=== design 1 ===
Design 1, local utilization:
14 x 14 tiles, from black (low) to pale yellow (high), 0 to 100% covered.
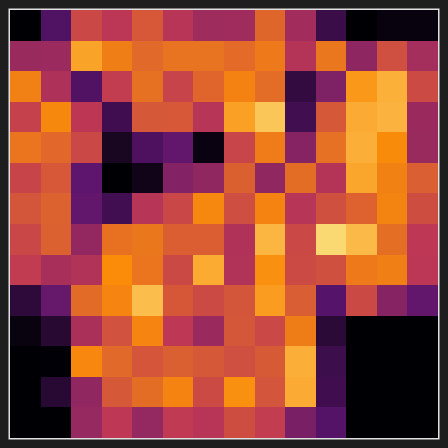

**config.mk**
```make
export PLATFORM = sky130hd
export DESIGN_NAME = lsu_mem_ctrl
export DESIGN_NICKNAME = d
export VERILOG_FILES = /design/src/rtl/lsu_mem_ctrl.sv
export SDC_FILE = /design/constraint.sdc
export NUM_CORES = 1
export LEC_CHECK = 0
export ABC_CLOCK_PERIOD_IN_PS = 3550
export CELL_PAD_IN_SITES_DETAIL_PLACEMENT = 0
export CELL_PAD_IN_SITES_GLOBAL_PLACEMENT = 1
export CORE_UTILIZATION = 34
export CTS_BUF_LIST = sky130_fd_sc_hd__clkbuf_8 sky130_fd_sc_hd__clkbuf_16
export CTS_CLUSTER_DIAMETER = 80
export DETAILED_ROUTE_END_ITERATION = 12
export PLACE_DENSITY = 0.91
export SLEW_MARGIN = 30
export SYNTH_ARGS = -nofsm -noshare
export SYNTH_HDL_FRONTEND = slang
export SYNTH_SLANG_ARGS = --single-unit
```
**constraint.sdc**
```tcl
create_clock -name clk -period 3.55 [get_ports clk]
set_input_delay 0.8875 -clock clk [delete_from_list [all_inputs] [get_ports clk]]
set_output_delay 0.8875 -clock clk [all_outputs]
set_load 0.005 [all_outputs]
```
**src/rtl/lsu_mem_ctrl.sv**
```systemverilog
// Load/store memory controller: arbitrates one data-memory port between loads and committed
// stores, formats sub-word accesses and squashes flushed loads.
package lsu_mem_pkg;
  typedef enum logic [2:0] {
    mem_lb, mem_lbu, mem_lh, mem_lhu, mem_lw, mem_sb, mem_sh, mem_sw
  } mem_ops;
endpackage

module lsu_mem_ctrl
  import lsu_mem_pkg::*;
#(
  parameter int TAG_W        = 4,
  parameter int STARVE_LIMIT = 4
) (
  input  logic             clk,
  input  logic             rst_n,
  input  logic             ld_valid,
  output logic             ld_ready,
  input  mem_ops           ld_memop,
  input  logic [31:0]      ld_addr,
  input  logic [TAG_W-1:0] ld_tag,
  input  logic             st_valid,
  output logic             st_ready,
  input  mem_ops           st_memop,
  input  logic [31:0]      st_addr,
  input  logic [31:0]      st_wdata,
  input  logic             flush,
  output logic             dmem_read,
  output logic             dmem_write,
  output logic [31:0]      dmem_address,
  output logic [31:0]      dmem_wdata,
  output logic [3:0]       dmem_byte_enable,
  input  logic [31:0]      dmem_rdata,
  input  logic             dmem_resp,
  output logic             res_valid,
  output logic [TAG_W-1:0] res_tag,
  output logic [31:0]      res_data,
  output logic             res_misaligned,
  output logic             st_misaligned
);

  localparam int CNT_W = $clog2(STARVE_LIMIT + 1);

  // state | meaning: IDLE arbitrate | LOAD read pending | STORE write pending | RESULT load writeback
  typedef enum logic [1:0] {IDLE, LOAD, STORE, RESULT} state_e;

  state_e             state_q, state_d;
  mem_ops             op_q, op_d;
  logic [31:0]        addr_q, addr_d;
  logic [TAG_W-1:0]   tag_q, tag_d;
  logic [31:0]        wdata_q, wdata_d;
  logic [3:0]         be_q, be_d;
  logic [31:0]        rdata_q, rdata_d;
  logic               mis_q, mis_d;
  logic               squash_q, squash_d;
  logic               st_mis_q, st_mis_d;
  logic [CNT_W-1:0]   starve_q, starve_d;

  logic grant_ld, grant_st, ld_mis, st_mis, in_idle, active;

  function automatic logic is_misaligned(input mem_ops op, input logic [1:0] a);
    case (op)
      mem_lh, mem_lhu, mem_sh: return a[0];
      mem_lw, mem_sw:          return (a != 2'b00);
      default:                 return 1'b0;
    endcase
  endfunction

  function automatic logic [3:0] byte_en(input mem_ops op, input logic [1:0] a);
    case (op)
      mem_lw, mem_sw:          return 4'b1111;
      mem_lh, mem_lhu, mem_sh: return 4'b0011 << {a[1], 1'b0};
      default:                 return 4'b0001 << a;
    endcase
  endfunction

  function automatic logic [31:0] shift_wdata(input mem_ops op, input logic [1:0] a,
                                              input logic [31:0] d);
    case (op)
      mem_sb:  return d << {a, 3'b000};
      mem_sh:  return d << {a[1], 4'b0000};
      default: return d;
    endcase
  endfunction

  function automatic logic [31:0] fmt_load(input mem_ops op, input logic [1:0] a,
                                           input logic [31:0] d);
    logic [7:0]  b;
    logic [15:0] h;
    b = 8'(d >> {a, 3'b000});
    h = 16'(d >> {a[1], 4'b0000});
    case (op)
      mem_lb:  return {{24{b[7]}}, b};
      mem_lbu: return {24'b0, b};
      mem_lh:  return {{16{h[15]}}, h};
      mem_lhu: return {16'b0, h};
      default: return d;
    endcase
  endfunction

  assign in_idle  = (state_q == IDLE) && rst_n;
  assign ld_mis   = is_misaligned(ld_memop, ld_addr[1:0]);
  assign st_mis   = is_misaligned(st_memop, st_addr[1:0]);
  // A waiting load only overtakes a store once it has been passed over STARVE_LIMIT times.
  assign grant_ld = in_idle && ld_valid && !flush &&
                    (!st_valid || (starve_q == CNT_W'(STARVE_LIMIT)));
  assign grant_st = in_idle && st_valid && !grant_ld;

  always_comb begin
    state_d  = state_q;
    op_d     = op_q;
    addr_d   = addr_q;
    tag_d    = tag_q;
    wdata_d  = wdata_q;
    be_d     = be_q;
    rdata_d  = rdata_q;
    mis_d    = mis_q;
    st_mis_d = 1'b0;
    starve_d = starve_q;

    case (state_q)
      IDLE: begin
        if (grant_ld) begin
          op_d    = ld_memop;
          addr_d  = ld_addr;
          tag_d   = ld_tag;
          be_d    = byte_en(ld_memop, ld_addr[1:0]);
          wdata_d = '0;
          rdata_d = '0;
          mis_d   = ld_mis;
          state_d = ld_mis ? RESULT : LOAD;
        end else if (grant_st) begin
          op_d     = st_memop;
          addr_d   = st_addr;
          be_d     = byte_en(st_memop, st_addr[1:0]);
          wdata_d  = shift_wdata(st_memop, st_addr[1:0], st_wdata);
          st_mis_d = st_mis;
          state_d  = st_mis ? IDLE : STORE;
        end
      end
      LOAD: begin
        if (dmem_resp) begin
          rdata_d = fmt_load(op_q, addr_q[1:0], dmem_rdata);
          state_d = RESULT;
        end
      end
      STORE:   if (dmem_resp) state_d = IDLE;
      RESULT:  state_d = IDLE;
      default: state_d = IDLE;
    endcase

    if (grant_ld || !ld_valid) begin
      starve_d = '0;
    end else if (grant_st && (starve_q != CNT_W'(STARVE_LIMIT))) begin
      starve_d = starve_q + 1'b1;
    end

    // Squash only ever marks a load that is already in flight; it dies on return to IDLE.
    squash_d = (state_d == IDLE) ? 1'b0 : (squash_q || ((state_q == LOAD) && flush));
  end

  always_ff @(posedge clk) begin
    if (!rst_n) begin
      state_q  <= IDLE;
      op_q     <= mem_lb;
      addr_q   <= '0;
      tag_q    <= '0;
      wdata_q  <= '0;
      be_q     <= '0;
      rdata_q  <= '0;
      mis_q    <= 1'b0;
      squash_q <= 1'b0;
      st_mis_q <= 1'b0;
      starve_q <= '0;
    end else begin
      state_q  <= state_d;
      op_q     <= op_d;
      addr_q   <= addr_d;
      tag_q    <= tag_d;
      wdata_q  <= wdata_d;
      be_q     <= be_d;
      rdata_q  <= rdata_d;
      mis_q    <= mis_d;
      squash_q <= squash_d;
      st_mis_q <= st_mis_d;
      starve_q <= starve_d;
    end
  end

  assign active           = (state_q == LOAD) || (state_q == STORE);
  assign ld_ready         = grant_ld;
  assign st_ready         = grant_st;
  assign dmem_read        = (state_q == LOAD);
  assign dmem_write       = (state_q == STORE);
  assign dmem_address     = active ? {addr_q[31:2], 2'b00} : '0;
  assign dmem_wdata       = (state_q == STORE) ? wdata_q : '0;
  assign dmem_byte_enable = active ? be_q : '0;
  assign res_valid        = (state_q == RESULT) && !squash_q && !flush;
  assign res_tag          = res_valid ? tag_q : '0;
  assign res_data         = res_valid ? rdata_q : '0;
  assign res_misaligned   = res_valid && mis_q;
  assign st_misaligned    = st_mis_q;

endmodule

```
=== design 2 ===
==> src/rtl/ula_pkg.sv <==
// ula_pkg: shared constants for the 4-bit ULA datapath.
//   ULA_WIDTH_DEF : default operand/result width
//   OP_*          : 3-bit operation selector codes
//   ula_is_arith  : true for selector codes that go through the adder/subtractor
package ula_pkg;

    localparam int ULA_WIDTH_DEF = 4;

    localparam logic [2:0] OP_AND  = 3'b000;
    localparam logic [2:0] OP_OR   = 3'b001;
    localparam logic [2:0] OP_NOT  = 3'b010;
    localparam logic [2:0] OP_NAND = 3'b011;
    localparam logic [2:0] OP_ADD  = 3'b100;
    localparam logic [2:0] OP_SUB  = 3'b101;

    function automatic logic ula_is_arith(input logic [2:0] sel);
        return (sel == OP_ADD) || (sel == OP_SUB);
    endfunction

endpackage

==> src/rtl/ula_addsub.sv <==
// ula_addsub: combinational WIDTH-bit adder/subtractor.
//   a_i, b_i : unsigned operands
//   sub_i    : 0 = a + b, 1 = a - b (b inverted, carry-in 1)
//   sum_o    : result truncated to WIDTH bits
//   carry_o  : carry-out for add, borrow (a < b) for subtract
module ula_addsub #(
    parameter int WIDTH = 4
) (
    input  logic [WIDTH-1:0] a_i,
    input  logic [WIDTH-1:0] b_i,
    input  logic             sub_i,
    output logic [WIDTH-1:0] sum_o,
    output logic             carry_o
);

    logic [WIDTH-1:0] b_eff;
    logic [WIDTH:0]   full;

    assign b_eff = sub_i ? ~b_i : b_i;
    assign full  = {1'b0, a_i} + {1'b0, b_eff} + {{WIDTH{1'b0}}, sub_i};
    assign sum_o = full[WIDTH-1:0];

    // With inverted B and carry-in 1 the carry-out means "no borrow",
    // so it is flipped to report borrow directly.
    assign carry_o = sub_i ? ~full[WIDTH] : full[WIDTH];

endmodule

==> src/rtl/ula_4bit.sv <==
// ula_4bit: registered 4-bit arithmetic/logic unit.
//   clk       : rising-edge clock
//   rst_n     : asynchronous active-low reset
//   in_valid  : A/B/seletor valid this cycle
//   A, B      : unsigned operands
//   seletor   : operation select (see ula_pkg OP_*; 110/111 give zero)
//   resultado : registered result
//   out_valid : one-cycle pulse after each accepted operation
//   carry     : registered carry/borrow  (ULA_FLAGS_EN only)
//   zero      : registered zero flag     (ULA_FLAGS_EN only)
// Build option: define ULA_FLAGS_EN to add the carry/zero flag registers.
module ula_4bit
    import ula_pkg::*;
#(
    parameter int WIDTH = ULA_WIDTH_DEF
) (
    input  logic             clk,
    input  logic             rst_n,
    input  logic             in_valid,
    input  logic [WIDTH-1:0] A,
    input  logic [WIDTH-1:0] B,
    input  logic [2:0]       seletor,
    output logic [WIDTH-1:0] resultado,
`ifdef ULA_FLAGS_EN
    output logic             carry,
    output logic             zero,
`endif
    output logic             out_valid
);

    logic [WIDTH-1:0] addsub_sum;
    logic [WIDTH-1:0] resultado_d;
    logic [WIDTH-1:0] resultado_q;
    logic             out_valid_q;

`ifdef ULA_FLAGS_EN
    logic addsub_carry;
    logic carry_d;
    logic carry_q;
    logic zero_d;
    logic zero_q;
`else
    logic addsub_carry_unused;
`endif

    ula_addsub #(
        .WIDTH (WIDTH)
    ) u_addsub (
        .a_i     (A),
        .b_i     (B),
        .sub_i   (seletor == OP_SUB),
        .sum_o   (addsub_sum),
`ifdef ULA_FLAGS_EN
        .carry_o (addsub_carry)
`else
        .carry_o (addsub_carry_unused)
`endif
    );

    always_comb begin
        resultado_d = '0;
        case (seletor)
            OP_AND:  resultado_d = A & B;
            OP_OR:   resultado_d = A | B;
            OP_NOT:  resultado_d = ~A;
            OP_NAND: resultado_d = ~(A & B);
            OP_ADD,
            OP_SUB:  resultado_d = addsub_sum;
            default: resultado_d = '0;
        endcase
    end

`ifdef ULA_FLAGS_EN
    // Logic ops and the unused codes always report carry 0.
    assign carry_d = ula_is_arith(seletor) ? addsub_carry : 1'b0;
    assign zero_d  = (resultado_d == '0);
`endif

    always_ff @(posedge clk or negedge rst_n) begin
        if (!rst_n) begin
            resultado_q <= '0;
            out_valid_q <= 1'b0;
`ifdef ULA_FLAGS_EN
            carry_q     <= 1'b0;
            zero_q      <= 1'b0;
`endif
        end else begin
            out_valid_q <= in_valid;
            if (in_valid) begin
                resultado_q <= resultado_d;
`ifdef ULA_FLAGS_EN
                carry_q     <= carry_d;
                zero_q      <= zero_d;
`endif
            end
        end
    end

    assign resultado = resultado_q;
    assign out_valid = out_valid_q;
`ifdef ULA_FLAGS_EN
    assign carry     = carry_q;
    assign zero      = zero_q;
`endif

endmodule

==> config.mk <==
export PLATFORM = sky130hd
export DESIGN_NAME = ula_4bit
export DESIGN_NICKNAME = d
export VERILOG_FILES = /design/src/rtl/ula_pkg.sv /design/src/rtl/ula_addsub.sv /design/src/rtl/ula_4bit.sv
export SDC_FILE = /design/constraint.sdc
export NUM_CORES = 1
export LEC_CHECK = 0
export CORE_AREA = 10 10 47 49
export CTS_BUF_LIST = sky130_fd_sc_hd__clkbuf_8 sky130_fd_sc_hd__clkbuf_16
export DETAILED_ROUTE_END_ITERATION = 7
export DIE_AREA = 0 0 57 59
export PLACE_DENSITY_LB_ADDON = 0.25
export RECOVER_POWER = 25
export SETUP_SLACK_MARGIN = 0.2
export SYNTH_ARGS = -nofsm -noshare
export SYNTH_HDL_FRONTEND = slang
export SYNTH_HIERARCHICAL = 1
export SYNTH_SLANG_ARGS = --single-unit
==> constraint.sdc <==
create_clock -name clk -period 0.85 [get_ports clk]
set_input_delay 0.1275 -clock clk [delete_from_list [all_inputs] [get_ports clk]]
set_output_delay 0.1275 -clock clk [all_outputs]
set_load 0.05 [all_outputs]
=== design 3 ===
<file path="src/rtl/fht_stream_io.sv">
// fht_stream_io: serial sample stream into the banked FHT RAMs, core
// start/completion handshake, natural-order result stream out.
module fht_stream_io #(
    parameter int D_BIT  = 16,
    parameter int A_BIT  = 8,
    parameter int N_BANK = 4,
    parameter int B_BIT  = 2,
    parameter int TO_CYC = 16
) (
    input  logic                    iCLK,
    input  logic                    iRESET,
    input  logic                    iS_VALID,
    output logic                    oS_READY,
    input  logic [D_BIT-2:0]        iS_DATA,
    output logic [N_BANK-1:0]       oWE,
    output logic [A_BIT-1:0]        oADDR_WR,
    output logic [D_BIT-1:0]        oDATA_WR,
    output logic                    oSTART,
    input  logic                    iRDY,
    output logic [A_BIT-1:0]        oADDR_RD,
    input  logic [N_BANK*D_BIT-1:0] iDATA_RD,
    output logic                    oM_VALID,
    input  logic                    iM_READY,
    output logic [D_BIT-1:0]        oM_DATA,
    output logic                    oM_LAST,
    output logic                    oBUSY,
    output logic                    oERR
);
    localparam int CW = B_BIT + A_BIT;
    localparam int TW = $clog2(TO_CYC + 1);
    localparam int VW = N_BANK * D_BIT;
    localparam logic [TW-1:0]    TO_LIM = TW'(TO_CYC - 2);
    localparam logic [CW-1:0]    LAST_N = '1;
    localparam logic [B_BIT-1:0] LAST_K = '1;
    localparam logic [A_BIT-1:0] LAST_A = '1;

    typedef enum logic [2:0] {
        IDLE, LOAD, START, WAIT_LO, WAIT_HI, UNLOAD
    } state_t;

    state_t           state_q, state_d;
    logic [CW-1:0]    cnt_q, cnt_d;
    logic [TW-1:0]    to_q, to_d;
    logic             err_q, err_d;
    logic [A_BIT-1:0] addr_q, addr_d;
    logic             rdv_q, rdv_d;
    logic             infl_q, infl_d;
    logic [VW-1:0]    cur_q, cur_d;
    logic             cur_v_q, cur_v_d;
    logic [B_BIT-1:0] k_q, k_d;
    logic [VW-1:0]    nxt_q, nxt_d;
    logic             nxt_v_q, nxt_v_d;
    logic [CW-1:0]    wcnt_q, wcnt_d;
    logic             mv_q, mv_d;
    logic [D_BIT-1:0] md_q, md_d;
    logic             ml_q, ml_d;

    logic             acc;
    logic             ld;
    logic             head_done;
    logic             can_rd;
    logic [2:0]       commit;
    logic [VW-1:0]    head_vec;
    logic [B_BIT-1:0] head_k;
    logic [D_BIT-1:0] head_word;

    assign oS_READY = (state_q == IDLE) || (state_q == LOAD);
    assign acc      = iS_VALID & oS_READY;
    assign oWE      = acc ? (N_BANK'(1) << cnt_q[B_BIT-1:0]) : '0;
    assign oADDR_WR = cnt_q[CW-1:B_BIT];
    assign oDATA_WR = acc ? {iS_DATA[D_BIT-2], iS_DATA} : '0;
    assign oSTART   = (state_q == START);
    assign oBUSY    = (state_q != IDLE);
    assign oERR     = err_q;
    assign oADDR_RD = addr_q;
    assign oM_VALID = mv_q;
    assign oM_DATA  = md_q;
    assign oM_LAST  = ml_q;

    // Head of the vector queue: held current vector, else the read landing now.
    assign head_vec  = cur_v_q ? cur_q : iDATA_RD;
    assign head_k    = cur_v_q ? k_q : '0;
    assign head_word = head_vec[int'(head_k)*D_BIT +: D_BIT];
    assign ld        = (state_q == UNLOAD) & (cur_v_q | infl_q)
                     & (~mv_q | iM_READY);
    assign head_done = ld & (head_k == LAST_K);

    // Every issued or in-flight vector owns one of the two slots.
    assign commit = 3'(cur_v_q) + 3'(nxt_v_q) + 3'(infl_q) + 3'(rdv_q);
    assign can_rd = (commit - 3'(head_done)) < 3'd2;

    always_comb begin
        state_d = state_q;
        cnt_d   = cnt_q;
        to_d    = to_q;
        err_d   = err_q;
        addr_d  = addr_q;
        rdv_d   = 1'b0;
        infl_d  = rdv_q;
        cur_d   = cur_q;
        cur_v_d = cur_v_q;
        k_d     = k_q;
        nxt_d   = nxt_q;
        nxt_v_d = nxt_v_q;
        wcnt_d  = wcnt_q;
        mv_d    = mv_q;
        md_d    = md_q;
        ml_d    = ml_q;

        unique case (state_q)
            IDLE: if (acc) begin
                err_d   = 1'b0;
                cnt_d   = cnt_q + CW'(1);
                state_d = LOAD;
            end
            LOAD: if (acc) begin
                cnt_d = cnt_q + CW'(1);
                if (cnt_q == LAST_N) state_d = START;
            end
            START: begin
                to_d    = '0;
                state_d = WAIT_LO;
            end
            WAIT_LO: begin
                // oERR lands exactly TO_CYC cycles after the oSTART cycle.
                if (!iRDY) begin
                    state_d = WAIT_HI;
                end else if (to_q == TO_LIM) begin
                    err_d   = 1'b1;
                    state_d = IDLE;
                end else begin
                    to_d = to_q + TW'(1);
                end
            end
            WAIT_HI: if (iRDY) begin
                state_d = UNLOAD;
                addr_d  = '0;
                rdv_d   = 1'b1;
                wcnt_d  = '0;
            end
            UNLOAD: begin
                if (can_rd && addr_q != LAST_A) begin
                    rdv_d  = 1'b1;
                    addr_d = addr_q + A_BIT'(1);
                end
                if (mv_q && iM_READY && ml_q) state_d = IDLE;
            end
            default: state_d = IDLE;
        endcase

        if (ld) begin
            mv_d   = 1'b1;
            md_d   = head_word;
            ml_d   = (wcnt_q == LAST_N);
            wcnt_d = wcnt_q + CW'(1);
        end else if (iM_READY) begin
            mv_d = 1'b0;
            ml_d = 1'b0;
        end

        if (cur_v_q) begin
            if (head_done) begin
                cur_d   = nxt_v_q ? nxt_q : iDATA_RD;
                cur_v_d = nxt_v_q | infl_q;
                k_d     = '0;
                nxt_d   = iDATA_RD;
                nxt_v_d = nxt_v_q & infl_q;
            end else begin
                if (ld) k_d = k_q + B_BIT'(1);
                if (infl_q) begin
                    nxt_d   = iDATA_RD;
                    nxt_v_d = 1'b1;
                end
            end
        end else if (infl_q) begin
            cur_d   = iDATA_RD;
            cur_v_d = 1'b1;
            k_d     = ld ? B_BIT'(1) : '0;
        end
    end

    always_ff @(posedge iCLK or negedge iRESET) begin
        if (!iRESET) begin
            state_q <= IDLE;
            cnt_q   <= '0;
            to_q    <= '0;
            err_q   <= 1'b0;
            addr_q  <= '0;
            rdv_q   <= 1'b0;
            infl_q  <= 1'b0;
            cur_q   <= '0;
            cur_v_q <= 1'b0;
            k_q     <= '0;
            nxt_q   <= '0;
            nxt_v_q <= 1'b0;
            wcnt_q  <= '0;
            mv_q    <= 1'b0;
            md_q    <= '0;
            ml_q    <= 1'b0;
        end else begin
            state_q <= state_d;
            cnt_q   <= cnt_d;
            to_q    <= to_d;
            err_q   <= err_d;
            addr_q  <= addr_d;
            rdv_q   <= rdv_d;
            infl_q  <= infl_d;
            cur_q   <= cur_d;
            cur_v_q <= cur_v_d;
            k_q     <= k_d;
            nxt_q   <= nxt_d;
            nxt_v_q <= nxt_v_d;
            wcnt_q  <= wcnt_d;
            mv_q    <= mv_d;
            md_q    <= md_d;
            ml_q    <= ml_d;
        end
    end
endmodule

</file>
<file path="config.mk">
export PLATFORM = sky130hd
export DESIGN_NAME = fht_stream_io
export DESIGN_NICKNAME = d
export VERILOG_FILES = /design/src/rtl/fht_stream_io.sv
export SDC_FILE = /design/constraint.sdc
export NUM_CORES = 1
export LEC_CHECK = 0
export CORE_UTILIZATION = 54
export CTS_BUF_LIST = sky130_fd_sc_hd__clkbuf_16
export DETAILED_ROUTE_END_ITERATION = 10
export PLACE_DENSITY = 0.8
export SLEW_MARGIN = 20
export SYNTH_ARGS = -nofsm -noshare
export SYNTH_HDL_FRONTEND = slang
export SYNTH_SLANG_ARGS = --single-unit
</file>
<file path="constraint.sdc">
create_clock -name iCLK -period 3.9 [get_ports iCLK]
set_input_delay 0.78 -clock iCLK [delete_from_list [all_inputs] [get_ports iCLK]]
set_output_delay 0.78 -clock iCLK [all_outputs]
set_load 0.01 [all_outputs]
</file>
=== design 4 ===
**src/rtl/pipe_ctrl_pkg.sv**
```systemverilog
// rtl/pipe_ctrl_pkg.sv - shared types and defaults for the pipeline hazard controller
package pipe_ctrl_pkg;

    typedef enum logic {
        IDLE = 1'b0,
        WAIT = 1'b1
    } mem_state_e;

    localparam int DEF_REG_W   = 4;
    localparam int DEF_TIMEOUT = 64;
    localparam int DEF_WD_W    = 7;
    localparam int DEF_CNT_W   = 16;

endpackage

```
**src/rtl/mem_stall_fsm.sv**
```systemverilog
// rtl/mem_stall_fsm.sv - SRAM access stall sequencer with watchdog and sticky error
module mem_stall_fsm
    import pipe_ctrl_pkg::*;
#(
    parameter int TIMEOUT = DEF_TIMEOUT,
    parameter int WD_W    = DEF_WD_W
) (
    input  logic clk,
    input  logic rst,
    input  logic mem_req,
    input  logic sram_ready,
    output logic mem_stall,
    output logic mem_err
);

    localparam logic [WD_W-1:0] WD_LAST = WD_W'(TIMEOUT - 1);

    mem_state_e      state_q, state_d;
    logic [WD_W-1:0] wd_q, wd_d;
    logic            err_q, err_d;

    always_ff @(posedge clk or negedge rst) begin
        if (!rst) begin
            state_q <= IDLE;
            wd_q    <= '0;
            err_q   <= 1'b0;
        end else begin
            state_q <= state_d;
            wd_q    <= wd_d;
            err_q   <= err_d;
        end
    end

    // sram_ready is only honoured in WAIT, so every access stalls at least once
    always_comb begin
        state_d   = state_q;
        wd_d      = wd_q;
        err_d     = err_q;
        mem_stall = 1'b0;
        case (state_q)
            IDLE: begin
                if (mem_req) begin
                    mem_stall = 1'b1;
                    state_d   = WAIT;
                    wd_d      = '0;
                end
            end
            WAIT: begin
                if (sram_ready) begin
                    state_d = IDLE;
                end else if (wd_q == WD_LAST) begin
                    err_d   = 1'b1;
                    state_d = IDLE;
                end else begin
                    mem_stall = 1'b1;
                    wd_d      = wd_q + 1'b1;
                end
            end
            default: state_d = IDLE;
        endcase
    end

    assign mem_err = err_q;

endmodule

```
**src/rtl/pipeline_hazard_ctrl.sv**
```systemverilog
// rtl/pipeline_hazard_ctrl.sv - freeze/flush sequencer for the 5-stage pipeline
module pipeline_hazard_ctrl
    import pipe_ctrl_pkg::*;
#(
    parameter int REG_W   = DEF_REG_W,
    parameter int FORWARD = 1,
    parameter int TIMEOUT = DEF_TIMEOUT,
    parameter int WD_W    = DEF_WD_W,
    parameter int CNT_W   = DEF_CNT_W
) (
    input  logic             clk,
    input  logic             rst,
    input  logic [REG_W-1:0] id_src1,
    input  logic [REG_W-1:0] id_src2,
    input  logic             id_two_src,
    input  logic             id_uses_src1,
    input  logic             exe_wb_en,
    input  logic [REG_W-1:0] exe_dest,
    input  logic             exe_mem_read,
    input  logic             mem_wb_en,
    input  logic [REG_W-1:0] mem_dest,
    input  logic             branch_taken,
    input  logic             mem_req,
    input  logic             sram_ready,
    input  logic             stat_clr,
    output logic             pc_freeze,
    output logic             if_id_freeze,
    output logic             if_id_flush,
    output logic             id_ex_flush,
    output logic             id_ex_freeze,
    output logic             ex_mem_freeze,
    output logic             mem_wb_flush,
    output logic             mem_err,
    output logic [CNT_W-1:0] stall_cycles,
    output logic [CNT_W-1:0] flush_count
);

    logic mem_stall;
    logic src1_hit, src2_hit, raw;
    logic [6:0] ctl;
    logic [CNT_W-1:0] stall_q, stall_d, flush_q, flush_d;

    mem_stall_fsm #(
        .TIMEOUT (TIMEOUT),
        .WD_W    (WD_W)
    ) u_mem_fsm (
        .clk        (clk),
        .rst        (rst),
        .mem_req    (mem_req),
        .sram_ready (sram_ready),
        .mem_stall  (mem_stall),
        .mem_err    (mem_err)
    );

    // With forwarding only a load in EX cannot be bypassed in time
    always_comb begin
        if (FORWARD != 0) begin
            src1_hit = exe_wb_en & exe_mem_read & (exe_dest == id_src1);
            src2_hit = exe_wb_en & exe_mem_read & (exe_dest == id_src2);
        end else begin
            src1_hit = (exe_wb_en & (exe_dest == id_src1)) | (mem_wb_en & (mem_dest == id_src1));
            src2_hit = (exe_wb_en & (exe_dest == id_src2)) | (mem_wb_en & (mem_dest == id_src2));
        end
        raw = (id_uses_src1 & src1_hit) | (id_two_src & src2_hit);
    end

    // ctl = {pc_frz, if_id_frz, if_id_fl, id_ex_fl, id_ex_frz, ex_mem_frz, mem_wb_fl}
    always_comb begin
        ctl = 7'b0;
        if (mem_stall)         ctl = 7'b1100111;
        else if (branch_taken) ctl = 7'b0011000;
        else if (raw)          ctl = 7'b1101000;
    end

    always_comb begin
        stall_d = stall_q;
        flush_d = flush_q;
        if (stat_clr) begin
            stall_d = '0;
            flush_d = '0;
        end else begin
            if (ctl[6] && stall_q != '1)                    stall_d = stall_q + 1'b1;
            if (!mem_stall && branch_taken && flush_q != '1) flush_d = flush_q + 1'b1;
        end
    end

    always_ff @(posedge clk or negedge rst) begin
        if (!rst) begin
            stall_q <= '0;
            flush_q <= '0;
        end else begin
            stall_q <= stall_d;
            flush_q <= flush_d;
        end
    end

    assign {pc_freeze, if_id_freeze, if_id_flush, id_ex_flush,
            id_ex_freeze, ex_mem_freeze, mem_wb_flush} = rst ? ctl : 7'b0;
    assign stall_cycles = stall_q;
    assign flush_count  = flush_q;

endmodule

```
**config.mk**
```make
export PLATFORM = sky130hd
export DESIGN_NAME = pipeline_hazard_ctrl
export DESIGN_NICKNAME = d
export VERILOG_FILES = /design/src/rtl/pipe_ctrl_pkg.sv /design/src/rtl/mem_stall_fsm.sv /design/src/rtl/pipeline_hazard_ctrl.sv
export SDC_FILE = /design/constraint.sdc
export NUM_CORES = 1
export LEC_CHECK = 0
export CORE_ASPECT_RATIO = 1.2
export CORE_UTILIZATION = 40
export CTS_CLUSTER_SIZE = 10
export DETAILED_ROUTE_END_ITERATION = 8
export HOLD_SLACK_MARGIN = 0.05
export PLACE_DENSITY = 0.68
export SYNTH_ARGS = -nofsm -noshare
export SYNTH_HDL_FRONTEND = slang
export SYNTH_SLANG_ARGS = --single-unit
```
**constraint.sdc**
```tcl
create_clock -name clk -period 3.3 [get_ports clk]
set_input_delay 0.66 -clock clk [delete_from_list [all_inputs] [get_ports clk]]
set_output_delay 0.66 -clock clk [all_outputs]
set_load 0.005 [all_outputs]
```
Design 2, local utilization:
11 x 12 tiles, from black (low) to pale yellow (high), 0 to 100% covered.
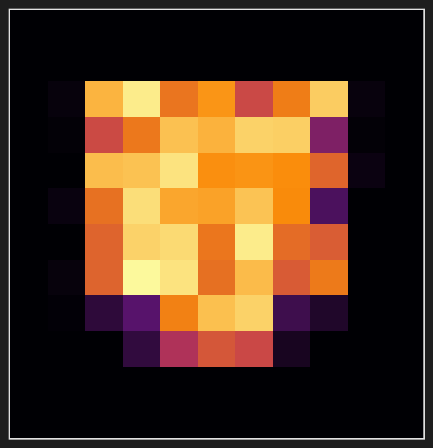
The densest ninth of the die: middle. 56% of the tiles are nearly empty. The fullest tile reaches 99%. The emptiest ninth of the die: bottom right. 20% of the tiles are over 75% full.
core region area: 0.00140 sq mm
fp util: 0.362
Final Core Density: 0.685

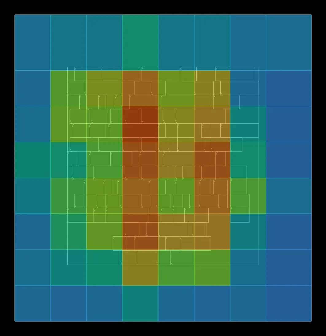
Design 2: track usage over the die
GRT Overall Usage: 0.0943
drt wl/cell: 14.6 um
met2 usage: 0.163
GRT Max-Usage Layer: met2

==> run summary, design 2 <==
Antenna violations before repair: 0
Port Buf Inserts: 18
Number of logic gates: 44
Layout Skew: 0 ns
Failing checks: negative setup slack
Clk ins delay skew pair: 0.22 ns
First-pass GRT wire length: 2.53 mm
Clock buffer depth: 2
Fin Setup TNS: -2.28 ns
Met3 usage: 0.0408
Total number of vias: 577
Clk pwr share: 0.318
Final setup margin: -0.712 ns
Sequential cell fraction of total power: 0.221
Largest cell class by area: multi-input combinational cells
Die Ht: 59 um
Clock Sink Count: 5
Power in the clock group: 0.000439 W
Outcome: complete, but fails checks
DIE WIDTH: 57 um
Logic area: 395 sq um
Number of global-route vias before repair: 596
Finish-stage setup viols: 8
Relative slew slack: 0.846
==> design 2: metal layers <==
layer  wire [um]  share of wire
met1         641           0.41
met2         798           0.51
met3          88          0.056
met4          44          0.028
met5           0              0
==> design 2: layout by cell type, fill, tap and decap left out, types with 4 or more instances in the layout <==
cell and count:
buf_4 13, inv_1 5, buf_6 5, buf_12 5
nand2b_1 4, a21oi_1 4, a32o_1 4, nand3_1 4
o221ai_1 4, clkdlybuf4s50_1 4, dlygate4sd2_1 4, dfrtp_2 4
==> design 2: state kept, by name, summed over array words and instances (netlist names) <==
| signal | cells |
|---|---|
| out_valid | 1 |
| resultado | 4 |
==> design 2: worst paths after layout <==
kind                                     startpoint                        to  slack, ns  cells after the start
max in group asynchronous                     rst_n  resultado[0]$_DFFE_PN0P_       0.51                      1
min reg2reg                resultado[0]$_DFFE_PN0P_  resultado[0]$_DFFE_PN0P_       0.61                      2
max                                      seletor[2]  resultado[3]$_DFFE_PN0P_      -0.71                     10
max reg2reg                resultado[2]$_DFFE_PN0P_  resultado[2]$_DFFE_PN0P_       0.14                      2
min                                           rst_n  resultado[3]$_DFFE_PN0P_       0.13                      1
min in group clk                           in_valid       out_valid$_DFF_PN0_       0.22                      1
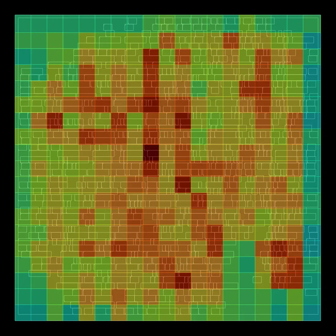
Design 3: track usage over the die
drt wl/cell: 17.5 um
met2 usage: 0.406
M1 GR Usage: 0.328
Final Core Density: 0.675

==> run summary, design 3 <==
Reg2Reg Setup Slack: 0.61 ns
Fin nets: 1,024
Avg Cell Area, Syn: 11.3 sq um
CTS buffer count: 17
Logic area: 0.00398 sq mm
DIE WIDTH: 132 um
Clock-cell share: 0.0471
Outcome: completed
Max Cap Violations: 0
Gate power share: 0.095
PwrDens: 357 mW/mm^2
Worst r2r src: state_q[1]$_DFFE_PN0P_
Req. time, crit path: 4.24 ns
Share of layout cells above drive strength 1: 0.155
H-tree Lvls: 4
Crit path max-delay family: adder cells
Post-CTS Setup Repair Bufs: 0
P&R area growth vs syn: 22.7%
Hold/Removal Path Class: input port to asynchronous set/reset pin
Final worst path period share: 0.888
design 3: synthesized netlist by cell type, drive strengths merged, types with 3 or more instances:
cell type and count:
nand2 102, ha 9, buf 44, nor3 4, xnor2 3, mux2 64, nor2b 4, and2 22
mux2i 69, nor2 32, nand3 15, inv 15, xor2 9, clkbuf 14, nand4 10, a31oi 8
nand2b 6, or3 7, mux4 16, a21oi 43, and3 6, dfrtp 189, o21ai 88, nor4 3
design 3: metrics by stage:
stage	cells	power (W)	hold WS [ns]	utilization	setup slack [ns]
5_1_grt	1162	0.00413	0.360	0.675	0.275
3_3_place_gp	1130	0.00244	0.379	0.643	0.198
6_report	1162	0.00398	0.315	0.675	0.436
4_1_cts	1162	0.00401	0.347	0.675	0.483
3_5_place_dp	1130	0.00246	0.381	0.643	0.0724
2_1_floorplan	808	0.00222	0.354	-	0.640
design 3: cells by family after synthesis:
group                    after synthesis  synth area share
XOR/XNOR                              12            0.0116
AND/OR/NAND/NOR                      221             0.119
AND-OR/OR-AND                        153            0.0952
flip-flops                           189             0.520
adder cells (fa/ha/maj)               11            0.0168
multiplexers                         149             0.195
buffers and inverters                 73            0.0431
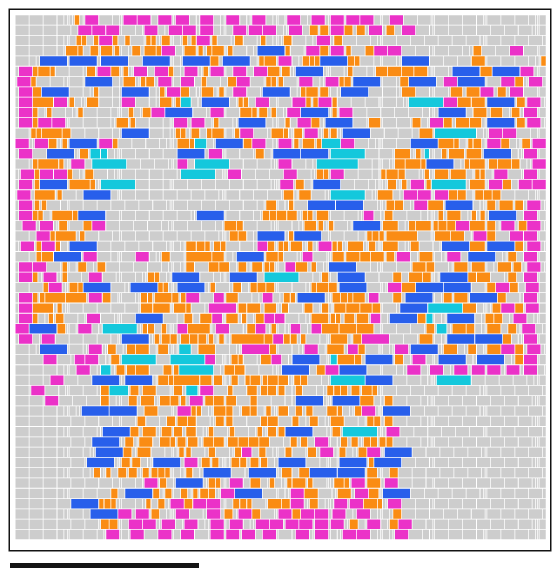
Design 1: cells colored by class
Scale bar: 50 um. Fill, decap, tap and diode cells in gray.
Key: flip-flops = blue [cells 115, share of their area 24%]; other buffers and delay cells = magenta [cells 277, share of their area 28%]; clock drivers and dummy loads = cyan [cells 32, share of their area 6.1%]; all other logic = orange [cells 637, share of their area 42%]

## Picture notes: 'local utilization' of design 1
10% of the tiles are nearly empty. The mean over all tiles is 48%. 10% of the tiles are over 75% full. The emptiest ninth of the die: bottom right.

==> run summary, design 1 <==
Outcome: completed
Invs w/o clock: 19
Ant. Diodes: 1
Fmax: 286 MHz
Final instance area: 0.0101 sq mm
Yosys stat area: 0.00673 sq mm
Main logic family: simple AND/OR/NAND/NOR gates
Commonest Layout Cell: clkdlybuf4s50_1
Drt wl/cell: 16.6 um
Total number of vias: 6,845
Non-Filler Instances: 1,327
Buffers & Inverters on Critical Path: 3
Register share after synthesis: 0.342
Number of enable flip-flop cells: 0
Area leader, netlist: dfxtp_1
Fraction of area in registers: 0.229
Top flop regs: addr_q: 32 flops, rdata_q: 32 flops, wdata_q: 32 flops
Final Hold Fails: 0
CTS buffer count: 17
# Cells Yosys: 822
GPL Wtd Cong: 0.813
H-tree Lvls: 4
XOR Share, Synth: 0.00632
Total tool warning count: 32
design 1: routing by layer:
layer	share of wire	wire length, um	track usage
met5	0	0	0
met4	0.026	571	0.0968
met3	0.061	1350	0.0520
met2	0.47	10300	0.345
met1	0.45	9870	0.282
design 1: cells in the mapped netlist (2+ instances only):
library cell and instances:
a32o_1 25, buf_1 2, buf_2 18, a221o_1 8
dfxtp_1 115, a222oi_1 8, clkinv_1 2, a211oi_1 8
nor3b_1 2, ha_1 8, xnor2_1 2, nor2b_1 7
nand3_1 36, o2bb2ai_1 7, nor2_1 58, a22oi_1 10
a31oi_1 7, and2_1 106, and3_1 17, o21ai_0 15
o21a_1 2, nand2_1 110, o211ai_1 8, o21ai_1 2
clkbuf_1 38, a21oi_1 31, a21o_1 3, o21bai_1 2
nor3_1 2, buf_6 2, buf_4 9, a221oi_1 2
inv_1 15, nand2b_1 28, a21boi_0 10, a311oi_2 10
o22ai_1 10, a311oi_1 25, mux2i_1 8, mux2_2 16
design 1: where the power goes:
part	total, W	switching, W	leakage [nW]	internal [W]
combinational	0.00144	0.000757	2.50	0.000686
clock	0.00170	0.000638	0.283	0.00107
sequential	0.00156	0.000102	0.938	0.00145
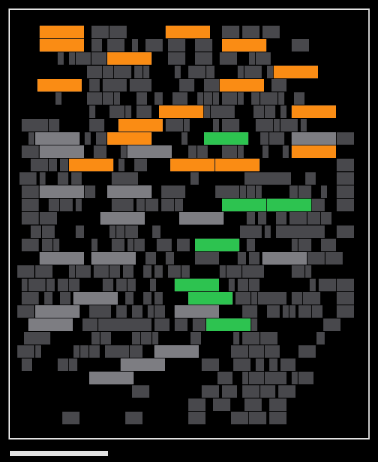
Design 4: sequential cells colored by netlist name
Scale bar: 20 um. Other sequential cells in the stronger gray, the rest of the logic in the fainter gray.
Key: flush_count = orange [sequential cells 16]; u_mem_fsm.wd_q = green [sequential cells 7, where middle]
Another 18 sequential cells are not colored.

==> run summary, design 4 <==
Outcome: completed
Power in the clock group: 0.000422 W
Non-Filler Instances: 402
Relative slew slack: 0.597
Antenna violations before repair: 0
Buffers & Inverters on Critical Path: 2
Pleak: 1.26 nW
Detailed Place HPWL: 3.99 mm
GRT Overall Usage: 0.188
Fin nets: 351
Port Buf Inserts: 61
Synth async-reset ratio: 1.00
DIE AREA: 0.00640 sq mm
Most frequent cell after synthesis: dfrtp_1
Fin Setup TNS: 0 ns
Routed WL: 5.38 mm
Area of the mapped netlist: 0.00243 sq mm
Commonest Layout Cell: clkdlybuf4s50_1
-- design 4: cell families after synthesis --
| family | share of synthesized area |
|---|---|
| XOR/XNOR | 0.0864 |
| AND-OR/OR-AND | 0.115 |
| multiplexers | 0.0226 |
| buffers and inverters | 0.0370 |
| adder cells (fa/ha/maj) | 0.0154 |
| flip-flops | 0.422 |
| AND/OR/NAND/NOR | 0.302 |
-- design 4: routing by layer --
metal / track usage / vias up / wire [um]
li1: - / 1038 / -
met1: 0.234 / 994 / 2490
met2: 0.314 / 36 / 2650
met3: 0.0417 / 6 / 169
met4: 0.0749 / 0 / 73
met5: 0 / - / 0
-- design 4: registers in the layout, summed over array words and instances (netlist names) --
register,count
u_mem_fsm.wd_q,7
u_mem_fsm.mem_err,1
flush_count,16
stall_cycles,16
u_mem_fsm.state_q,1
-- design 4: area by class of cell --
cell class | count | area [sq um]
fill | 537 | 2500
multi-input combinational | 198 | 1320
sequential | 41 | 1030
timing repair buffer | 67 | 651
tap | 80 | 100
clock buffer | 7 | 86.3
clock inverter | 1 | 30.0
inverter | 8 | 30.0

=== design 5 ===
Design 5, track usage over the die:
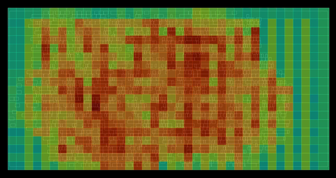

File: src/rtl/hilo_muldiv.sv
`default_nettype none
// ============================================================================
// Module      : hilo_muldiv
// Description : Multi-cycle unsigned MULTU/DIVU unit owning the HI/LO
//               registers. One result bit per cycle, WIDTH cycles per op.
// Revision    : 1.0 - initial release
// ============================================================================
module hilo_muldiv #(
    parameter int WIDTH = 32
) (
    input  logic             clk,
    input  logic             rst,
    input  logic             start,
    input  logic             op,
    input  logic [WIDTH-1:0] a,
    input  logic [WIDTH-1:0] b,
    output logic             busy,
    output logic             done,
    output logic [WIDTH-1:0] hi,
    output logic [WIDTH-1:0] lo
);

    localparam logic [5:0] c_CNT_LAST = 6'(WIDTH - 1);

    typedef enum logic [0:0] {
        S_IDLE = 1'b0,
        S_RUN  = 1'b1
    } state_t;

    state_t           r_state;
    state_t           w_state_nxt;
    logic [5:0]       r_cnt;
    logic             r_op;
    logic [WIDTH-1:0] r_a;
    logic [WIDTH-1:0] r_b;
    // Upper working half: product accumulator (MULTU) or remainder (DIVU).
    // The transient carry / extra remainder bit lives only in the
    // combinational step below, so the stored part is WIDTH bits.
    logic [WIDTH-1:0] r_acc;
    // Lower working half: multiplier shift register or quotient shift register.
    logic [WIDTH-1:0] r_sh;
    logic [WIDTH-1:0] r_hi;
    logic [WIDTH-1:0] r_lo;
    logic             r_done;

    logic             w_accept;
    logic             w_last;
    logic [WIDTH-1:0] w_addend;
    logic [WIDTH:0]   w_sum;
    logic [WIDTH-1:0] w_mul_acc;
    logic [WIDTH-1:0] w_mul_sh;
    logic [WIDTH:0]   w_shrem;
    logic             w_ge;
    logic [WIDTH-1:0] w_diff;
    logic [WIDTH-1:0] w_div_acc;
    logic [WIDTH-1:0] w_div_sh;
    logic [WIDTH-1:0] w_acc_nxt;
    logic [WIDTH-1:0] w_sh_nxt;

    assign w_accept = (r_state == S_IDLE) && start;
    assign w_last   = (r_cnt == c_CNT_LAST);

    // Shift-add step: add multiplicand into the upper half, then shift
    // {carry, acc, mplier} right by one.
    assign w_addend  = r_sh[0] ? r_a : '0;
    assign w_sum     = {1'b0, r_acc} + {1'b0, w_addend};
    assign w_mul_acc = w_sum[WIDTH:1];
    assign w_mul_sh  = {w_sum[0], r_sh[WIDTH-1:1]};

    // Restoring divide step: shift {rem, quot} left, trial-subtract divisor.
    // A zero divisor always "fits", giving all-ones quotient and rem = a.
    assign w_shrem   = {r_acc, r_sh[WIDTH-1]};
    assign w_ge      = (w_shrem >= {1'b0, r_b});
    assign w_diff    = w_shrem[WIDTH-1:0] - r_b;
    assign w_div_acc = w_ge ? w_diff : w_shrem[WIDTH-1:0];
    assign w_div_sh  = {r_sh[WIDTH-2:0], w_ge};

    assign w_acc_nxt = r_op ? w_div_acc : w_mul_acc;
    assign w_sh_nxt  = r_op ? w_div_sh  : w_mul_sh;

    // State register
    always_ff @(posedge clk or posedge rst) begin
        if (rst) begin
            r_state <= S_IDLE;
        end else begin
            r_state <= w_state_nxt;
        end
    end

    // Next-state: accept from IDLE, leave RUN after the last iteration
    always_comb begin
        w_state_nxt = r_state;
        case (r_state)
            S_IDLE:  if (start)  w_state_nxt = S_RUN;
            S_RUN:   if (w_last) w_state_nxt = S_IDLE;
            default: w_state_nxt = S_IDLE;
        endcase
    end

    // Datapath: operand latch on accept, one iteration per RUN cycle,
    // HI/LO commit and done pulse on the final iteration
    always_ff @(posedge clk or posedge rst) begin
        if (rst) begin
            r_cnt  <= '0;
            r_op   <= 1'b0;
            r_a    <= '0;
            r_b    <= '0;
            r_acc  <= '0;
            r_sh   <= '0;
            r_hi   <= '0;
            r_lo   <= '0;
            r_done <= 1'b0;
        end else begin
            r_done <= 1'b0;
            if (w_accept) begin
                r_op  <= op;
                r_a   <= a;
                r_b   <= b;
                r_cnt <= '0;
                r_acc <= '0;
                r_sh  <= op ? a : b;
            end else if (r_state == S_RUN) begin
                r_acc <= w_acc_nxt;
                r_sh  <= w_sh_nxt;
                r_cnt <= r_cnt + 6'd1;
                if (w_last) begin
                    r_hi   <= w_acc_nxt;
                    r_lo   <= w_sh_nxt;
                    r_done <= 1'b1;
                    r_cnt  <= '0;
                end
            end
        end
    end

    assign busy = (r_state == S_RUN);
    assign done = r_done;
    assign hi   = r_hi;
    assign lo   = r_lo;

endmodule
`default_nettype wire

File: config.mk
export PLATFORM = sky130hd
export DESIGN_NAME = hilo_muldiv
export DESIGN_NICKNAME = d
export VERILOG_FILES = /design/src/rtl/hilo_muldiv.sv
export SDC_FILE = /design/constraint.sdc
export NUM_CORES = 1
export LEC_CHECK = 0
export CAP_MARGIN = 40
export CORE_ASPECT_RATIO = 0.5
export CORE_UTILIZATION = 39
export CTS_CLUSTER_DIAMETER = 60
export DETAILED_ROUTE_END_ITERATION = 7
export GPL_TIMING_DRIVEN = 0
export PLACE_DENSITY = 0.68
export SYNTH_ARGS = -nofsm -noshare
export SYNTH_HDL_FRONTEND = slang
export SYNTH_SLANG_ARGS = --single-unit
File: constraint.sdc
create_clock -name clk -period 6.4 [get_ports clk]
set_input_delay 1.28 -clock clk [delete_from_list [all_inputs] [get_ports clk]]
set_output_delay 1.28 -clock clk [all_outputs]
set_load 0.005 [all_outputs]
=== design 6 ===
<file path="src/rtl/seq_detect_sched.sv">
// Round-robin scheduler feeding one shared Moore pattern detector.
// Each granted channel streams one frame; a done pulse reports the match count.
module seq_detect_sched #(
  parameter int N_CH    = 4,
  parameter int MAX_LEN = 8,
  parameter int FRAME_W = 8,
  parameter int CNT_W   = 8
) (
  input  logic               clk,
  input  logic               rst,
  input  logic               cfg_we,
  input  logic [MAX_LEN-1:0] cfg_pattern,
  input  logic [3:0]         cfg_len,
  input  logic               cfg_overlap,
  input  logic [FRAME_W-1:0] cfg_frame_len,
  input  logic [N_CH-1:0]    req,
  input  logic [N_CH-1:0]    din,
  input  logic [N_CH-1:0]    din_valid,
  output logic [N_CH-1:0]    gnt,
  output logic               y,
  output logic               busy,
  output logic               done,
  output logic               abort,
  output logic [2:0]         done_ch,
  output logic [CNT_W-1:0]   match_cnt
);

  typedef enum logic [1:0] {IDLE = 2'd0, RUN = 2'd1, DONE = 2'd2} state_t;

  localparam logic [N_CH-1:0] ONE_CH = {{(N_CH-1){1'b0}}, 1'b1};

  state_t             state_r, state_nx_s;
  logic [MAX_LEN-1:0] pat_r, mask_s, hist_nx_s;
  logic [3:0]         len_r, len_clamp_s, hist_cnt_r, hist_cnt_inc_s;
  logic               ovl_r;
  logic [FRAME_W-1:0] flen_r, bit_cnt_r, bit_cnt_inc_s;
  logic [CNT_W-1:0]   mcnt_r, mcnt_nx_s, match_cnt_r;
  // The oldest history bit drops out as the new one enters, so MAX_LEN-1 stored bits suffice.
  logic [MAX_LEN-2:0] hist_r;
  logic [N_CH-1:0]    gnt_r;
  logic [2:0]         g_r, rr_ptr_r, done_ch_r, pick_s, pick_hi_s, pick_lo_s;
  logic               hi_vld_s, pick_vld_s;
  logic               y_r, busy_r, done_r, abort_r;
  logic               accept_s, bit_s, drop_s, match_s, last_s;

  function automatic logic [2:0] next_ch(input logic [2:0] ch);
    if (ch == 3'(N_CH - 1)) next_ch = 3'd0;
    else next_ch = ch + 3'd1;
  endfunction

  assign len_clamp_s    = (cfg_len == 4'd0) ? 4'd1 :
                          (cfg_len > 4'(MAX_LEN)) ? 4'(MAX_LEN) : cfg_len;
  assign accept_s       = (state_r == RUN) && (flen_r != {FRAME_W{1'b0}}) && (|(gnt_r & din_valid));
  assign bit_s          = |(gnt_r & din);
  assign drop_s         = ~|(gnt_r & req);
  assign hist_nx_s      = {hist_r, bit_s};
  assign hist_cnt_inc_s = (hist_cnt_r == 4'(MAX_LEN)) ? hist_cnt_r : hist_cnt_r + 4'd1;
  assign bit_cnt_inc_s  = bit_cnt_r + {{(FRAME_W-1){1'b0}}, 1'b1};
  assign match_s        = accept_s && (hist_cnt_inc_s >= len_r) && ((hist_nx_s & mask_s) == (pat_r & mask_s));
  assign last_s         = accept_s && (bit_cnt_inc_s == flen_r);
  assign mcnt_nx_s      = (match_s && (mcnt_r != {CNT_W{1'b1}})) ? mcnt_r + {{(CNT_W-1){1'b0}}, 1'b1} : mcnt_r;

  // Pattern compare mask and round-robin pick (lowest requester at or after rr_ptr, else lowest overall).
  always_comb begin
    pick_hi_s = 3'd0;
    pick_lo_s = 3'd0;
    hi_vld_s  = 1'b0;
    for (int i = 0; i < MAX_LEN; i++) begin
      mask_s[i] = (i < int'(len_r));
    end
    for (int c = N_CH - 1; c >= 0; c--) begin
      pick_lo_s = req[c] ? 3'(c) : pick_lo_s;
      pick_hi_s = (req[c] && (c >= int'(rr_ptr_r))) ? 3'(c) : pick_hi_s;
      hi_vld_s  = (req[c] && (c >= int'(rr_ptr_r))) ? 1'b1 : hi_vld_s;
    end
    pick_s     = hi_vld_s ? pick_hi_s : pick_lo_s;
    pick_vld_s = |req;
  end

  // Next-state logic.
  always_comb begin
    state_nx_s = state_r;
    case (state_r)
      IDLE:    state_nx_s = pick_vld_s ? RUN : IDLE;
      RUN:     state_nx_s = (last_s || drop_s || (flen_r == {FRAME_W{1'b0}})) ? DONE : RUN;
      DONE:    state_nx_s = IDLE;
      default: state_nx_s = IDLE;
    endcase
  end

  // State register.
  always_ff @(posedge clk or posedge rst) begin
    if (rst) state_r <= IDLE;
    else     state_r <= state_nx_s;
  end

  // Config, history, counters and registered outputs.
  always_ff @(posedge clk or posedge rst) begin
    if (rst) begin
      pat_r       <= {{(MAX_LEN-3){1'b0}}, 3'b101};
      len_r       <= 4'd3;
      ovl_r       <= 1'b1;
      flen_r      <= FRAME_W'(8);
      hist_r      <= {(MAX_LEN-1){1'b0}};
      hist_cnt_r  <= 4'd0;
      bit_cnt_r   <= {FRAME_W{1'b0}};
      mcnt_r      <= {CNT_W{1'b0}};
      match_cnt_r <= {CNT_W{1'b0}};
      gnt_r       <= {N_CH{1'b0}};
      g_r         <= 3'd0;
      rr_ptr_r    <= 3'd0;
      done_ch_r   <= 3'd0;
      y_r         <= 1'b0;
      busy_r      <= 1'b0;
      done_r      <= 1'b0;
      abort_r     <= 1'b0;
    end else begin
      y_r     <= match_s;
      busy_r  <= (state_nx_s != IDLE);
      done_r  <= (state_nx_s == DONE);
      abort_r <= (state_r == RUN) && drop_s;
      case (state_r)
        IDLE: begin
          if (cfg_we) begin
            pat_r  <= cfg_pattern;
            len_r  <= len_clamp_s;
            ovl_r  <= cfg_overlap;
            flen_r <= cfg_frame_len;
          end
          if (pick_vld_s) begin
            g_r        <= pick_s;
            gnt_r      <= ONE_CH << pick_s;
            hist_r     <= {(MAX_LEN-1){1'b0}};
            hist_cnt_r <= 4'd0;
            bit_cnt_r  <= {FRAME_W{1'b0}};
            mcnt_r     <= {CNT_W{1'b0}};
          end
        end
        RUN: begin
          if (accept_s) begin
            hist_r     <= hist_nx_s[MAX_LEN-2:0];
            hist_cnt_r <= (match_s && !ovl_r) ? 4'd0 : hist_cnt_inc_s;
            bit_cnt_r  <= bit_cnt_inc_s;
            mcnt_r     <= mcnt_nx_s;
          end
          if (state_nx_s == DONE) begin
            gnt_r       <= {N_CH{1'b0}};
            done_ch_r   <= g_r;
            match_cnt_r <= mcnt_nx_s;
            rr_ptr_r    <= next_ch(g_r);
          end
        end
        default: begin
        end
      endcase
    end
  end

  assign gnt       = gnt_r;
  assign y         = y_r;
  assign busy      = busy_r;
  assign done      = done_r;
  assign abort     = abort_r;
  assign done_ch   = done_ch_r;
  assign match_cnt = match_cnt_r;

endmodule

</file>
<file path="config.mk">
export PLATFORM = sky130hd
export DESIGN_NAME = seq_detect_sched
export DESIGN_NICKNAME = d
export VERILOG_FILES = /design/src/rtl/seq_detect_sched.sv
export SDC_FILE = /design/constraint.sdc
export NUM_CORES = 1
export LEC_CHECK = 0
export CORE_MARGIN = 2
export CORE_UTILIZATION = 49
export DETAILED_ROUTE_END_ITERATION = 8
export PLACE_DENSITY = 0.76
export SYNTH_ARGS = -nofsm -noshare
export SYNTH_HDL_FRONTEND = slang
export SYNTH_SLANG_ARGS = --single-unit
</file>
<file path="constraint.sdc">
create_clock -name clk -period 2.68 [get_ports clk]
set_input_delay 0.536 -clock clk [delete_from_list [all_inputs] [get_ports clk]]
set_output_delay 0.536 -clock clk [all_outputs]
set_load 0.01 [all_outputs]
</file>
=== design 7 ===
## src/rtl/id_stage_hazard.sv

```systemverilog
// id_stage_hazard: MIPS-style decode stage with a register file, write-back bypass,
// load-use stall detection and a registered decode-to-execute pipeline register.
module id_stage_hazard #(
  parameter int DATA_W  = 32,
  parameter int REG_NUM = 32,
  parameter int BYPASS  = 1,
  localparam int AW     = $clog2(REG_NUM)
) (
  input  logic              clk,
  input  logic              rst,
  input  logic [31:0]       pc,
  input  logic [31:0]       ir,
  input  logic              if_valid,
  input  logic              flush,
  input  logic              wb_we,
  input  logic [AW-1:0]     wb_rd,
  input  logic [DATA_W-1:0] wb_data,
  output logic              id_stall,
  output logic              dx_valid,
  output logic              dx_jump,
  output logic              dx_branch,
  output logic              dx_memwrite,
  output logic              dx_memtoreg,
  output logic              dx_regwrite,
  output logic              dx_alusrc,
  output logic              dx_illegal,
  output logic [2:0]        dx_aluctr,
  output logic [AW-1:0]     dx_rd,
  output logic [AW-1:0]     dx_rs,
  output logic [AW-1:0]     dx_rt,
  output logic [31:0]       dx_pc,
  output logic [31:0]       dx_jaddr,
  output logic [DATA_W-1:0] dx_a,
  output logic [DATA_W-1:0] dx_b,
  output logic [DATA_W-1:0] dx_imm
);
  logic [DATA_W-1:0] rf_q [REG_NUM];
  logic [DATA_W-1:0] rf_d [REG_NUM];
  logic [5:0] op, fn;
  logic [AW-1:0] rs, rt, rd;
  logic jump, branch, memwrite, memtoreg, regwrite, alusrc, illegal, rd_r, zext, rt_use;
  logic [2:0] aluctr;
  logic [DATA_W-1:0] a, b, imm;
  logic hazard, issue;
  logic valid_d, jump_d, branch_d, memwrite_d, memtoreg_d, regwrite_d, alusrc_d, illegal_d;
  logic valid_q, jump_q, branch_q, memwrite_q, memtoreg_q, regwrite_q, alusrc_q, illegal_q;
  logic [2:0] aluctr_d, aluctr_q;
  logic [AW-1:0] rd_d, rd_q, rs_d, rs_q, rt_d, rt_q;
  logic [31:0] pc_d, pc_q, jaddr_d, jaddr_q;
  logic [DATA_W-1:0] a_d, a_q, b_d, b_q, imm_d, imm_q;

  assign op = ir[31:26];
  assign fn = ir[5:0];
  assign rs = ir[21 +: AW];
  assign rt = ir[16 +: AW];

  always_comb begin
    rf_d = rf_q;
    if (wb_we && wb_rd != '0) rf_d[wb_rd] = wb_data;
  end

  always_comb begin
    jump     = 1'b0;
    branch   = 1'b0;
    memwrite = 1'b0;
    memtoreg = 1'b0;
    regwrite = 1'b0;
    alusrc   = 1'b0;
    illegal  = 1'b0;
    rd_r     = 1'b0;
    zext     = 1'b0;
    aluctr   = 3'b010;
    case (op)
      6'b000000: begin
        regwrite = 1'b1;
        rd_r     = 1'b1;
        case (fn)
          6'b100000: aluctr = 3'b010;
          6'b100010: aluctr = 3'b110;
          6'b100100: aluctr = 3'b000;
          6'b100101: aluctr = 3'b001;
          6'b101010: aluctr = 3'b111;
          default: begin
            illegal  = 1'b1;
            regwrite = 1'b0;
          end
        endcase
      end
      6'b001000: {regwrite, alusrc} = 2'b11;
      6'b001010: {regwrite, alusrc, aluctr} = {2'b11, 3'b111};
      6'b001100: {regwrite, alusrc, zext, aluctr} = {3'b111, 3'b000};
      6'b001101: {regwrite, alusrc, zext, aluctr} = {3'b111, 3'b001};
      6'b100011: {regwrite, alusrc, memtoreg} = 3'b111;
      6'b101011: {alusrc, memwrite} = 2'b11;
      6'b000100: {branch, aluctr} = {1'b1, 3'b110};
      6'b000010: jump = 1'b1;
      default:   illegal = 1'b1;
    endcase
  end

  assign rd     = regwrite ? (rd_r ? ir[11 +: AW] : ir[16 +: AW]) : '0;
  assign imm    = zext ? {{(DATA_W-16){1'b0}}, ir[15:0]} : {{(DATA_W-16){ir[15]}}, ir[15:0]};
  assign rt_use = op == 6'b000000 || op == 6'b000100 || op == 6'b101011;
  // Write-through makes a same-cycle write-back visible to the instruction being decoded
  assign a = (BYPASS != 0 && wb_we && wb_rd != '0 && wb_rd == rs) ? wb_data : rf_q[rs];
  assign b = (BYPASS != 0 && wb_we && wb_rd != '0 && wb_rd == rt) ? wb_data : rf_q[rt];

  assign hazard   = if_valid && !flush && valid_q && memtoreg_q && rd_q != '0 &&
                    (rd_q == rs || (rt_use && rd_q == rt));
  assign id_stall = hazard;
  assign issue    = if_valid && !flush && !hazard;

  always_comb begin
    valid_d    = issue;
    jump_d     = issue && jump;
    branch_d   = issue && branch;
    memwrite_d = issue && memwrite;
    memtoreg_d = issue && memtoreg;
    regwrite_d = issue && regwrite;
    alusrc_d   = issue && alusrc;
    illegal_d  = issue && illegal;
    aluctr_d   = aluctr;
    rd_d       = issue ? rd : '0;
    rs_d       = rs;
    rt_d       = rt;
    pc_d       = pc;
    jaddr_d    = {pc[31:28], ir[25:0], 2'b00};
    a_d        = a;
    b_d        = b;
    imm_d      = imm;
  end

  always_ff @(posedge clk or negedge rst) begin
    if (!rst) begin
      rf_q <= '{default: '0};
      {valid_q, jump_q, branch_q, memwrite_q, memtoreg_q, regwrite_q, alusrc_q, illegal_q} <= '0;
      aluctr_q <= '0;
      rd_q     <= '0;
      rs_q     <= '0;
      rt_q     <= '0;
      pc_q     <= '0;
      jaddr_q  <= '0;
      a_q      <= '0;
      b_q      <= '0;
      imm_q    <= '0;
    end else begin
      rf_q <= rf_d;
      {valid_q, jump_q, branch_q, memwrite_q, memtoreg_q, regwrite_q, alusrc_q, illegal_q} <=
        {valid_d, jump_d, branch_d, memwrite_d, memtoreg_d, regwrite_d, alusrc_d, illegal_d};
      aluctr_q <= aluctr_d;
      rd_q     <= rd_d;
      rs_q     <= rs_d;
      rt_q     <= rt_d;
      pc_q     <= pc_d;
      jaddr_q  <= jaddr_d;
      a_q      <= a_d;
      b_q      <= b_d;
      imm_q    <= imm_d;
    end
  end

  assign dx_valid    = valid_q;
  assign dx_jump     = jump_q;
  assign dx_branch   = branch_q;
  assign dx_memwrite = memwrite_q;
  assign dx_memtoreg = memtoreg_q;
  assign dx_regwrite = regwrite_q;
  assign dx_alusrc   = alusrc_q;
  assign dx_illegal  = illegal_q;
  assign dx_aluctr   = aluctr_q;
  assign dx_rd       = rd_q;
  assign dx_rs       = rs_q;
  assign dx_rt       = rt_q;
  assign dx_pc       = pc_q;
  assign dx_jaddr    = jaddr_q;
  assign dx_a        = a_q;
  assign dx_b        = b_q;
  assign dx_imm      = imm_q;
endmodule

```

## config.mk

```make
export PLATFORM = sky130hd
export DESIGN_NAME = id_stage_hazard
export DESIGN_NICKNAME = d
export VERILOG_FILES = /design/src/rtl/id_stage_hazard.sv
export SDC_FILE = /design/constraint.sdc
export NUM_CORES = 2
export LEC_CHECK = 0
export ABC_CLOCK_PERIOD_IN_PS = 2600
export CAP_MARGIN = 20
export CORE_MARGIN = 1.5
export CORE_UTILIZATION = 45
export CTS_BUF_LIST = sky130_fd_sc_hd__clkbuf_8 sky130_fd_sc_hd__clkbuf_16
export CTS_CLUSTER_DIAMETER = 150
export DETAILED_ROUTE_END_ITERATION = 16
export PLACE_DENSITY = 0.72
export SYNTH_ARGS = -nofsm -noshare
export SYNTH_HDL_FRONTEND = slang
export SYNTH_SLANG_ARGS = --single-unit
export TNS_END_PERCENT = 20
```

## constraint.sdc

```tcl
create_clock -name clk -period 2.6 [get_ports clk]
set_input_delay 0.26 -clock clk [delete_from_list [all_inputs] [get_ports clk]]
set_output_delay 0.26 -clock clk [all_outputs]
set_load 0.02 [all_outputs]
```

=== design 8 ===
--- src/rtl/mem_port_arbiter.sv ---
// Shares one memory bus between fetch (IF) and data (MEM) stages: MEM first, IF wins after a MEM streak.
// Grant to bus_req takes 1 cycle; ack is 1 cycle after bus_ready, then one DONE cycle; requesters stall until ack.
module mem_port_arbiter #(
  parameter int ADDR_WIDTH     = 32,
  parameter int DAT_WIDTH      = 32,
  parameter int MAX_MEM_STREAK = 4,
  parameter int TIMEOUT        = 64
) (
  input  logic                  clk,
  input  logic                  rst,
  input  logic                  if_req,
  input  logic [ADDR_WIDTH-1:0] if_addr,
  output logic [DAT_WIDTH-1:0]  if_rdata,
  output logic                  if_ack,
  input  logic                  mem_rd,
  input  logic                  mem_wr,
  input  logic [ADDR_WIDTH-1:0] mem_addr,
  input  logic [DAT_WIDTH-1:0]  mem_wdata,
  output logic [DAT_WIDTH-1:0]  mem_rdata,
  output logic                  mem_ack,
  output logic                  bus_req,
  output logic                  bus_we,
  output logic [ADDR_WIDTH-1:0] bus_addr,
  output logic [DAT_WIDTH-1:0]  bus_wdata,
  input  logic [DAT_WIDTH-1:0]  bus_rdata,
  input  logic                  bus_ready,
  output logic                  bus_err,
  output logic                  stall_if,
  output logic                  stall_mem
);

  localparam int TW = $clog2(TIMEOUT + 1);
  localparam int SW = $clog2(MAX_MEM_STREAK + 1);
  localparam logic [TW-1:0] TIMER_LAST = TW'(TIMEOUT - 1);
  localparam logic [SW-1:0] STREAK_MAX = SW'(MAX_MEM_STREAK);

  typedef enum logic [1:0] {
    IDLE,
    IF_WAIT,
    MEM_WAIT,
    DONE
  } state_t;

  state_t        state;
  logic [TW-1:0] timer;
  logic [SW-1:0] streak;
  logic          mem_pend;
  logic          if_turn;

  assign mem_pend  = mem_rd | mem_wr;
  // IF takes the next grant once MEM has won MAX_MEM_STREAK times in a row while IF waited.
  assign if_turn   = if_req && (streak == STREAK_MAX);
  assign stall_if  = if_req & ~if_ack;
  assign stall_mem = mem_pend & ~mem_ack;

  always_ff @(posedge clk) begin
    if (rst) begin
      state     <= IDLE;
      timer     <= '0;
      streak    <= '0;
      bus_req   <= 1'b0;
      bus_we    <= 1'b0;
      bus_addr  <= '0;
      bus_wdata <= '0;
      if_rdata  <= '0;
      mem_rdata <= '0;
      if_ack    <= 1'b0;
      mem_ack   <= 1'b0;
      bus_err   <= 1'b0;
    end else begin
      if_ack  <= 1'b0;
      mem_ack <= 1'b0;
      bus_err <= 1'b0;
      case (state)
        IDLE: begin
          timer <= '0;
          if (mem_pend && !if_turn) begin
            bus_req   <= 1'b1;
            bus_we    <= mem_wr;
            bus_addr  <= mem_addr;
            bus_wdata <= mem_wdata;
            streak    <= if_req ? streak + 1'b1 : '0;
            state     <= MEM_WAIT;
          end else if (if_req) begin
            bus_req  <= 1'b1;
            bus_we   <= 1'b0;
            bus_addr <= if_addr;
            streak   <= '0;
            state    <= IF_WAIT;
          end
        end
        IF_WAIT, MEM_WAIT: begin
          if (bus_ready) begin
            bus_req <= 1'b0;
            timer   <= '0;
            state   <= DONE;
            if (state == IF_WAIT) begin
              if_ack   <= 1'b1;
              if_rdata <= bus_rdata;
            end else begin
              mem_ack <= 1'b1;
              if (!bus_we) mem_rdata <= bus_rdata;
            end
          end else if (timer == TIMER_LAST) begin
            // Abort with a zero-data ack so the stalled stage can make progress.
            bus_req <= 1'b0;
            bus_err <= 1'b1;
            timer   <= '0;
            state   <= DONE;
            if (state == IF_WAIT) begin
              if_ack   <= 1'b1;
              if_rdata <= '0;
            end else begin
              mem_ack <= 1'b1;
              if (!bus_we) mem_rdata <= '0;
            end
          end else begin
            timer <= timer + 1'b1;
          end
        end
        DONE: begin
          state <= IDLE;
        end
        default: begin
          state   <= IDLE;
          bus_req <= 1'b0;
        end
      endcase
    end
  end

  a_one_ack: assert property (@(posedge clk) disable iff (rst) !(if_ack && mem_ack));

  a_bus_hold: assert property (@(posedge clk) disable iff (rst)
    (bus_req && !bus_ready && timer != TIMER_LAST) |=>
      (bus_req && $stable(bus_addr) && $stable(bus_we) && $stable(bus_wdata)));

endmodule
--- config.mk ---
export PLATFORM = sky130hd
export DESIGN_NAME = mem_port_arbiter
export DESIGN_NICKNAME = d
export VERILOG_FILES = /design/src/rtl/mem_port_arbiter.sv
export SDC_FILE = /design/constraint.sdc
export NUM_CORES = 1
export LEC_CHECK = 0
export CAP_MARGIN = 10
export CORE_ASPECT_RATIO = 1.4
export CORE_UTILIZATION = 37
export CTS_CLUSTER_SIZE = 24
export DETAILED_ROUTE_END_ITERATION = 6
export HOLD_SLACK_MARGIN = 0.12
export PLACE_DENSITY = 0.77
export SLEW_MARGIN = 0
export SYNTH_ARGS = -nofsm -noshare
export SYNTH_HDL_FRONTEND = slang
export SYNTH_SLANG_ARGS = --single-unit
export TNS_END_PERCENT = 20
--- constraint.sdc ---
create_clock -name clk -period 1.7 [get_ports clk]
set_clock_uncertainty 0.05 [all_clocks]
set_input_delay 0.34 -clock clk [delete_from_list [all_inputs] [get_ports clk]]
set_output_delay 0.34 -clock clk [all_outputs]
set_load 0.02 [all_outputs]

==> notes/layouts.md <==
Pictures saved along the way, in no particular order.

Metal layers overlaid.
image #1
Scale bar: 20 um. Only two layers are drawn.
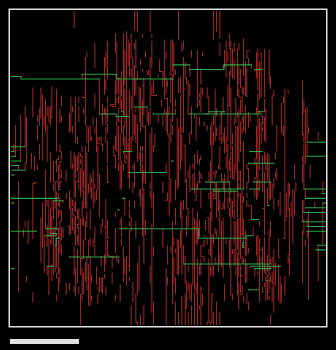
image #2
Scale bar: 100 um. Only two layers are drawn.
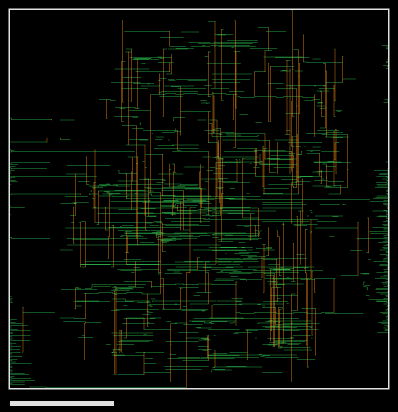
image #3
Scale bar: 20 um. Only two layers are drawn.
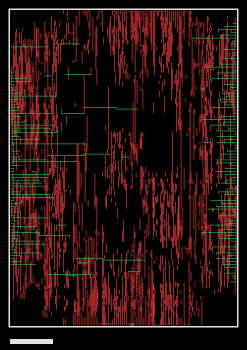
image #4
Scale bar: 100 um. Only two layers are drawn.
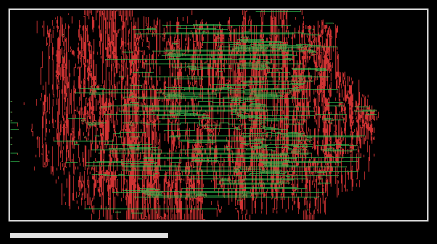
- design 5 = image #4
- design 8 = image #3
- design 6 = image #1
- design 7 = image #2

Key to image #3:
Key: met3 = green [wire length 1,240 um]; met2 = red [wire length 9,100 um]

Design 7, local utilization:
36 x 36 tiles, from black (low) to pale yellow (high), 0 to 100% covered.
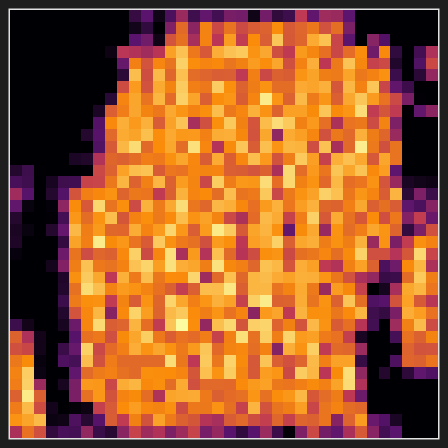
The fullest tile reaches 99%. 18% of the tiles are nearly empty. The emptiest ninth of the die: top left.

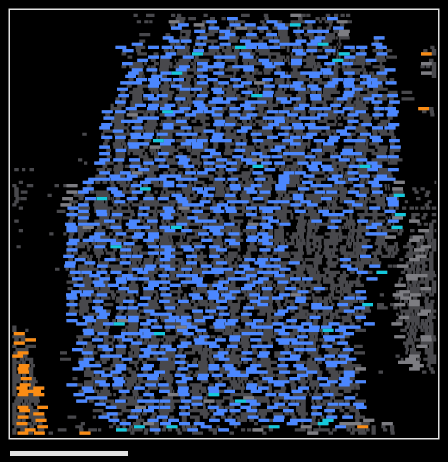
Design 7: sequential cells colored by netlist name
Scale bar: 100 um. Other sequential cells in the stronger gray, the rest of the logic in the fainter gray.
Key: dx_b = cyan [sequential cells 32, where all over the die]; rf_q = blue [sequential cells 1,024]; dx_pc = orange [sequential cells 31, where bottom left]

==> run summary, design 7 <==
Slowest CP cell: or4_1
Top cells by count, synth: 1,163 x dfrtp_1, 887 x mux2_2, 501 x mux4_2, 253 x o22ai_1, 222 x clkbuf_1
Largest net degree at the start of global routing: 109
Outcome: completed
CTS buffer count: 130
Commonest Layout Cell: dfrtp_1
Most Frequent Cell on Critical Path: buf_6
Worst EP arrival: 2.32 ns
Detailed Place HPWL: 105 mm
Hold path startpoint: ir[4]
Max-area cell share: 0.501
Max Cap Violations: 0
GRT Overall Usage: 0.266
Setup CP Type: register to output pin
Post-CTS Hold Fix Bufs: 44
Post-DR vias/cell: 6.41
Power in the clock group: 0.0184 W
Worst-path clk slew: 0.06 ns
Grt total ovfl: 0
Met2 usage: 0.417
Signal buffers: 628
PwrDens: 749 mW/mm^2
FF-to-FF End: dx_rd[4]$_DFF_PN0_
# Cells Yosys: 3,764
Clock-cell share: 0.0617
==> design 7: kinds of logic (layout without fill, tap and decap cells) <==
| kind of cell | Yosys count | count (layout) | share of synthesized area |
|---|---|---|---|
| mux | 1514 | 1514 | 0.393 |
| flops | 1163 | 1163 | 0.501 |
| xor+xnor | 20 | 20 | 0.00302 |
| other cells | 1 | 5 | 0.0000646 |
| buf+inv | 471 | 866 | 0.0423 |
| simple gates | 259 | 259 | 0.0250 |
| compound gates | 336 | 336 | 0.0354 |
==> design 7: worst max-delay path by stage <==
stage / from / end / slack, ns / cells past startpoint
2_1_floorplan: ir[27] / id_stall / 0.46 / 7
3_3_place_gp: ir[27] / id_stall / -0.24 / 7
3_5_place_dp: ir[27] / id_stall / -0.08 / 7
4_1_cts: dx_rd[3]$_DFF_PN0_ / id_stall / -0.02 / 6
5_1_grt: dx_rd[3]$_DFF_PN0_ / id_stall / -0.15 / 7
6_report: dx_rd[3]$_DFF_PN0_ / id_stall / 0.02 / 6
==> design 7: sequential cells by signal (all words and copies together), names as in the netlist, 4 cells and up <==
name	count
dx_rs	4
dx_pc	31
dx_a	32
dx_b	32
dx_rd	5
rf_q	1024
dx_rt	4
dx_imm	17
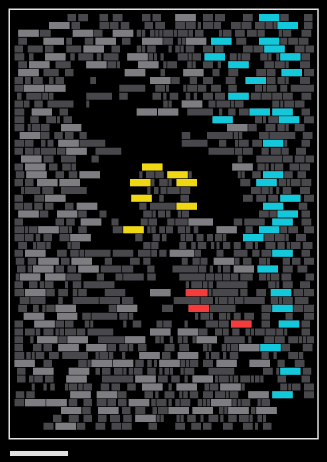
Design 8: sequential cells colored by netlist name
Scale bar: 20 um. Other sequential cells in the stronger gray, the rest of the logic in the fainter gray.
Key: streak = red [sequential cells 3]; timer = yellow [sequential cells 7, where middle]; bus_addr = cyan [sequential cells 32, where a vertical strip on the right]
Another 103 sequential cells are not colored.
fraction of area in registers: 0.307
register area: 0.00291 sq mm
sequential power: 0.00444 W
Final Core Density: 0.633

==> run summary, design 8 <==
Main power group: combinational logic
Num ports: 269
Yosys reg bits: 145
Clock Sink Count: 145
Number of global-route vias before repair: 5,179
Netlist cell types: 41
Clk pwr share: 0.271
Cell count of the worst reg-to-reg path: 7
CP startpoint: state[1]$_SDFFE_PP0P_
DIE WIDTH: 106 um
Fp util: 0.377
M1 GR Usage: 0.240
Clk ins delay skew pair: 0.41 ns
Area leader, netlist: dfxtp_1
Rows: 53
Pleak: 4.23 nW
Root Driver: clkbuf_16
Max-slew violation count: 0
Main flop type: dfxtp_1
DR iter-0 viols: 183
Outcome: completed
Register share after synthesis: 0.514
Fin nets: 1,021
Post-CTS Hold Fix Bufs: 0
-- design 8: area by class of cell --
type                    instances  area share
repair buffers                316       0.326
flip-flops and latches        145       0.307
multi-input cells             397       0.277
clock buffers                  19      0.0467
well taps                     192      0.0253
clock inverters                12      0.0169
inverters                       4     0.00185
-- design 8: flip-flops by register name (all words and copies together) (netlist names) --
| name | flops |
|---|---|
| bus_addr | 32 |
| bus_err | 1 |
| bus_req | 1 |
| bus_wdata | 32 |
| bus_we | 1 |
| if_ack | 1 |
| if_rdata | 32 |
| mem_ack | 1 |
| mem_rdata | 32 |
| state | 2 |
| streak | 3 |
| timer | 7 |
-- design 8: through the flow --
stage	area [sq um]	cells	total power, W
final	9490	1085	0.0141
after detailed placement	8680	1045	0.0102
after CTS	9140	1076	0.0136
after global placement	8680	1045	0.0101
after global routing	9490	1085	0.0149
after floorplan	5650	597	0.00760
-- design 8: critical path: stages, from the launching register on --
cell and delay (ns):
dfxtp_4 0.37, inv_4 0.05, ha_4 0.16, nor2_4 0.13, and3_4 0.31, buf_12 0.17
nand2_2 0.06, a311oi_2 0.27
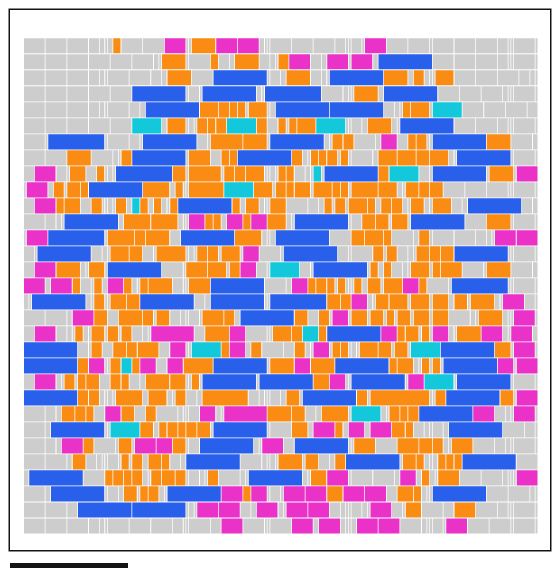
Design 6: cells colored by class
Scale bar: 20 um. Fill, decap, tap and diode cells in gray.
Key: flip-flops = blue [cells 72, share of their area 38%]; clock drivers and dummy loads = cyan [cells 16, share of their area 3.9%]; all other logic = orange [cells 293, share of their area 41%]; other buffers and delay cells = magenta [cells 85, share of their area 17%]

==> run summary, design 6 <==
Outcome: completed
Hold/Removal Path Class: register to register
Crit end category: register
Main flop type: dfrtp_1
Warnings, synthesis: 0
Layout Skew: 0.00775 ns
Post-CTS Hold Fix Bufs: 0
Yosys reg bits: 72
Grt total ovfl: 0
M1 GR Usage: 0.297
GRT Max-Usage Layer: met2
Fin crit period: 2.64 ns
ANT nets after route: 0
Setup CP Type: register to register
Commonest Layout Cell: dfrtp_1
Total tool warning count: 28
Most frequent cells in the layout: 66 x dfrtp_1, 53 x clkdlybuf4s50_1, 43 x nand2_1
Worst-path clk slew: 0.08 ns
Crit-path max FO: 3
FF-to-FF End: match_cnt[5]$_DFFE_PP0P_
Clock buffer depth: 2
Critical Path Max Stage Delay: 0.51 ns
GPL Wtd Cong: 0.830
[design 6: area by class of cell]
class	instances	area [sq um]	share of cell area
Multi-Input combinational cell	281	1900	0.392
Sequential cell	72	1810	0.372
Timing Repair Buffer	85	796	0.164
Clock buffer	14	173	0.0355
Tap cell	99	124	0.0255
Inverter	12	45.0	0.00926
Clock inverter	2	12.5	0.00257
[design 6: synthesized netlist by cell type, drive strengths merged, types with 7 or more instances]
library cell and n:
a21oi 16, a22oi 8, a31oi 12, a32o 7, buf 8, clkbuf 11
dfrtp 66, ha 9, inv 12, mux2 20, nand2 44, nand3 19
nor2 24, o21ai 31, or3 9, xnor2 12
[design 6: power breakdown]
| group | leakage (nW) | internal [W] | total, W | switching (W) |
|---|---|---|---|---|
| Combinational | 1.08 | 0.00122 | 0.00242 | 0.00120 |
| Clock | 0.0927 | 0.000411 | 0.000799 | 0.000388 |
| Sequential | 0.916 | 0.00149 | 0.00184 | 0.000353 |
[design 6: routing by layer]
metal | wire length (um) | vias up
li1 | - | 1548
met1 | 4060 | 1610
met2 | 4520 | 90
met3 | 401 | 19
met4 | 191 | 0
met5 | 0 | -
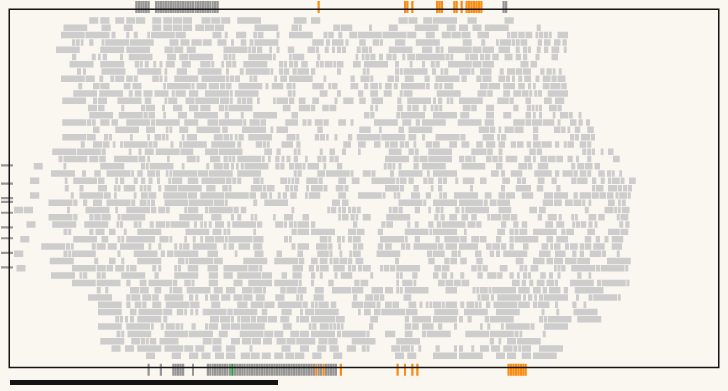
Design 5: pin map
Scale bar: 100 um. Pins as bars across the die edge, other pins in gray.
Key: start = green [pins 1, direction input, edge bottom]; hi = orange [pins 32, direction output, edge 17 top, 15 bottom]
All pins by edge: 74 bottom, 51 top, 9 left.
DIE WIDTH: 264 um
Die Ht: 133 um

About 'track usage over the die' of design 5:
GRT Overall Usage: 0.289
met3 usage: 0.113

==> run summary, design 5 <==
Grt total ovfl: 0
Avg Cell Area, Syn: 8.94 sq um
Clock buffer depth: 3
Netlist cell types: 88
Max-slew violation count: 0
Overall power: 0.00989 W
PwrDens: 612 mW/mm^2
Fmax: 251 MHz
Number of remaining DRC errors: 0
Hold path startpoint: hi[23]$_DFFE_PP0P_
Crit end category: register
Clock Sink Count: 201
Yosys reg bits: 201
Outcome: completed
Fp util: 0.401
Met1 Routed Length: 22.4 mm
DR pass1 iterations: 5
design 5: tightest hold or removal path, stage by stage, from the launching register on:
cell	delay [ns]
dfrtp_1	0.34
nand2_1	0.05
o31ai_1	0.05
design 5: stage by stage:
step	util	instances	hold WS (ns)
after global placement	0.457	2074	0.465
after global routing	0.483	2117	0.509
after detailed placement	0.461	2082	0.470
after CTS	0.483	2117	0.484
after floorplan	-	1501	0.469
final	0.483	2117	0.479
design 5: power by group through the flow:
| stage | Combinational (W) | Clock (W) | Sequential [W] |
|---|---|---|---|
| 3_3_place_gp | 0.00598 | 0 | 0.00233 |
| 3_5_place_dp | 0.00602 | 0 | 0.00234 |
| 5_1_grt | 0.00675 | 0.00137 | 0.00239 |
| 2_1_floorplan | 0.00415 | 0 | 0.00215 |
| 6_report | 0.00623 | 0.00130 | 0.00236 |
| 4_1_cts | 0.00606 | 0.00132 | 0.00232 |
design 5: flip-flops by register name, indices dropped and copies added (netlist names):
register / flops
r_acc: 32
r_cnt: 6
r_a: 32
hi: 32
r_op: 1
r_sh: 32
done: 1
lo: 32
busy: 1
r_b: 32

=== design 9 ===
### src/rtl/usb_rx_pkg.sv
// Shared constants and types for the USB receive-side bit/byte timer.
package usb_rx_pkg;

    localparam int unsigned USB_CLKS_PER_BIT  = 8;
    localparam int unsigned USB_STUFF_LIMIT   = 6;
    localparam int unsigned USB_BITS_PER_BYTE = 8;
    localparam int unsigned USB_MAX_BYTES     = 17;

    typedef logic [4:0] byte_cnt_t;
    typedef logic [2:0] bit_cnt_t;
    typedef logic [2:0] ones_cnt_t;

endpackage

### src/rtl/usb_rx_bit_phase.sv
// Bit-phase counter for the USB receiver. Runs freely inside a bit time and is
// resynchronised by decoded-line edges; raises sample once per bit at SAMPLE_POINT.
module usb_rx_bit_phase
    import usb_rx_pkg::*;
#(
    parameter int unsigned CLKS_PER_BIT = USB_CLKS_PER_BIT,
    parameter int unsigned SAMPLE_POINT = 3
) (
    input  logic clk_i,
    input  logic rst_i,
    input  logic receiving_i,
    input  logic d_edge_i,
    output logic sample_o
);

    localparam int unsigned PhaseW = (CLKS_PER_BIT > 1) ? $clog2(CLKS_PER_BIT) : 1;

    logic [PhaseW-1:0] phase_q, phase_d;

    // Next phase: idle holds 0; an edge marks phase 0, so the following cycle is phase 1.
    always_comb begin
        phase_d = phase_q;
        if (!receiving_i) begin
            phase_d = '0;
        end else if (d_edge_i) begin
            phase_d = PhaseW'(1);
        end else if (phase_q == PhaseW'(CLKS_PER_BIT - 1)) begin
            phase_d = '0;
        end else begin
            phase_d = phase_q + 1'b1;
        end
    end

    // Phase register with synchronous reset.
    always_ff @(posedge clk_i) begin
        if (rst_i) begin
            phase_q <= '0;
        end else begin
            phase_q <= phase_d;
        end
    end

    assign sample_o = receiving_i && (phase_q == PhaseW'(SAMPLE_POINT));

endmodule

### src/rtl/usb_timer_rx.sv
// USB receive bit/byte timer: recovers mid-bit sample strobes, drops stuffed bits,
// counts bits into bytes and bytes into a packet, and flags alignment/overflow errors.
// Optional feature macro: USB_RX_STUFF_ERR_EN (stuff bit seen as 1 pulses stuff_err_o).
module usb_timer_rx
    import usb_rx_pkg::*;
#(
    parameter int unsigned CLKS_PER_BIT = USB_CLKS_PER_BIT,
    parameter int unsigned SAMPLE_POINT = 3,
    parameter int unsigned MAX_BYTES    = USB_MAX_BYTES
) (
    input  logic      clk_i,
    input  logic      rst_i,
    input  logic      receiving_i,
    input  logic      d_edge_i,
    input  logic      d_orig_i,
    input  logic      eop_i,
    output logic      shift_enable_o,
    output logic      byte_received_o,
    output byte_cnt_t byte_count_o,
    output logic      rx_overflow_o,
    output logic      align_err_o,
    output logic      stuff_err_o
);

    logic      sample;
    logic      stuff_bit;
    ones_cnt_t ones_q, ones_d;
    bit_cnt_t  bit_q, bit_d;
    byte_cnt_t byte_cnt_q, byte_cnt_d;
    logic      overflow_q, overflow_d;
    logic      byte_rx_q, byte_rx_d;
    logic      align_q, align_d;

    usb_rx_bit_phase #(
        .CLKS_PER_BIT (CLKS_PER_BIT),
        .SAMPLE_POINT (SAMPLE_POINT)
    ) u_phase (
        .clk_i       (clk_i),
        .rst_i       (rst_i),
        .receiving_i (receiving_i),
        .d_edge_i    (d_edge_i),
        .sample_o    (sample)
    );

    // After six consecutive ones the next sampled bit is a stuff bit and is dropped.
    assign stuff_bit      = sample && (ones_q == ones_cnt_t'(USB_STUFF_LIMIT));
    assign shift_enable_o = sample && !(ones_q == ones_cnt_t'(USB_STUFF_LIMIT));

    // Next-state for destuffing, bit/byte counters and error flags.
    always_comb begin
        ones_d     = ones_q;
        bit_d      = bit_q;
        byte_cnt_d = byte_cnt_q;
        overflow_d = overflow_q;
        byte_rx_d  = 1'b0;

        if (stuff_bit) begin
            ones_d = '0;
        end else if (shift_enable_o) begin
            ones_d = d_orig_i ? ones_q + 1'b1 : '0;
        end

        if (shift_enable_o) begin
            if (bit_q == bit_cnt_t'(USB_BITS_PER_BYTE - 1)) begin
                bit_d     = '0;
                byte_rx_d = 1'b1;
            end else begin
                bit_d = bit_q + 1'b1;
            end
        end

        if (byte_rx_q) begin
            if (byte_cnt_q < byte_cnt_t'(MAX_BYTES)) begin
                byte_cnt_d = byte_cnt_q + 1'b1;
            end else begin
                overflow_d = 1'b1;
            end
        end

        // Uses the post-update bit count so eop on the 8th bit is a clean end.
        align_d = eop_i && receiving_i && (bit_d != '0);

        // Leaving the packet body wipes timing state; a pending byte pulse still fires.
        if (!receiving_i) begin
            ones_d     = '0;
            bit_d      = '0;
            byte_cnt_d = '0;
            overflow_d = 1'b0;
        end
    end

    // State and registered pulse outputs.
    always_ff @(posedge clk_i) begin
        if (rst_i) begin
            ones_q     <= '0;
            bit_q      <= '0;
            byte_cnt_q <= '0;
            overflow_q <= 1'b0;
            byte_rx_q  <= 1'b0;
            align_q    <= 1'b0;
        end else begin
            ones_q     <= ones_d;
            bit_q      <= bit_d;
            byte_cnt_q <= byte_cnt_d;
            overflow_q <= overflow_d;
            byte_rx_q  <= byte_rx_d;
            align_q    <= align_d;
        end
    end

    assign byte_received_o = byte_rx_q;
    assign byte_count_o    = byte_cnt_q;
    assign rx_overflow_o   = overflow_q;
    assign align_err_o     = align_q;

`ifdef USB_RX_STUFF_ERR_EN
    logic stuff_err_q;

    // A stuff bit must be 0; a 1 there is a stuffing violation.
    always_ff @(posedge clk_i) begin
        if (rst_i) begin
            stuff_err_q <= 1'b0;
        end else begin
            stuff_err_q <= stuff_bit && d_orig_i;
        end
    end

    assign stuff_err_o = stuff_err_q;
`else
    assign stuff_err_o = 1'b0;
`endif

endmodule

### config.mk
export PLATFORM = sky130hd
export DESIGN_NAME = usb_timer_rx
export DESIGN_NICKNAME = d
export VERILOG_FILES = /design/src/rtl/usb_rx_pkg.sv /design/src/rtl/usb_rx_bit_phase.sv /design/src/rtl/usb_timer_rx.sv
export SDC_FILE = /design/constraint.sdc
export NUM_CORES = 1
export LEC_CHECK = 0
export CORE_MARGIN = 2
export CORE_UTILIZATION = 50
export DETAILED_ROUTE_END_ITERATION = 10
export GPL_TIMING_DRIVEN = 1
export PLACE_DENSITY_LB_ADDON = 0.25
export SLEW_MARGIN = 25
export SYNTH_ARGS = -nofsm -noshare
export SYNTH_HDL_FRONTEND = slang
export SYNTH_SLANG_ARGS = --single-unit
### constraint.sdc
create_clock -name clk_i -period 4.6 [get_ports clk_i]
set_input_delay 0.92 -clock clk_i [delete_from_list [all_inputs] [get_ports clk_i]]
set_output_delay 0.92 -clock clk_i [all_outputs]
set_load 0.02 [all_outputs]
=== design 10 ===
[src/rtl/adc_pkg.sv]
// Shared FSM state type and width helper for the multi-channel ADC scaler.
package adc_pkg;

    typedef enum logic [1:0] {
        IDLE,
        DIV,
        HOLD
    } adc_state_e;

    // Largest value that fits in 'width' bits, i.e. full scale for that width.
    function automatic int unsigned all_ones(input int unsigned width);
        return (32'd1 << width) - 32'd1;
    endfunction

endpackage

[src/rtl/adc_seq_divider.sv]
// Restoring divider: o_quot = floor(i_avg * (2^OUT_W-1) / (2^IN_W-1)), one quotient
// bit per cycle over OUT_W cycles; o_done pulses when the quotient is ready.
module adc_seq_divider
    import adc_pkg::*;
#(
    parameter int IN_W  = 12,
    parameter int OUT_W = 8
) (
    input  logic             clk,
    input  logic             reset,
    input  logic             i_start,
    input  logic [IN_W-1:0]  i_avg,
    output logic             o_done,
    output logic [OUT_W-1:0] o_quot
);

    localparam int NUM_W = IN_W + OUT_W;
    localparam int CNT_W = $clog2(OUT_W + 1);
    localparam logic [IN_W-1:0] DIVISOR = IN_W'(all_ones(IN_W));

    logic [NUM_W-1:0] w_num;
    logic [IN_W:0]    w_trial;
    logic [IN_W:0]    w_diff;
    logic             w_fits;

    logic [IN_W-1:0]  r_rem;
    logic [OUT_W-1:0] r_shift;
    logic [CNT_W-1:0] r_cnt;
    logic             r_busy;
    logic             r_done;

    // avg * (2^OUT_W - 1) without a multiplier.
    assign w_num   = {i_avg, {OUT_W{1'b0}}} - NUM_W'(i_avg);
    assign w_trial = {r_rem, r_shift[OUT_W-1]};
    assign w_fits  = w_trial >= {1'b0, DIVISOR};
    assign w_diff  = w_trial - {1'b0, DIVISOR};

    // The low numerator bits shift out as quotient bits shift in, so r_shift
    // ends up holding the quotient; the upper half always starts below DIVISOR.
    always_ff @(posedge clk) begin
        if (reset) begin
            r_rem   <= '0;
            r_shift <= '0;
            r_cnt   <= '0;
            r_busy  <= 1'b0;
            r_done  <= 1'b0;
        end else begin
            r_done <= 1'b0;
            if (i_start) begin
                r_rem   <= w_num[NUM_W-1:OUT_W];
                r_shift <= w_num[OUT_W-1:0];
                r_cnt   <= CNT_W'(OUT_W);
                r_busy  <= 1'b1;
            end else if (r_busy) begin
                r_rem   <= w_fits ? w_diff[IN_W-1:0] : w_trial[IN_W-1:0];
                r_shift <= {r_shift[OUT_W-2:0], w_fits};
                r_cnt   <= r_cnt - CNT_W'(1);
                if (r_cnt == CNT_W'(1)) begin
                    r_busy <= 1'b0;
                    r_done <= 1'b1;
                end
            end
        end
    end

    assign o_done = r_done;
    assign o_quot = r_shift;

endmodule

[src/rtl/multi_ch_adc_scaler.sv]
// Per-channel averaging ADC front end with sequential rescaling to OUT_W bits.
// Define ADC_ALARM_EN to build the per-channel over-threshold alarm flags.
module multi_ch_adc_scaler
    import adc_pkg::*;
#(
    parameter int IN_W        = 12,
    parameter int OUT_W       = 8,
    parameter int NUM_CH      = 4,
    parameter int AVG_LOG2    = 2,
    parameter int ALARM_LEVEL = 200,
    localparam int CH_W       = (NUM_CH > 1) ? $clog2(NUM_CH) : 1
) (
    input  logic              clk,
    input  logic              reset,
    input  logic              in_valid,
    output logic              in_ready,
    input  logic [CH_W-1:0]   in_ch,
    input  logic [IN_W-1:0]   in_data,
    output logic              out_valid,
    input  logic              out_ready,
    output logic [CH_W-1:0]   out_ch,
    output logic [OUT_W-1:0]  out_data,
    output logic              err_ch,
    output logic              busy,
    output logic [NUM_CH-1:0] alarm
);

    localparam int ACC_W = IN_W + AVG_LOG2;
    localparam int CNT_W = (AVG_LOG2 > 0) ? AVG_LOG2 : 1;

    adc_state_e       r_state;
    logic [ACC_W-1:0] r_acc [NUM_CH];
    logic [CNT_W-1:0] r_cnt [NUM_CH];
    logic [CH_W-1:0]  r_pend_ch;
    logic             r_out_valid;
    logic [OUT_W-1:0] r_out_data;
    logic [CH_W-1:0]  r_out_ch;
    logic             r_err_ch;

    logic             w_accept;
    logic             w_ch_ok;
    logic             w_last;
    logic             w_start;
    logic [ACC_W-1:0] w_sum;
    logic [IN_W-1:0]  w_avg;
    logic             w_div_done;
    logic [OUT_W-1:0] w_quot;

    assign w_accept = in_valid && (r_state == IDLE);
    assign w_ch_ok  = 32'(in_ch) < NUM_CH;
    assign w_sum    = r_acc[in_ch] + ACC_W'(in_data);
    assign w_avg    = w_sum[ACC_W-1:AVG_LOG2];
    assign w_last   = (AVG_LOG2 == 0) || (r_cnt[in_ch] == {CNT_W{1'b1}});
    assign w_start  = w_accept && w_ch_ok && w_last;

    // NOTE: the accumulators are a handful of flops rather than a RAM, so they
    // take the synchronous reset like every other register here.
    always_ff @(posedge clk) begin
        if (reset) begin
            for (int c = 0; c < NUM_CH; c++) begin
                r_acc[c] <= '0;
                r_cnt[c] <= '0;
            end
        end else if (w_accept && w_ch_ok) begin
            if (w_last) begin
                r_acc[in_ch] <= '0;
                r_cnt[in_ch] <= '0;
            end else begin
                r_acc[in_ch] <= w_sum;
                r_cnt[in_ch] <= r_cnt[in_ch] + CNT_W'(1);
            end
        end
    end

    adc_seq_divider #(
        .IN_W  (IN_W),
        .OUT_W (OUT_W)
    ) u_div (
        .clk     (clk),
        .reset   (reset),
        .i_start (w_start),
        .i_avg   (w_avg),
        .o_done  (w_div_done),
        .o_quot  (w_quot)
    );

    always_ff @(posedge clk) begin
        if (reset) begin
            r_state     <= IDLE;
            r_pend_ch   <= '0;
            r_out_valid <= 1'b0;
            r_out_data  <= '0;
            r_out_ch    <= '0;
            r_err_ch    <= 1'b0;
        end else begin
            r_err_ch <= w_accept && !w_ch_ok;
            case (r_state)
                IDLE: begin
                    if (w_start) begin
                        r_state   <= DIV;
                        r_pend_ch <= in_ch;
                    end
                end
                DIV: begin
                    if (w_div_done) begin
                        r_state     <= HOLD;
                        r_out_valid <= 1'b1;
                        r_out_data  <= w_quot;
                        r_out_ch    <= r_pend_ch;
                    end
                end
                HOLD: begin
                    if (out_ready) begin
                        r_state     <= IDLE;
                        r_out_valid <= 1'b0;
                    end
                end
                default: r_state <= IDLE;
            endcase
        end
    end

    assign in_ready  = (r_state == IDLE);
    assign busy      = (r_state != IDLE);
    assign out_valid = r_out_valid;
    assign out_data  = r_out_data;
    assign out_ch    = r_out_ch;
    assign err_ch    = r_err_ch;

`ifdef ADC_ALARM_EN
    logic [NUM_CH-1:0] r_alarm;

    always_ff @(posedge clk) begin
        if (reset) begin
            r_alarm <= '0;
        end else if (r_out_valid && out_ready) begin
            r_alarm[r_out_ch] <= (r_out_data >= OUT_W'(ALARM_LEVEL));
        end
    end

    assign alarm = r_alarm;
`else
    assign alarm = '0;
`endif

endmodule

[config.mk]
export PLATFORM = sky130hd
export DESIGN_NAME = multi_ch_adc_scaler
export DESIGN_NICKNAME = d
export VERILOG_FILES = /design/src/rtl/adc_pkg.sv /design/src/rtl/adc_seq_divider.sv /design/src/rtl/multi_ch_adc_scaler.sv
export SDC_FILE = /design/constraint.sdc
export NUM_CORES = 1
export LEC_CHECK = 0
export ABC_AREA = 1
export CAP_MARGIN = 20
export CORE_MARGIN = 2
export CORE_UTILIZATION = 60
export CTS_CLUSTER_DIAMETER = 40
export DETAILED_ROUTE_END_ITERATION = 12
export GPL_ROUTABILITY_DRIVEN = 0
export MAX_ROUTING_LAYER = met4
export PLACE_DENSITY = 0.8
export SETUP_SLACK_MARGIN = 0.15
export SLEW_MARGIN = 25
export SYNTH_ARGS = -nofsm -noshare
export SYNTH_HDL_FRONTEND = slang
export SYNTH_SLANG_ARGS = --single-unit
[constraint.sdc]
create_clock -name clk -period 4.8 [get_ports clk]
set_input_delay 0.96 -clock clk [delete_from_list [all_inputs] [get_ports clk]]
set_output_delay 0.96 -clock clk [all_outputs]
set_load 0.005 [all_outputs]
=== design 11 ===
--- config.mk ---
export PLATFORM = sky130hd
export DESIGN_NAME = hs_skid_reg
export DESIGN_NICKNAME = d
export VERILOG_FILES = /design/src/rtl/hs_pkg.sv /design/src/rtl/hs_skid_reg.sv
export SDC_FILE = /design/constraint.sdc
export NUM_CORES = 1
export LEC_CHECK = 0
export CAP_MARGIN = 20
export CORE_ASPECT_RATIO = 0.9
export CORE_MARGIN = 1.5
export CORE_UTILIZATION = 45
export DETAILED_ROUTE_END_ITERATION = 10
export GPL_ROUTABILITY_DRIVEN = 0
export PLACE_DENSITY = 0.84
export SLEW_MARGIN = 10
export SYNTH_ARGS = -nofsm -noshare
export SYNTH_HDL_FRONTEND = slang
export SYNTH_SLANG_ARGS = --single-unit
--- constraint.sdc ---
create_clock -name clk -period 1.95 [get_ports clk]
set_clock_uncertainty 0.15 [all_clocks]
set_input_delay 0.4875 -clock clk [delete_from_list [all_inputs] [get_ports clk]]
set_output_delay 0.4875 -clock clk [all_outputs]
set_load 0.02 [all_outputs]
--- src/rtl/hs_pkg.sv ---
// Shared handshake definitions: state encoding and occupancy width for
// valid/ready style storage blocks (skid registers, small FIFOs).
package hs_pkg;

  // Occupancy is reported directly from the state encoding, so the encoding
  // value equals the number of words held.
  localparam int unsigned OccWidth = 2;

  typedef enum logic [OccWidth-1:0] {
    StEmpty = 2'd0,
    StOne   = 2'd1,
    StFull  = 2'd2
  } hs_state_e;

endpackage

--- src/rtl/hs_skid_reg.sv ---
// Two-entry skid register. All outputs come from flops (din_rd is only
// additionally qualified by reset), so chaining instances breaks both the
// data path and the backpressure path at every stage.
module hs_skid_reg
  import hs_pkg::*;
#(
  parameter int unsigned DATA_WIDTH = 8
) (
  input  logic                  clk,
  input  logic                  rst_n,
  input  logic [DATA_WIDTH-1:0] din_data,
  input  logic                  din_vld,
  output logic                  din_rd,
  output logic [DATA_WIDTH-1:0] dout_data,
  output logic                  dout_vld,
  input  logic                  dout_rd,
  output logic [OccWidth-1:0]   occupancy
);

  hs_state_e             state_q;
  logic [DATA_WIDTH-1:0] main_q;
  logic [DATA_WIDTH-1:0] skid_q;

  // Occupancy FSM with the main (output) and skid (overflow) registers.
  always_ff @(posedge clk or negedge rst_n) begin
    if (!rst_n) begin
      state_q <= StEmpty;
      main_q  <= '0;
      skid_q  <= '0;
    end else begin
      unique case (state_q)
        StEmpty: begin
          if (din_vld) begin
            main_q  <= din_data;
            state_q <= StOne;
          end
        end
        StOne: begin
          case ({din_vld, dout_rd})
            2'b10: begin
              skid_q  <= din_data;
              state_q <= StFull;
            end
            // main keeps its stale value; dout_vld masks it.
            2'b01: state_q <= StEmpty;
            2'b11: main_q  <= din_data;
            default: ;
          endcase
        end
        StFull: begin
          // din_rd is low here, so any offered input is ignored.
          if (dout_rd) begin
            main_q  <= skid_q;
            state_q <= StOne;
          end
        end
        default: state_q <= StEmpty;
      endcase
    end
  end

  // Outputs decoded from registered state only.
  assign dout_data = main_q;
  assign dout_vld  = (state_q != StEmpty);
  assign din_rd    = rst_n & (state_q != StFull);
  assign occupancy = state_q;

endmodule

=== design 12 ===
[src/rtl/motor_uart_pkg.sv]
`default_nettype none
// ============================================================================
//  Module      : motor_uart_pkg
//  Description : Shared constants, frame-state enum and bit-period helper for
//                the motor controller UART paths (status TX, command RX).
//  Revision    : 1.0 - initial release
// ============================================================================
package motor_uart_pkg;

    localparam logic [7:0] SYNC_CHAR = 8'h53;
    localparam int         CLK_HZ    = 10000000;
    localparam int         BAUD      = 230400;

    typedef enum logic [2:0] {
        ST_IDLE  = 3'd0,
        ST_SYNC  = 3'd1,
        ST_INDEX = 3'd2,
        ST_POS   = 3'd3,
        ST_CHK   = 3'd4
    } frame_state_t;

    // Clock cycles per bit, rounded to the nearest whole cycle
    function automatic int bit_cycles(input int clk_hz, input int baud);
        return (clk_hz + baud / 2) / baud;
    endfunction

endpackage
`default_nettype wire

[src/rtl/uart_tx_byte.sv]
`default_nettype none
// ============================================================================
//  Module      : uart_tx_byte
//  Description : 8N1 byte serialiser. A load starts the start bit on the very
//                next cycle; byteDone is high during the last cycle of the
//                stop bit so the owner can load the next byte back-to-back.
//  Revision    : 1.0 - initial release
// ============================================================================
module uart_tx_byte #(
    parameter int BIT_CYCLES = 43
) (
    input  logic       clk,
    input  logic       rst,
    input  logic       load,
    input  logic [7:0] data,
    output logic       idle,
    output logic       byteDone,
    output logic       TxD
);

    localparam int               CNT_W     = (BIT_CYCLES > 1) ? $clog2(BIT_CYCLES) : 1;
    localparam logic [CNT_W-1:0] BAUD_LAST = CNT_W'(BIT_CYCLES - 1);
    localparam logic [3:0]       LAST_BIT  = 4'd9;

    logic             busy;
    logic [CNT_W-1:0] baud_cnt;
    logic [3:0]       bit_cnt;
    logic [9:0]       shift;
    logic [9:0]       shift_next;
    logic             bit_end;
    logic             byte_end;

    assign bit_end  = busy && (baud_cnt == BAUD_LAST);
    assign byte_end = bit_end && (bit_cnt == LAST_BIT);
    assign idle     = ~busy;
    assign byteDone = byte_end;

    // Shift register holds {stop, D7..D0, start}; bit 0 is the bit on the line
    always_comb begin
        shift_next = shift;
        if (load) begin
            shift_next = {1'b1, data, 1'b0};
        end else if (bit_end && !byte_end) begin
            shift_next = {1'b1, shift[9:1]};
        end
    end

    // Baud/bit counters and the registered line driver
    always_ff @(posedge clk or posedge rst) begin
        if (rst) begin
            busy     <= 1'b0;
            baud_cnt <= '0;
            bit_cnt  <= '0;
            shift    <= '1;
            TxD      <= 1'b1;
        end else begin
            shift <= shift_next;
            if (load) begin
                busy     <= 1'b1;
                baud_cnt <= '0;
                bit_cnt  <= '0;
                TxD      <= shift_next[0];
            end else if (byte_end) begin
                busy     <= 1'b0;
                baud_cnt <= '0;
                bit_cnt  <= '0;
                TxD      <= 1'b1;
            end else if (bit_end) begin
                baud_cnt <= '0;
                bit_cnt  <= bit_cnt + 4'd1;
                TxD      <= shift_next[0];
            end else if (busy) begin
                baud_cnt <= baud_cnt + CNT_W'(1);
                TxD      <= shift_next[0];
            end else begin
                TxD      <= 1'b1;
            end
        end
    end

endmodule
`default_nettype wire

[src/rtl/motor_status_tx.sv]
`default_nettype none
// ============================================================================
//  Module      : motor_status_tx
//  Description : Host-bound status frame transmitter: "S", motor index, pos
//                (and optional XOR checksum) sent 8N1 back-to-back.
//                Optional feature macro: MOTOR_STATUS_TX_CHECKSUM_EN adds a
//                fourth byte CHK = 8'h53 ^ {4'h0, motorIdx} ^ pos.
//  Revision    : 1.0 - initial release
// ============================================================================
module motor_status_tx
    import motor_uart_pkg::*;
#(
    parameter int ClkFrequency = CLK_HZ,
    parameter int Baud         = BAUD
) (
    input  logic       CLK_10MHZ,
    input  logic       RST,
    input  logic       send,
    input  logic [3:0] motorIdx,
    input  logic [7:0] pos,
    output logic       ready,
    output logic       TxD,
    output logic       done
);

    localparam int BIT_CYCLES = bit_cycles(ClkFrequency, Baud);

    frame_state_t state;
    frame_state_t state_next;
    logic [3:0]   frame_idx;
    logic [7:0]   frame_pos;
    logic         load;
    logic [7:0]   tx_data;
    logic         capture;
    logic         done_next;
    logic         tx_idle;
    logic         byte_done;

`ifdef MOTOR_STATUS_TX_CHECKSUM_EN
    logic [7:0] chk_byte;
    assign chk_byte = SYNC_CHAR ^ {4'h0, frame_idx} ^ frame_pos;
`endif

    // Idle means no frame in flight and the serialiser has drained
    assign ready = (state == ST_IDLE) && tx_idle;

    // Byte sequencing: load the next byte on the edge the previous one ends
    always_comb begin
        state_next = state;
        load       = 1'b0;
        tx_data    = SYNC_CHAR;
        capture    = 1'b0;
        done_next  = 1'b0;
        case (state)
            ST_IDLE: begin
                if (send && tx_idle) begin
                    load       = 1'b1;
                    tx_data    = SYNC_CHAR;
                    capture    = 1'b1;
                    state_next = ST_SYNC;
                end
            end
            ST_SYNC: begin
                if (byte_done) begin
                    load       = 1'b1;
                    tx_data    = {4'h0, frame_idx};
                    state_next = ST_INDEX;
                end
            end
            ST_INDEX: begin
                if (byte_done) begin
                    load       = 1'b1;
                    tx_data    = frame_pos;
                    state_next = ST_POS;
                end
            end
            ST_POS: begin
                if (byte_done) begin
`ifdef MOTOR_STATUS_TX_CHECKSUM_EN
                    load       = 1'b1;
                    tx_data    = chk_byte;
                    state_next = ST_CHK;
`else
                    done_next  = 1'b1;
                    state_next = ST_IDLE;
`endif
                end
            end
`ifdef MOTOR_STATUS_TX_CHECKSUM_EN
            ST_CHK: begin
                if (byte_done) begin
                    done_next  = 1'b1;
                    state_next = ST_IDLE;
                end
            end
`endif
            default: begin
                state_next = ST_IDLE;
            end
        endcase
    end

    // Frame state register and the registered done pulse
    always_ff @(posedge CLK_10MHZ or posedge RST) begin
        if (RST) begin
            state <= ST_IDLE;
            done  <= 1'b0;
        end else begin
            state <= state_next;
            done  <= done_next;
        end
    end

    // Snapshot of the request so later input changes cannot corrupt the frame
    always_ff @(posedge CLK_10MHZ or posedge RST) begin
        if (RST) begin
            frame_idx <= '0;
            frame_pos <= '0;
        end else if (capture) begin
            frame_idx <= motorIdx;
            frame_pos <= pos;
        end
    end

    uart_tx_byte #(
        .BIT_CYCLES (BIT_CYCLES)
    ) u_tx (
        .clk      (CLK_10MHZ),
        .rst      (RST),
        .load     (load),
        .data     (tx_data),
        .idle     (tx_idle),
        .byteDone (byte_done),
        .TxD      (TxD)
    );

endmodule
`default_nettype wire

[config.mk]
export PLATFORM = sky130hd
export DESIGN_NAME = motor_status_tx
export DESIGN_NICKNAME = d
export VERILOG_FILES = /design/src/rtl/motor_uart_pkg.sv /design/src/rtl/uart_tx_byte.sv /design/src/rtl/motor_status_tx.sv
export SDC_FILE = /design/constraint.sdc
export NUM_CORES = 1
export LEC_CHECK = 0
export ABC_AREA = 0
export CAP_MARGIN = 20
export CORE_ASPECT_RATIO = 1.4
export CORE_MARGIN = 4
export CORE_UTILIZATION = 50
export DETAILED_ROUTE_END_ITERATION = 7
export HOLD_SLACK_MARGIN = 0.05
export PLACE_DENSITY = 0.74
export SYNTH_ARGS = -nofsm -noshare
export SYNTH_HDL_FRONTEND = slang
export SYNTH_SLANG_ARGS = --single-unit
[constraint.sdc]
create_clock -name CLK_10MHZ -period 2.2 [get_ports CLK_10MHZ]
set_input_delay 0.33 -clock CLK_10MHZ [delete_from_list [all_inputs] [get_ports CLK_10MHZ]]
set_output_delay 0.33 -clock CLK_10MHZ [all_outputs]
set_load 0.02 [all_outputs]

==> gallery <==
Sequential cells colored by netlist name.
picture 1
Scale bar: 10 um. Other sequential cells in the stronger gray, the rest of the logic in the fainter gray.
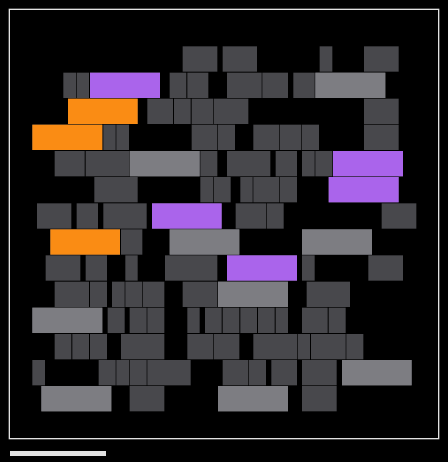
picture 2
Scale bar: 10 um. Other sequential cells in the stronger gray, the rest of the logic in the fainter gray.
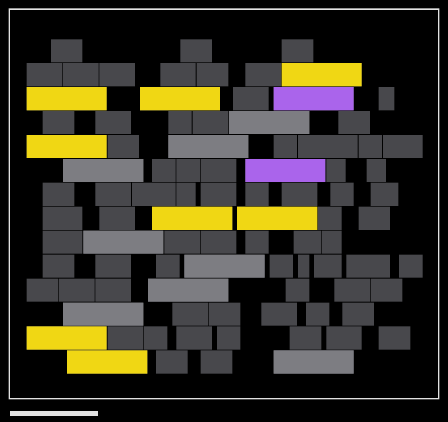
picture 3
Scale bar: 20 um. Other sequential cells in the stronger gray, the rest of the logic in the fainter gray.
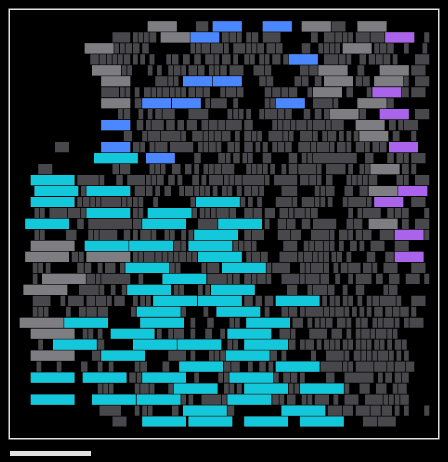
picture 4
Scale bar: 20 um. Other sequential cells in the stronger gray, the rest of the logic in the fainter gray.
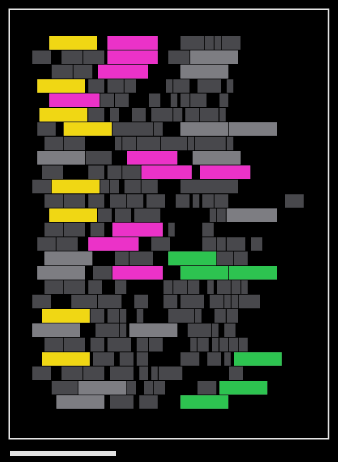
- design 12 = picture 4
- design 11 = picture 2
- design 10 = picture 3
- design 9 = picture 1

Key to picture 4:
Key: u_tx.shift = magenta [sequential cells 10]; frame_pos = yellow [sequential cells 8]; u_tx.baud_cnt = green [sequential cells 6]

Design 10, metal layers overlaid:
Scale bar: 20 um. Only two layers are drawn.
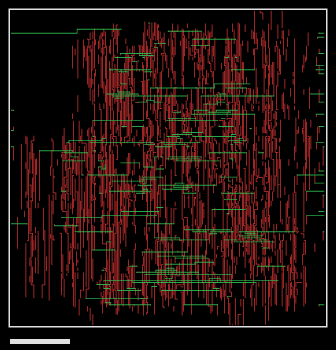
Key: met2 = red [wire length 7,570 um]; met3 = green [wire length 1,280 um]

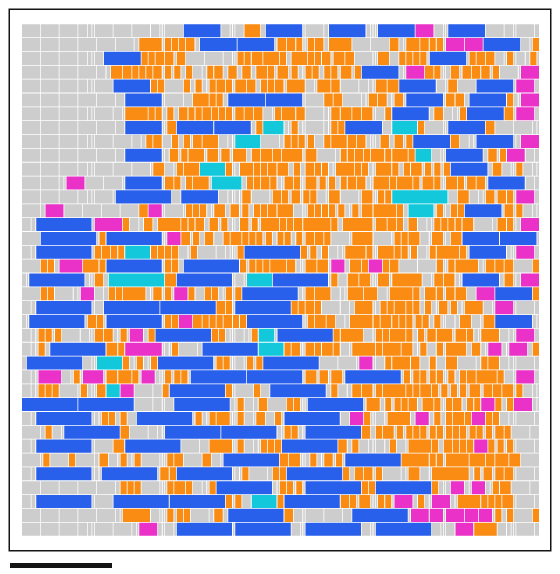
Design 10: cells colored by class
Scale bar: 20 um. Fill, decap, tap and diode cells in gray.
Key: clock drivers and dummy loads = cyan [cells 16, share of their area 3.4%]; other buffers and delay cells = magenta [cells 55, share of their area 7.5%]; all other logic = orange [cells 683, share of their area 49%]; flip-flops = blue [cells 105, share of their area 40%]
fraction of area in registers: 0.388
Final Core Density: 0.691
final instance area: 0.00707 sq mm
Rows: 37

==> run summary, design 10 <==
Commonest Layout Cell: nand2_1
Buffers & Inverters on Critical Path: 6
Fin crit period: 4.14 ns
Hold/Removal Path Class: register to register
Non-Filler Instances: 995
# Cells Yosys: 815
Main logic family: simple AND/OR/NAND/NOR gates
Met2 usage: 0.471
Slowest CP cell: ha_2
Clk ins delay skew pair: 0.39 ns
Placement Setup Slack: -0.222 ns
Synth async-reset ratio: 0
Gate power share: 0.294
RSZ-0062 raised after global routing: no
Antenna violations before repair: 0
Outcome: completed
Top cells, area: edfxtp_1 31%, dfxtp_1 13%, nand2_1 9.2%
Min-Delay Endpoint: out_data[0]$_SDFFE_PP0P_
Top reg by flops: r_acc
Yosys stat area: 0.00625 sq mm
Number of enable flip-flop cells: 64
Share of layout cells above drive strength 1: 0.125
M1 GR Usage: 0.398
Yosys reg bits: 105
-- design 10: worst reg2reg max path, stage by stage, from the launching register on --
cell      delay [ns]
edfxtp_1        0.43
o21ai_0         0.27
o22ai_2         0.18
ha_1            0.34
nand3_1         0.10
nand2_1         0.14
nand3_2         0.11
nand3_2         0.09
nand2_1         0.09
a21oi_2         0.14
xnor2_1         0.15
inv_1           0.11
ha_2            0.39
inv_1           0.09
nor2_2          0.18
nand3_1         0.12
nand2_1         0.07
inv_1           0.07
nand4_1         0.08
nand3_1         0.14
a21oi_2         0.17
-- design 10: final cells by class --
cell class / count / area (sq um) / share of cell area
multi-input combinational: 576 / 2990 / 0.423
sequential: 105 / 2740 / 0.388
timing repair buffer: 55 / 517 / 0.0731
inverter: 106 / 404 / 0.0571
tap: 136 / 170 / 0.0241
clock buffer: 9 / 124 / 0.0175
clock inverter: 7 / 113 / 0.0159
timing repair inverter: 1 / 7.51 / 0.00106
-- design 10: cell families (layout without fill, tap and decap cells) --
family | after synthesis | in the layout
AOI/OAI and AO/OA | 138 | 138
xor gates and xnor gates | 14 | 14
adders and majority gates | 20 | 20
buffers and inverters | 138 | 178
DFF | 105 | 105
other | 1 | 5
and+or+nand+nor | 399 | 399
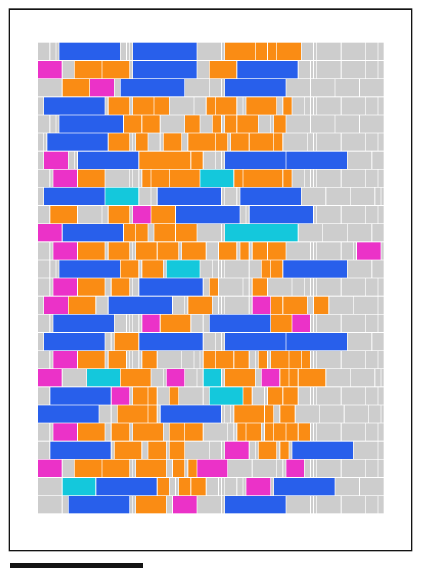
Design 12: cells colored by class
Scale bar: 20 um. Fill, decap, tap and diode cells in gray.
Key: all other logic = orange [cells 122, share of their area 42%]; flip-flops = blue [cells 37, share of their area 42%]; clock drivers and dummy loads = cyan [cells 8, share of their area 5.4%]; other buffers and delay cells = magenta [cells 25, share of their area 10%]

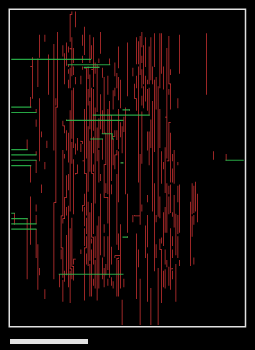
Design 12: metal layers overlaid
Scale bar: 20 um. Only two layers are drawn.
Key: met3 = green [wire length 143 um]; met2 = red [wire length 2,160 um]
Routed WL: 3.80 mm
drt wl/cell: 16.2 um
GRT Overall Usage: 0.183
total number of vias: 1,351

==> run summary, design 12 <==
Number of logic gates: 114
WL met2: 2.16 mm
Finish-stage setup viols: 0
Fin crit period: 2.02 ns
Antenna violations before repair: 0
Invs w/o clock: 8
Worst vdd ir: 0.607 mV
P&R area growth vs syn: 19.6%
Non-Filler Instances: 234
Compound Share, Synth: 0.154
Worst r2r src: u_tx.baud_cnt[0]$_DFFE_PP0P_
Met3 usage: 0.0429
Logic share of the area: 0.396
Die Ht: 81.0 um
Area of the mapped netlist: 0.00190 sq mm
Outcome: completed
## design 12: cells in the mapped netlist, drive strengths merged (2+ instances only)
library cell	n	area [sq um]
dfrtp	26	651
o21bai	2	15.0
clkbuf	2	7.51
a211o	2	17.5
o21ai	6	30.0
buf	4	23.8
a2bb2oi	2	17.5
nand2	8	30.0
a21oi	3	15.0
o2bb2ai	4	35.0
or2	3	18.8
mux2i	6	60.1
nand3b	3	26.3
nor2	8	30.0
mux2	13	146
a22oi	6	45.0
o22ai	4	37.5
a22o	2	17.5
dfstp	11	289
nand2b	3	18.8
a211oi	3	22.5
nor3	7	51.3
nand3	4	20.0
ha	9	113
nand4	2	12.5
nor4	3	33.8
inv	8	30.0
## design 12: per-stage QoR
stage          hold WS, ns  worst slack, ns  area, sq um  power, W  utilization
2_1_floorplan        0.445            0.492         1900  0.000704            -
3_3_place_gp         0.462            0.305         2160  0.000732        0.586
3_5_place_dp         0.475            0.201         2160  0.000733        0.586
4_1_cts              0.466           0.0491         2280   0.00135        0.619
5_1_grt              0.500           0.0690         2280   0.00138        0.620
6_report             0.448            0.184         2280   0.00133        0.620
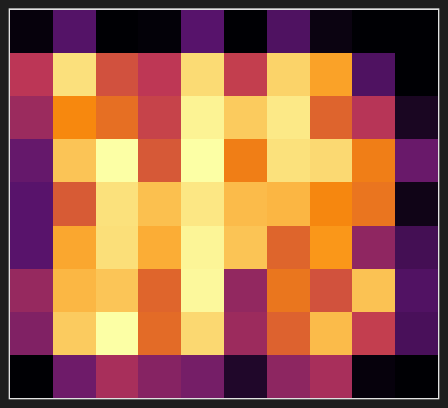
Design 11: local utilization
10 x 9 tiles, from black (low) to pale yellow (high), 0 to 100% covered.
The densest ninth of the die: middle. 11% of the tiles are nearly empty. 34% of the tiles are over 75% full. The emptiest ninth of the die: top right. The fullest tile reaches 100%.

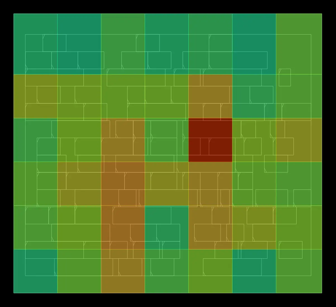
Design 11: track usage over the die
met3 usage: 0.0338
met2 usage: 0.326
GRT Overall Usage: 0.174

==> run summary, design 11 <==
Outcome: completed
P&R area growth vs syn: 41.7%
Flop count: 18
CTS buffer count: 3
Final worst path period share: 0.982
Final Core Density: 0.696
Relative slew slack: 0.813
Top cells, area: dfrtp_1 53%, mux2_2 32%, nor3b_4 2.2%
Fp util: 0.491
Placed instance count: 111
Post-CTS Setup Repair Bufs: 0
Non-Filler Instances: 115
Cells after Synth: 56
Final Hold Fails: 0
Setup CP Type: input port to output pin
Signal buffers: 32
Fin nets: 104
CLK BUF: 4
Fin crit period: 1.92 ns
Worst-path clk slew: 0.10 ns
Placement Setup Slack: -0.440 ns
Number of global-route vias before repair: 674
CP startpoint: rst_n
[design 11: per-layer routing]
metal | up-vias | routed length (um) | track usage
met5 | - | 0 | 0
met4 | 0 | 10 | 0.0800
met3 | 2 | 69 | 0.0338
met2 | 16 | 845 | 0.326
met1 | 291 | 731 | 0.197
li1 | 271 | - | -
[design 11: registers in the layout (all words and copies together), names as in the netlist]
name / count
dout_data: 8
skid_q: 8
occupancy: 2
[design 11: logic make-up after synthesis]
kind of cell           after synthesis  synth area share
AND/OR/NAND/NOR                      7            0.0801
AND-OR/OR-AND                        4            0.0356
multiplexers                        25             0.332
buffers and inverters                2            0.0178
flip-flops                          18             0.534
[design 11: worst max-delay path, cell delays in order]
cell and delay (ns):
clkdlybuf4s50_1 0.47, nor2b_1 0.16, buf_4 0.16
[design 11: power by group]
group	total (W)	internal, W	leakage, nW	switching [W]
sequential	0.000587	0.000515	0.213	0.0000722
combinational	0.000553	0.000322	0.310	0.000231
clock	0.000224	0.000114	0.0210	0.000110
total	0.00136	0.000951	0.544	0.000413
[design 11: timing repair]
action / 4_1_cts / 5_1_grt
setup endpoints to repair: 3 / 5
hold buffers: 0 / 0
resized: 7 / 5
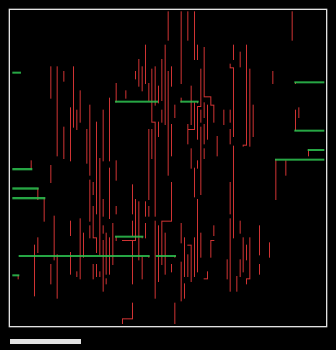
Design 9: metal layers overlaid
Scale bar: 10 um. Only two layers are drawn.
Key: met2 = red [wire length 674 um]; met3 = green [wire length 60.9 um]

==> run summary, design 9 <==
Worst vdd ir: 0.188 mV
CP startpoint: receiving_i
Outcome: completed
Pleak: 0.400 nW
Rows: 14
Hold Path Depth: 2
Max-area cell share: 0.414
Max Cap Violations: 0
Register share after synthesis: 0.414
Total tool warning count: 28
Crit end category: output pin
Antenna violations before repair: 0
DIE AREA: 0.00198 sq mm
Hold path startpoint: rx_overflow_o$_SDFFE_PP0P_
Hold/Removal Path Class: register to register
Netlist cell types: 31
==> design 9: area by class of cell <==
type / instances / area [sq um] / share of cell area
Multi-Input combinational cell: 65 / 434 / 0.441
Sequential cell: 17 / 340 / 0.346
Timing Repair Buffer: 14 / 140 / 0.142
Clock buffer: 3 / 22.5 / 0.0229
Inverter: 6 / 22.5 / 0.0229
Tap cell: 16 / 20.0 / 0.0203
Clock inverter: 1 / 5.00 / 0.00508
==> design 9: routing by layer <==
| layer | GRT usage | part of all wire | vias up |
|---|---|---|---|
| li1 | - | - | 364 |
| met4 | 0.127 | 0.030 | 0 |
| met2 | 0.278 | 0.43 | 15 |
| met5 | 0 | 0 | - |
| met3 | 0.0367 | 0.038 | 4 |
| met1 | 0.248 | 0.50 | 338 |
==> design 9: power breakdown <==
| part | internal [W] | switching [W] |
|---|---|---|
| Sequential | 0.000148 | 0.000000350 |
| Clock | 0.0000324 | 0.0000508 |
| Combinational | 0.00000570 | 0.00000522 |
==> design 9: logic make-up (layout without fill, tap and decap cells) <==
kind of cell    count (synthesis)  in the layout
compound gates                 27             27
simple gates                   29             29
fa+ha+maj                       8              8
flops                          17             17
other cells                     1              1
buf+inv                        11             24


==> notes/layouts.md <==
Pictures saved along the way, in no particular order.

Cells colored by class.
(a)
Scale bar: 10 um. Fill, decap, tap and diode cells in gray.
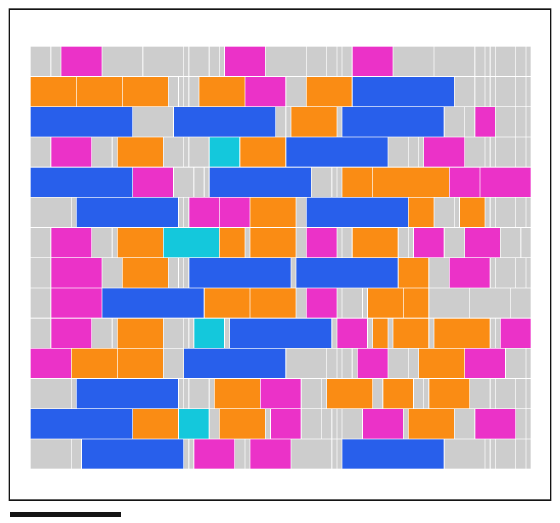
(b)
Scale bar: 20 um. Fill, decap, tap and diode cells in gray.
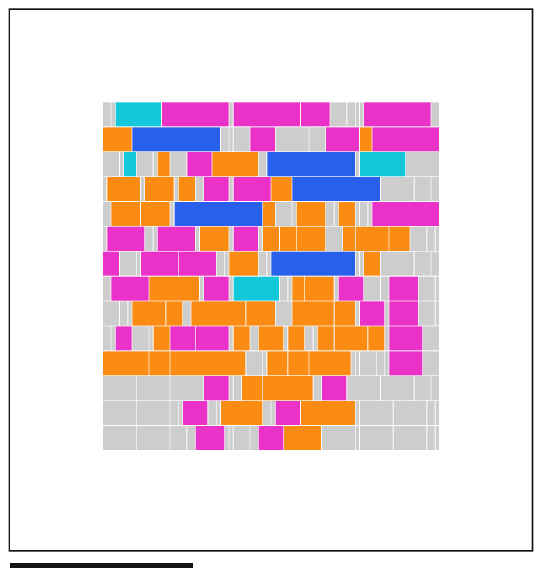
(c)
Scale bar: 20 um. Fill, decap, tap and diode cells in gray.
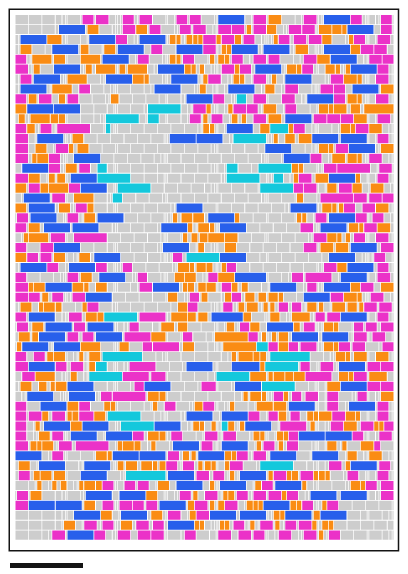
(d)
Scale bar: 10 um. Fill, decap, tap and diode cells in gray.
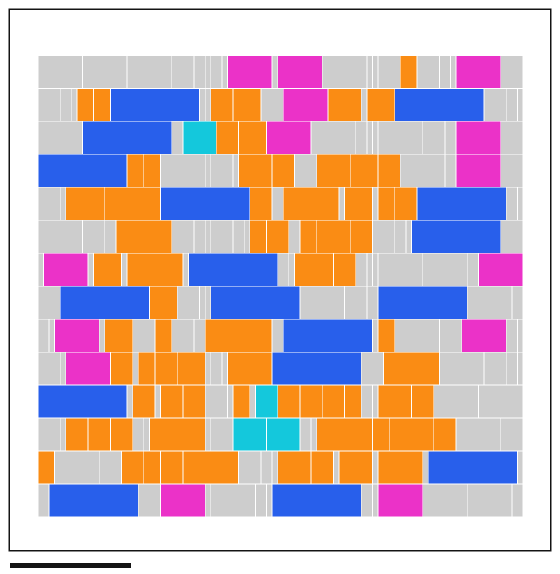
(e)
Scale bar: 100 um. Fill, decap, tap and diode cells in gray.
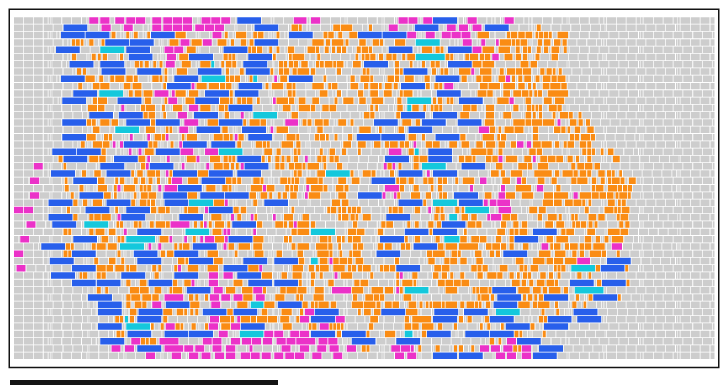
(f)
Scale bar: 100 um. Fill, decap, tap and diode cells in gray.
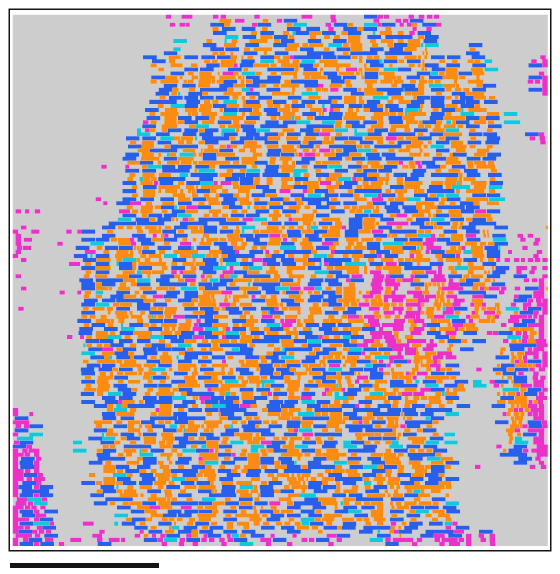
Of these, largest die: (f)
Of these, most sequential cells: (f)
(c) comes from design 8.
(d) comes from design 9.
(e) comes from design 5.
(a) comes from design 11.
(f) comes from design 7.
(b) comes from design 2.

Key to (e):
Key: other buffers and delay cells = magenta [cells 242, share of their area 13%]; clock drivers and dummy loads = cyan [cells 35, share of their area 4.6%]; all other logic = orange [cells 1,198, share of their area 50%]; flip-flops = blue [cells 201, share of their area 32%]


==> screenshots <==
Sequential cells colored by netlist name.
Plate I
Scale bar: 50 um. Other sequential cells in the stronger gray, the rest of the logic in the fainter gray.
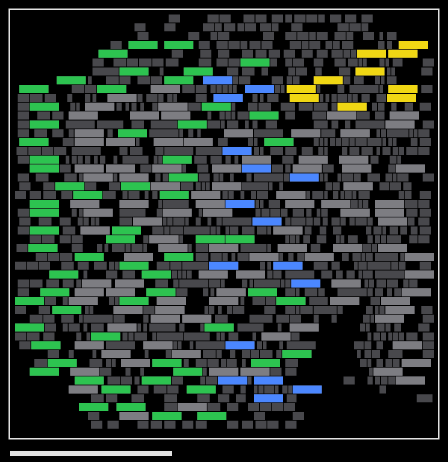
Plate II
Scale bar: 50 um. Other sequential cells in the stronger gray, the rest of the logic in the fainter gray.
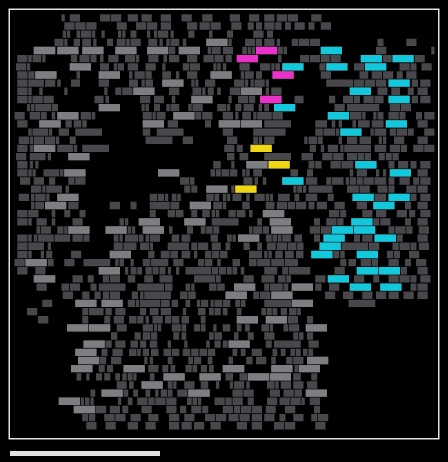
Plate III
Scale bar: 20 um. Other sequential cells in the stronger gray, the rest of the logic in the fainter gray.
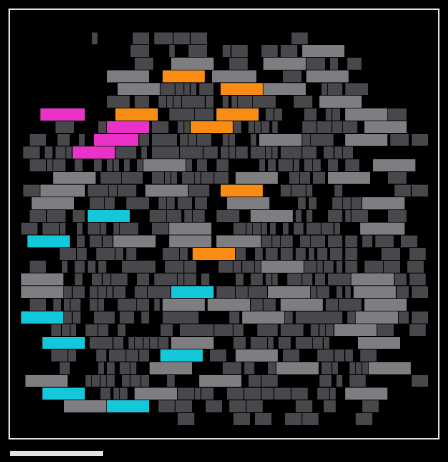
| picture | from |
|---|---|
| Plate II | design 1 |
| Plate I | design 3 |
| Plate III | design 6 |

No activity file was given, so power comes from the tool's default toggle rates.
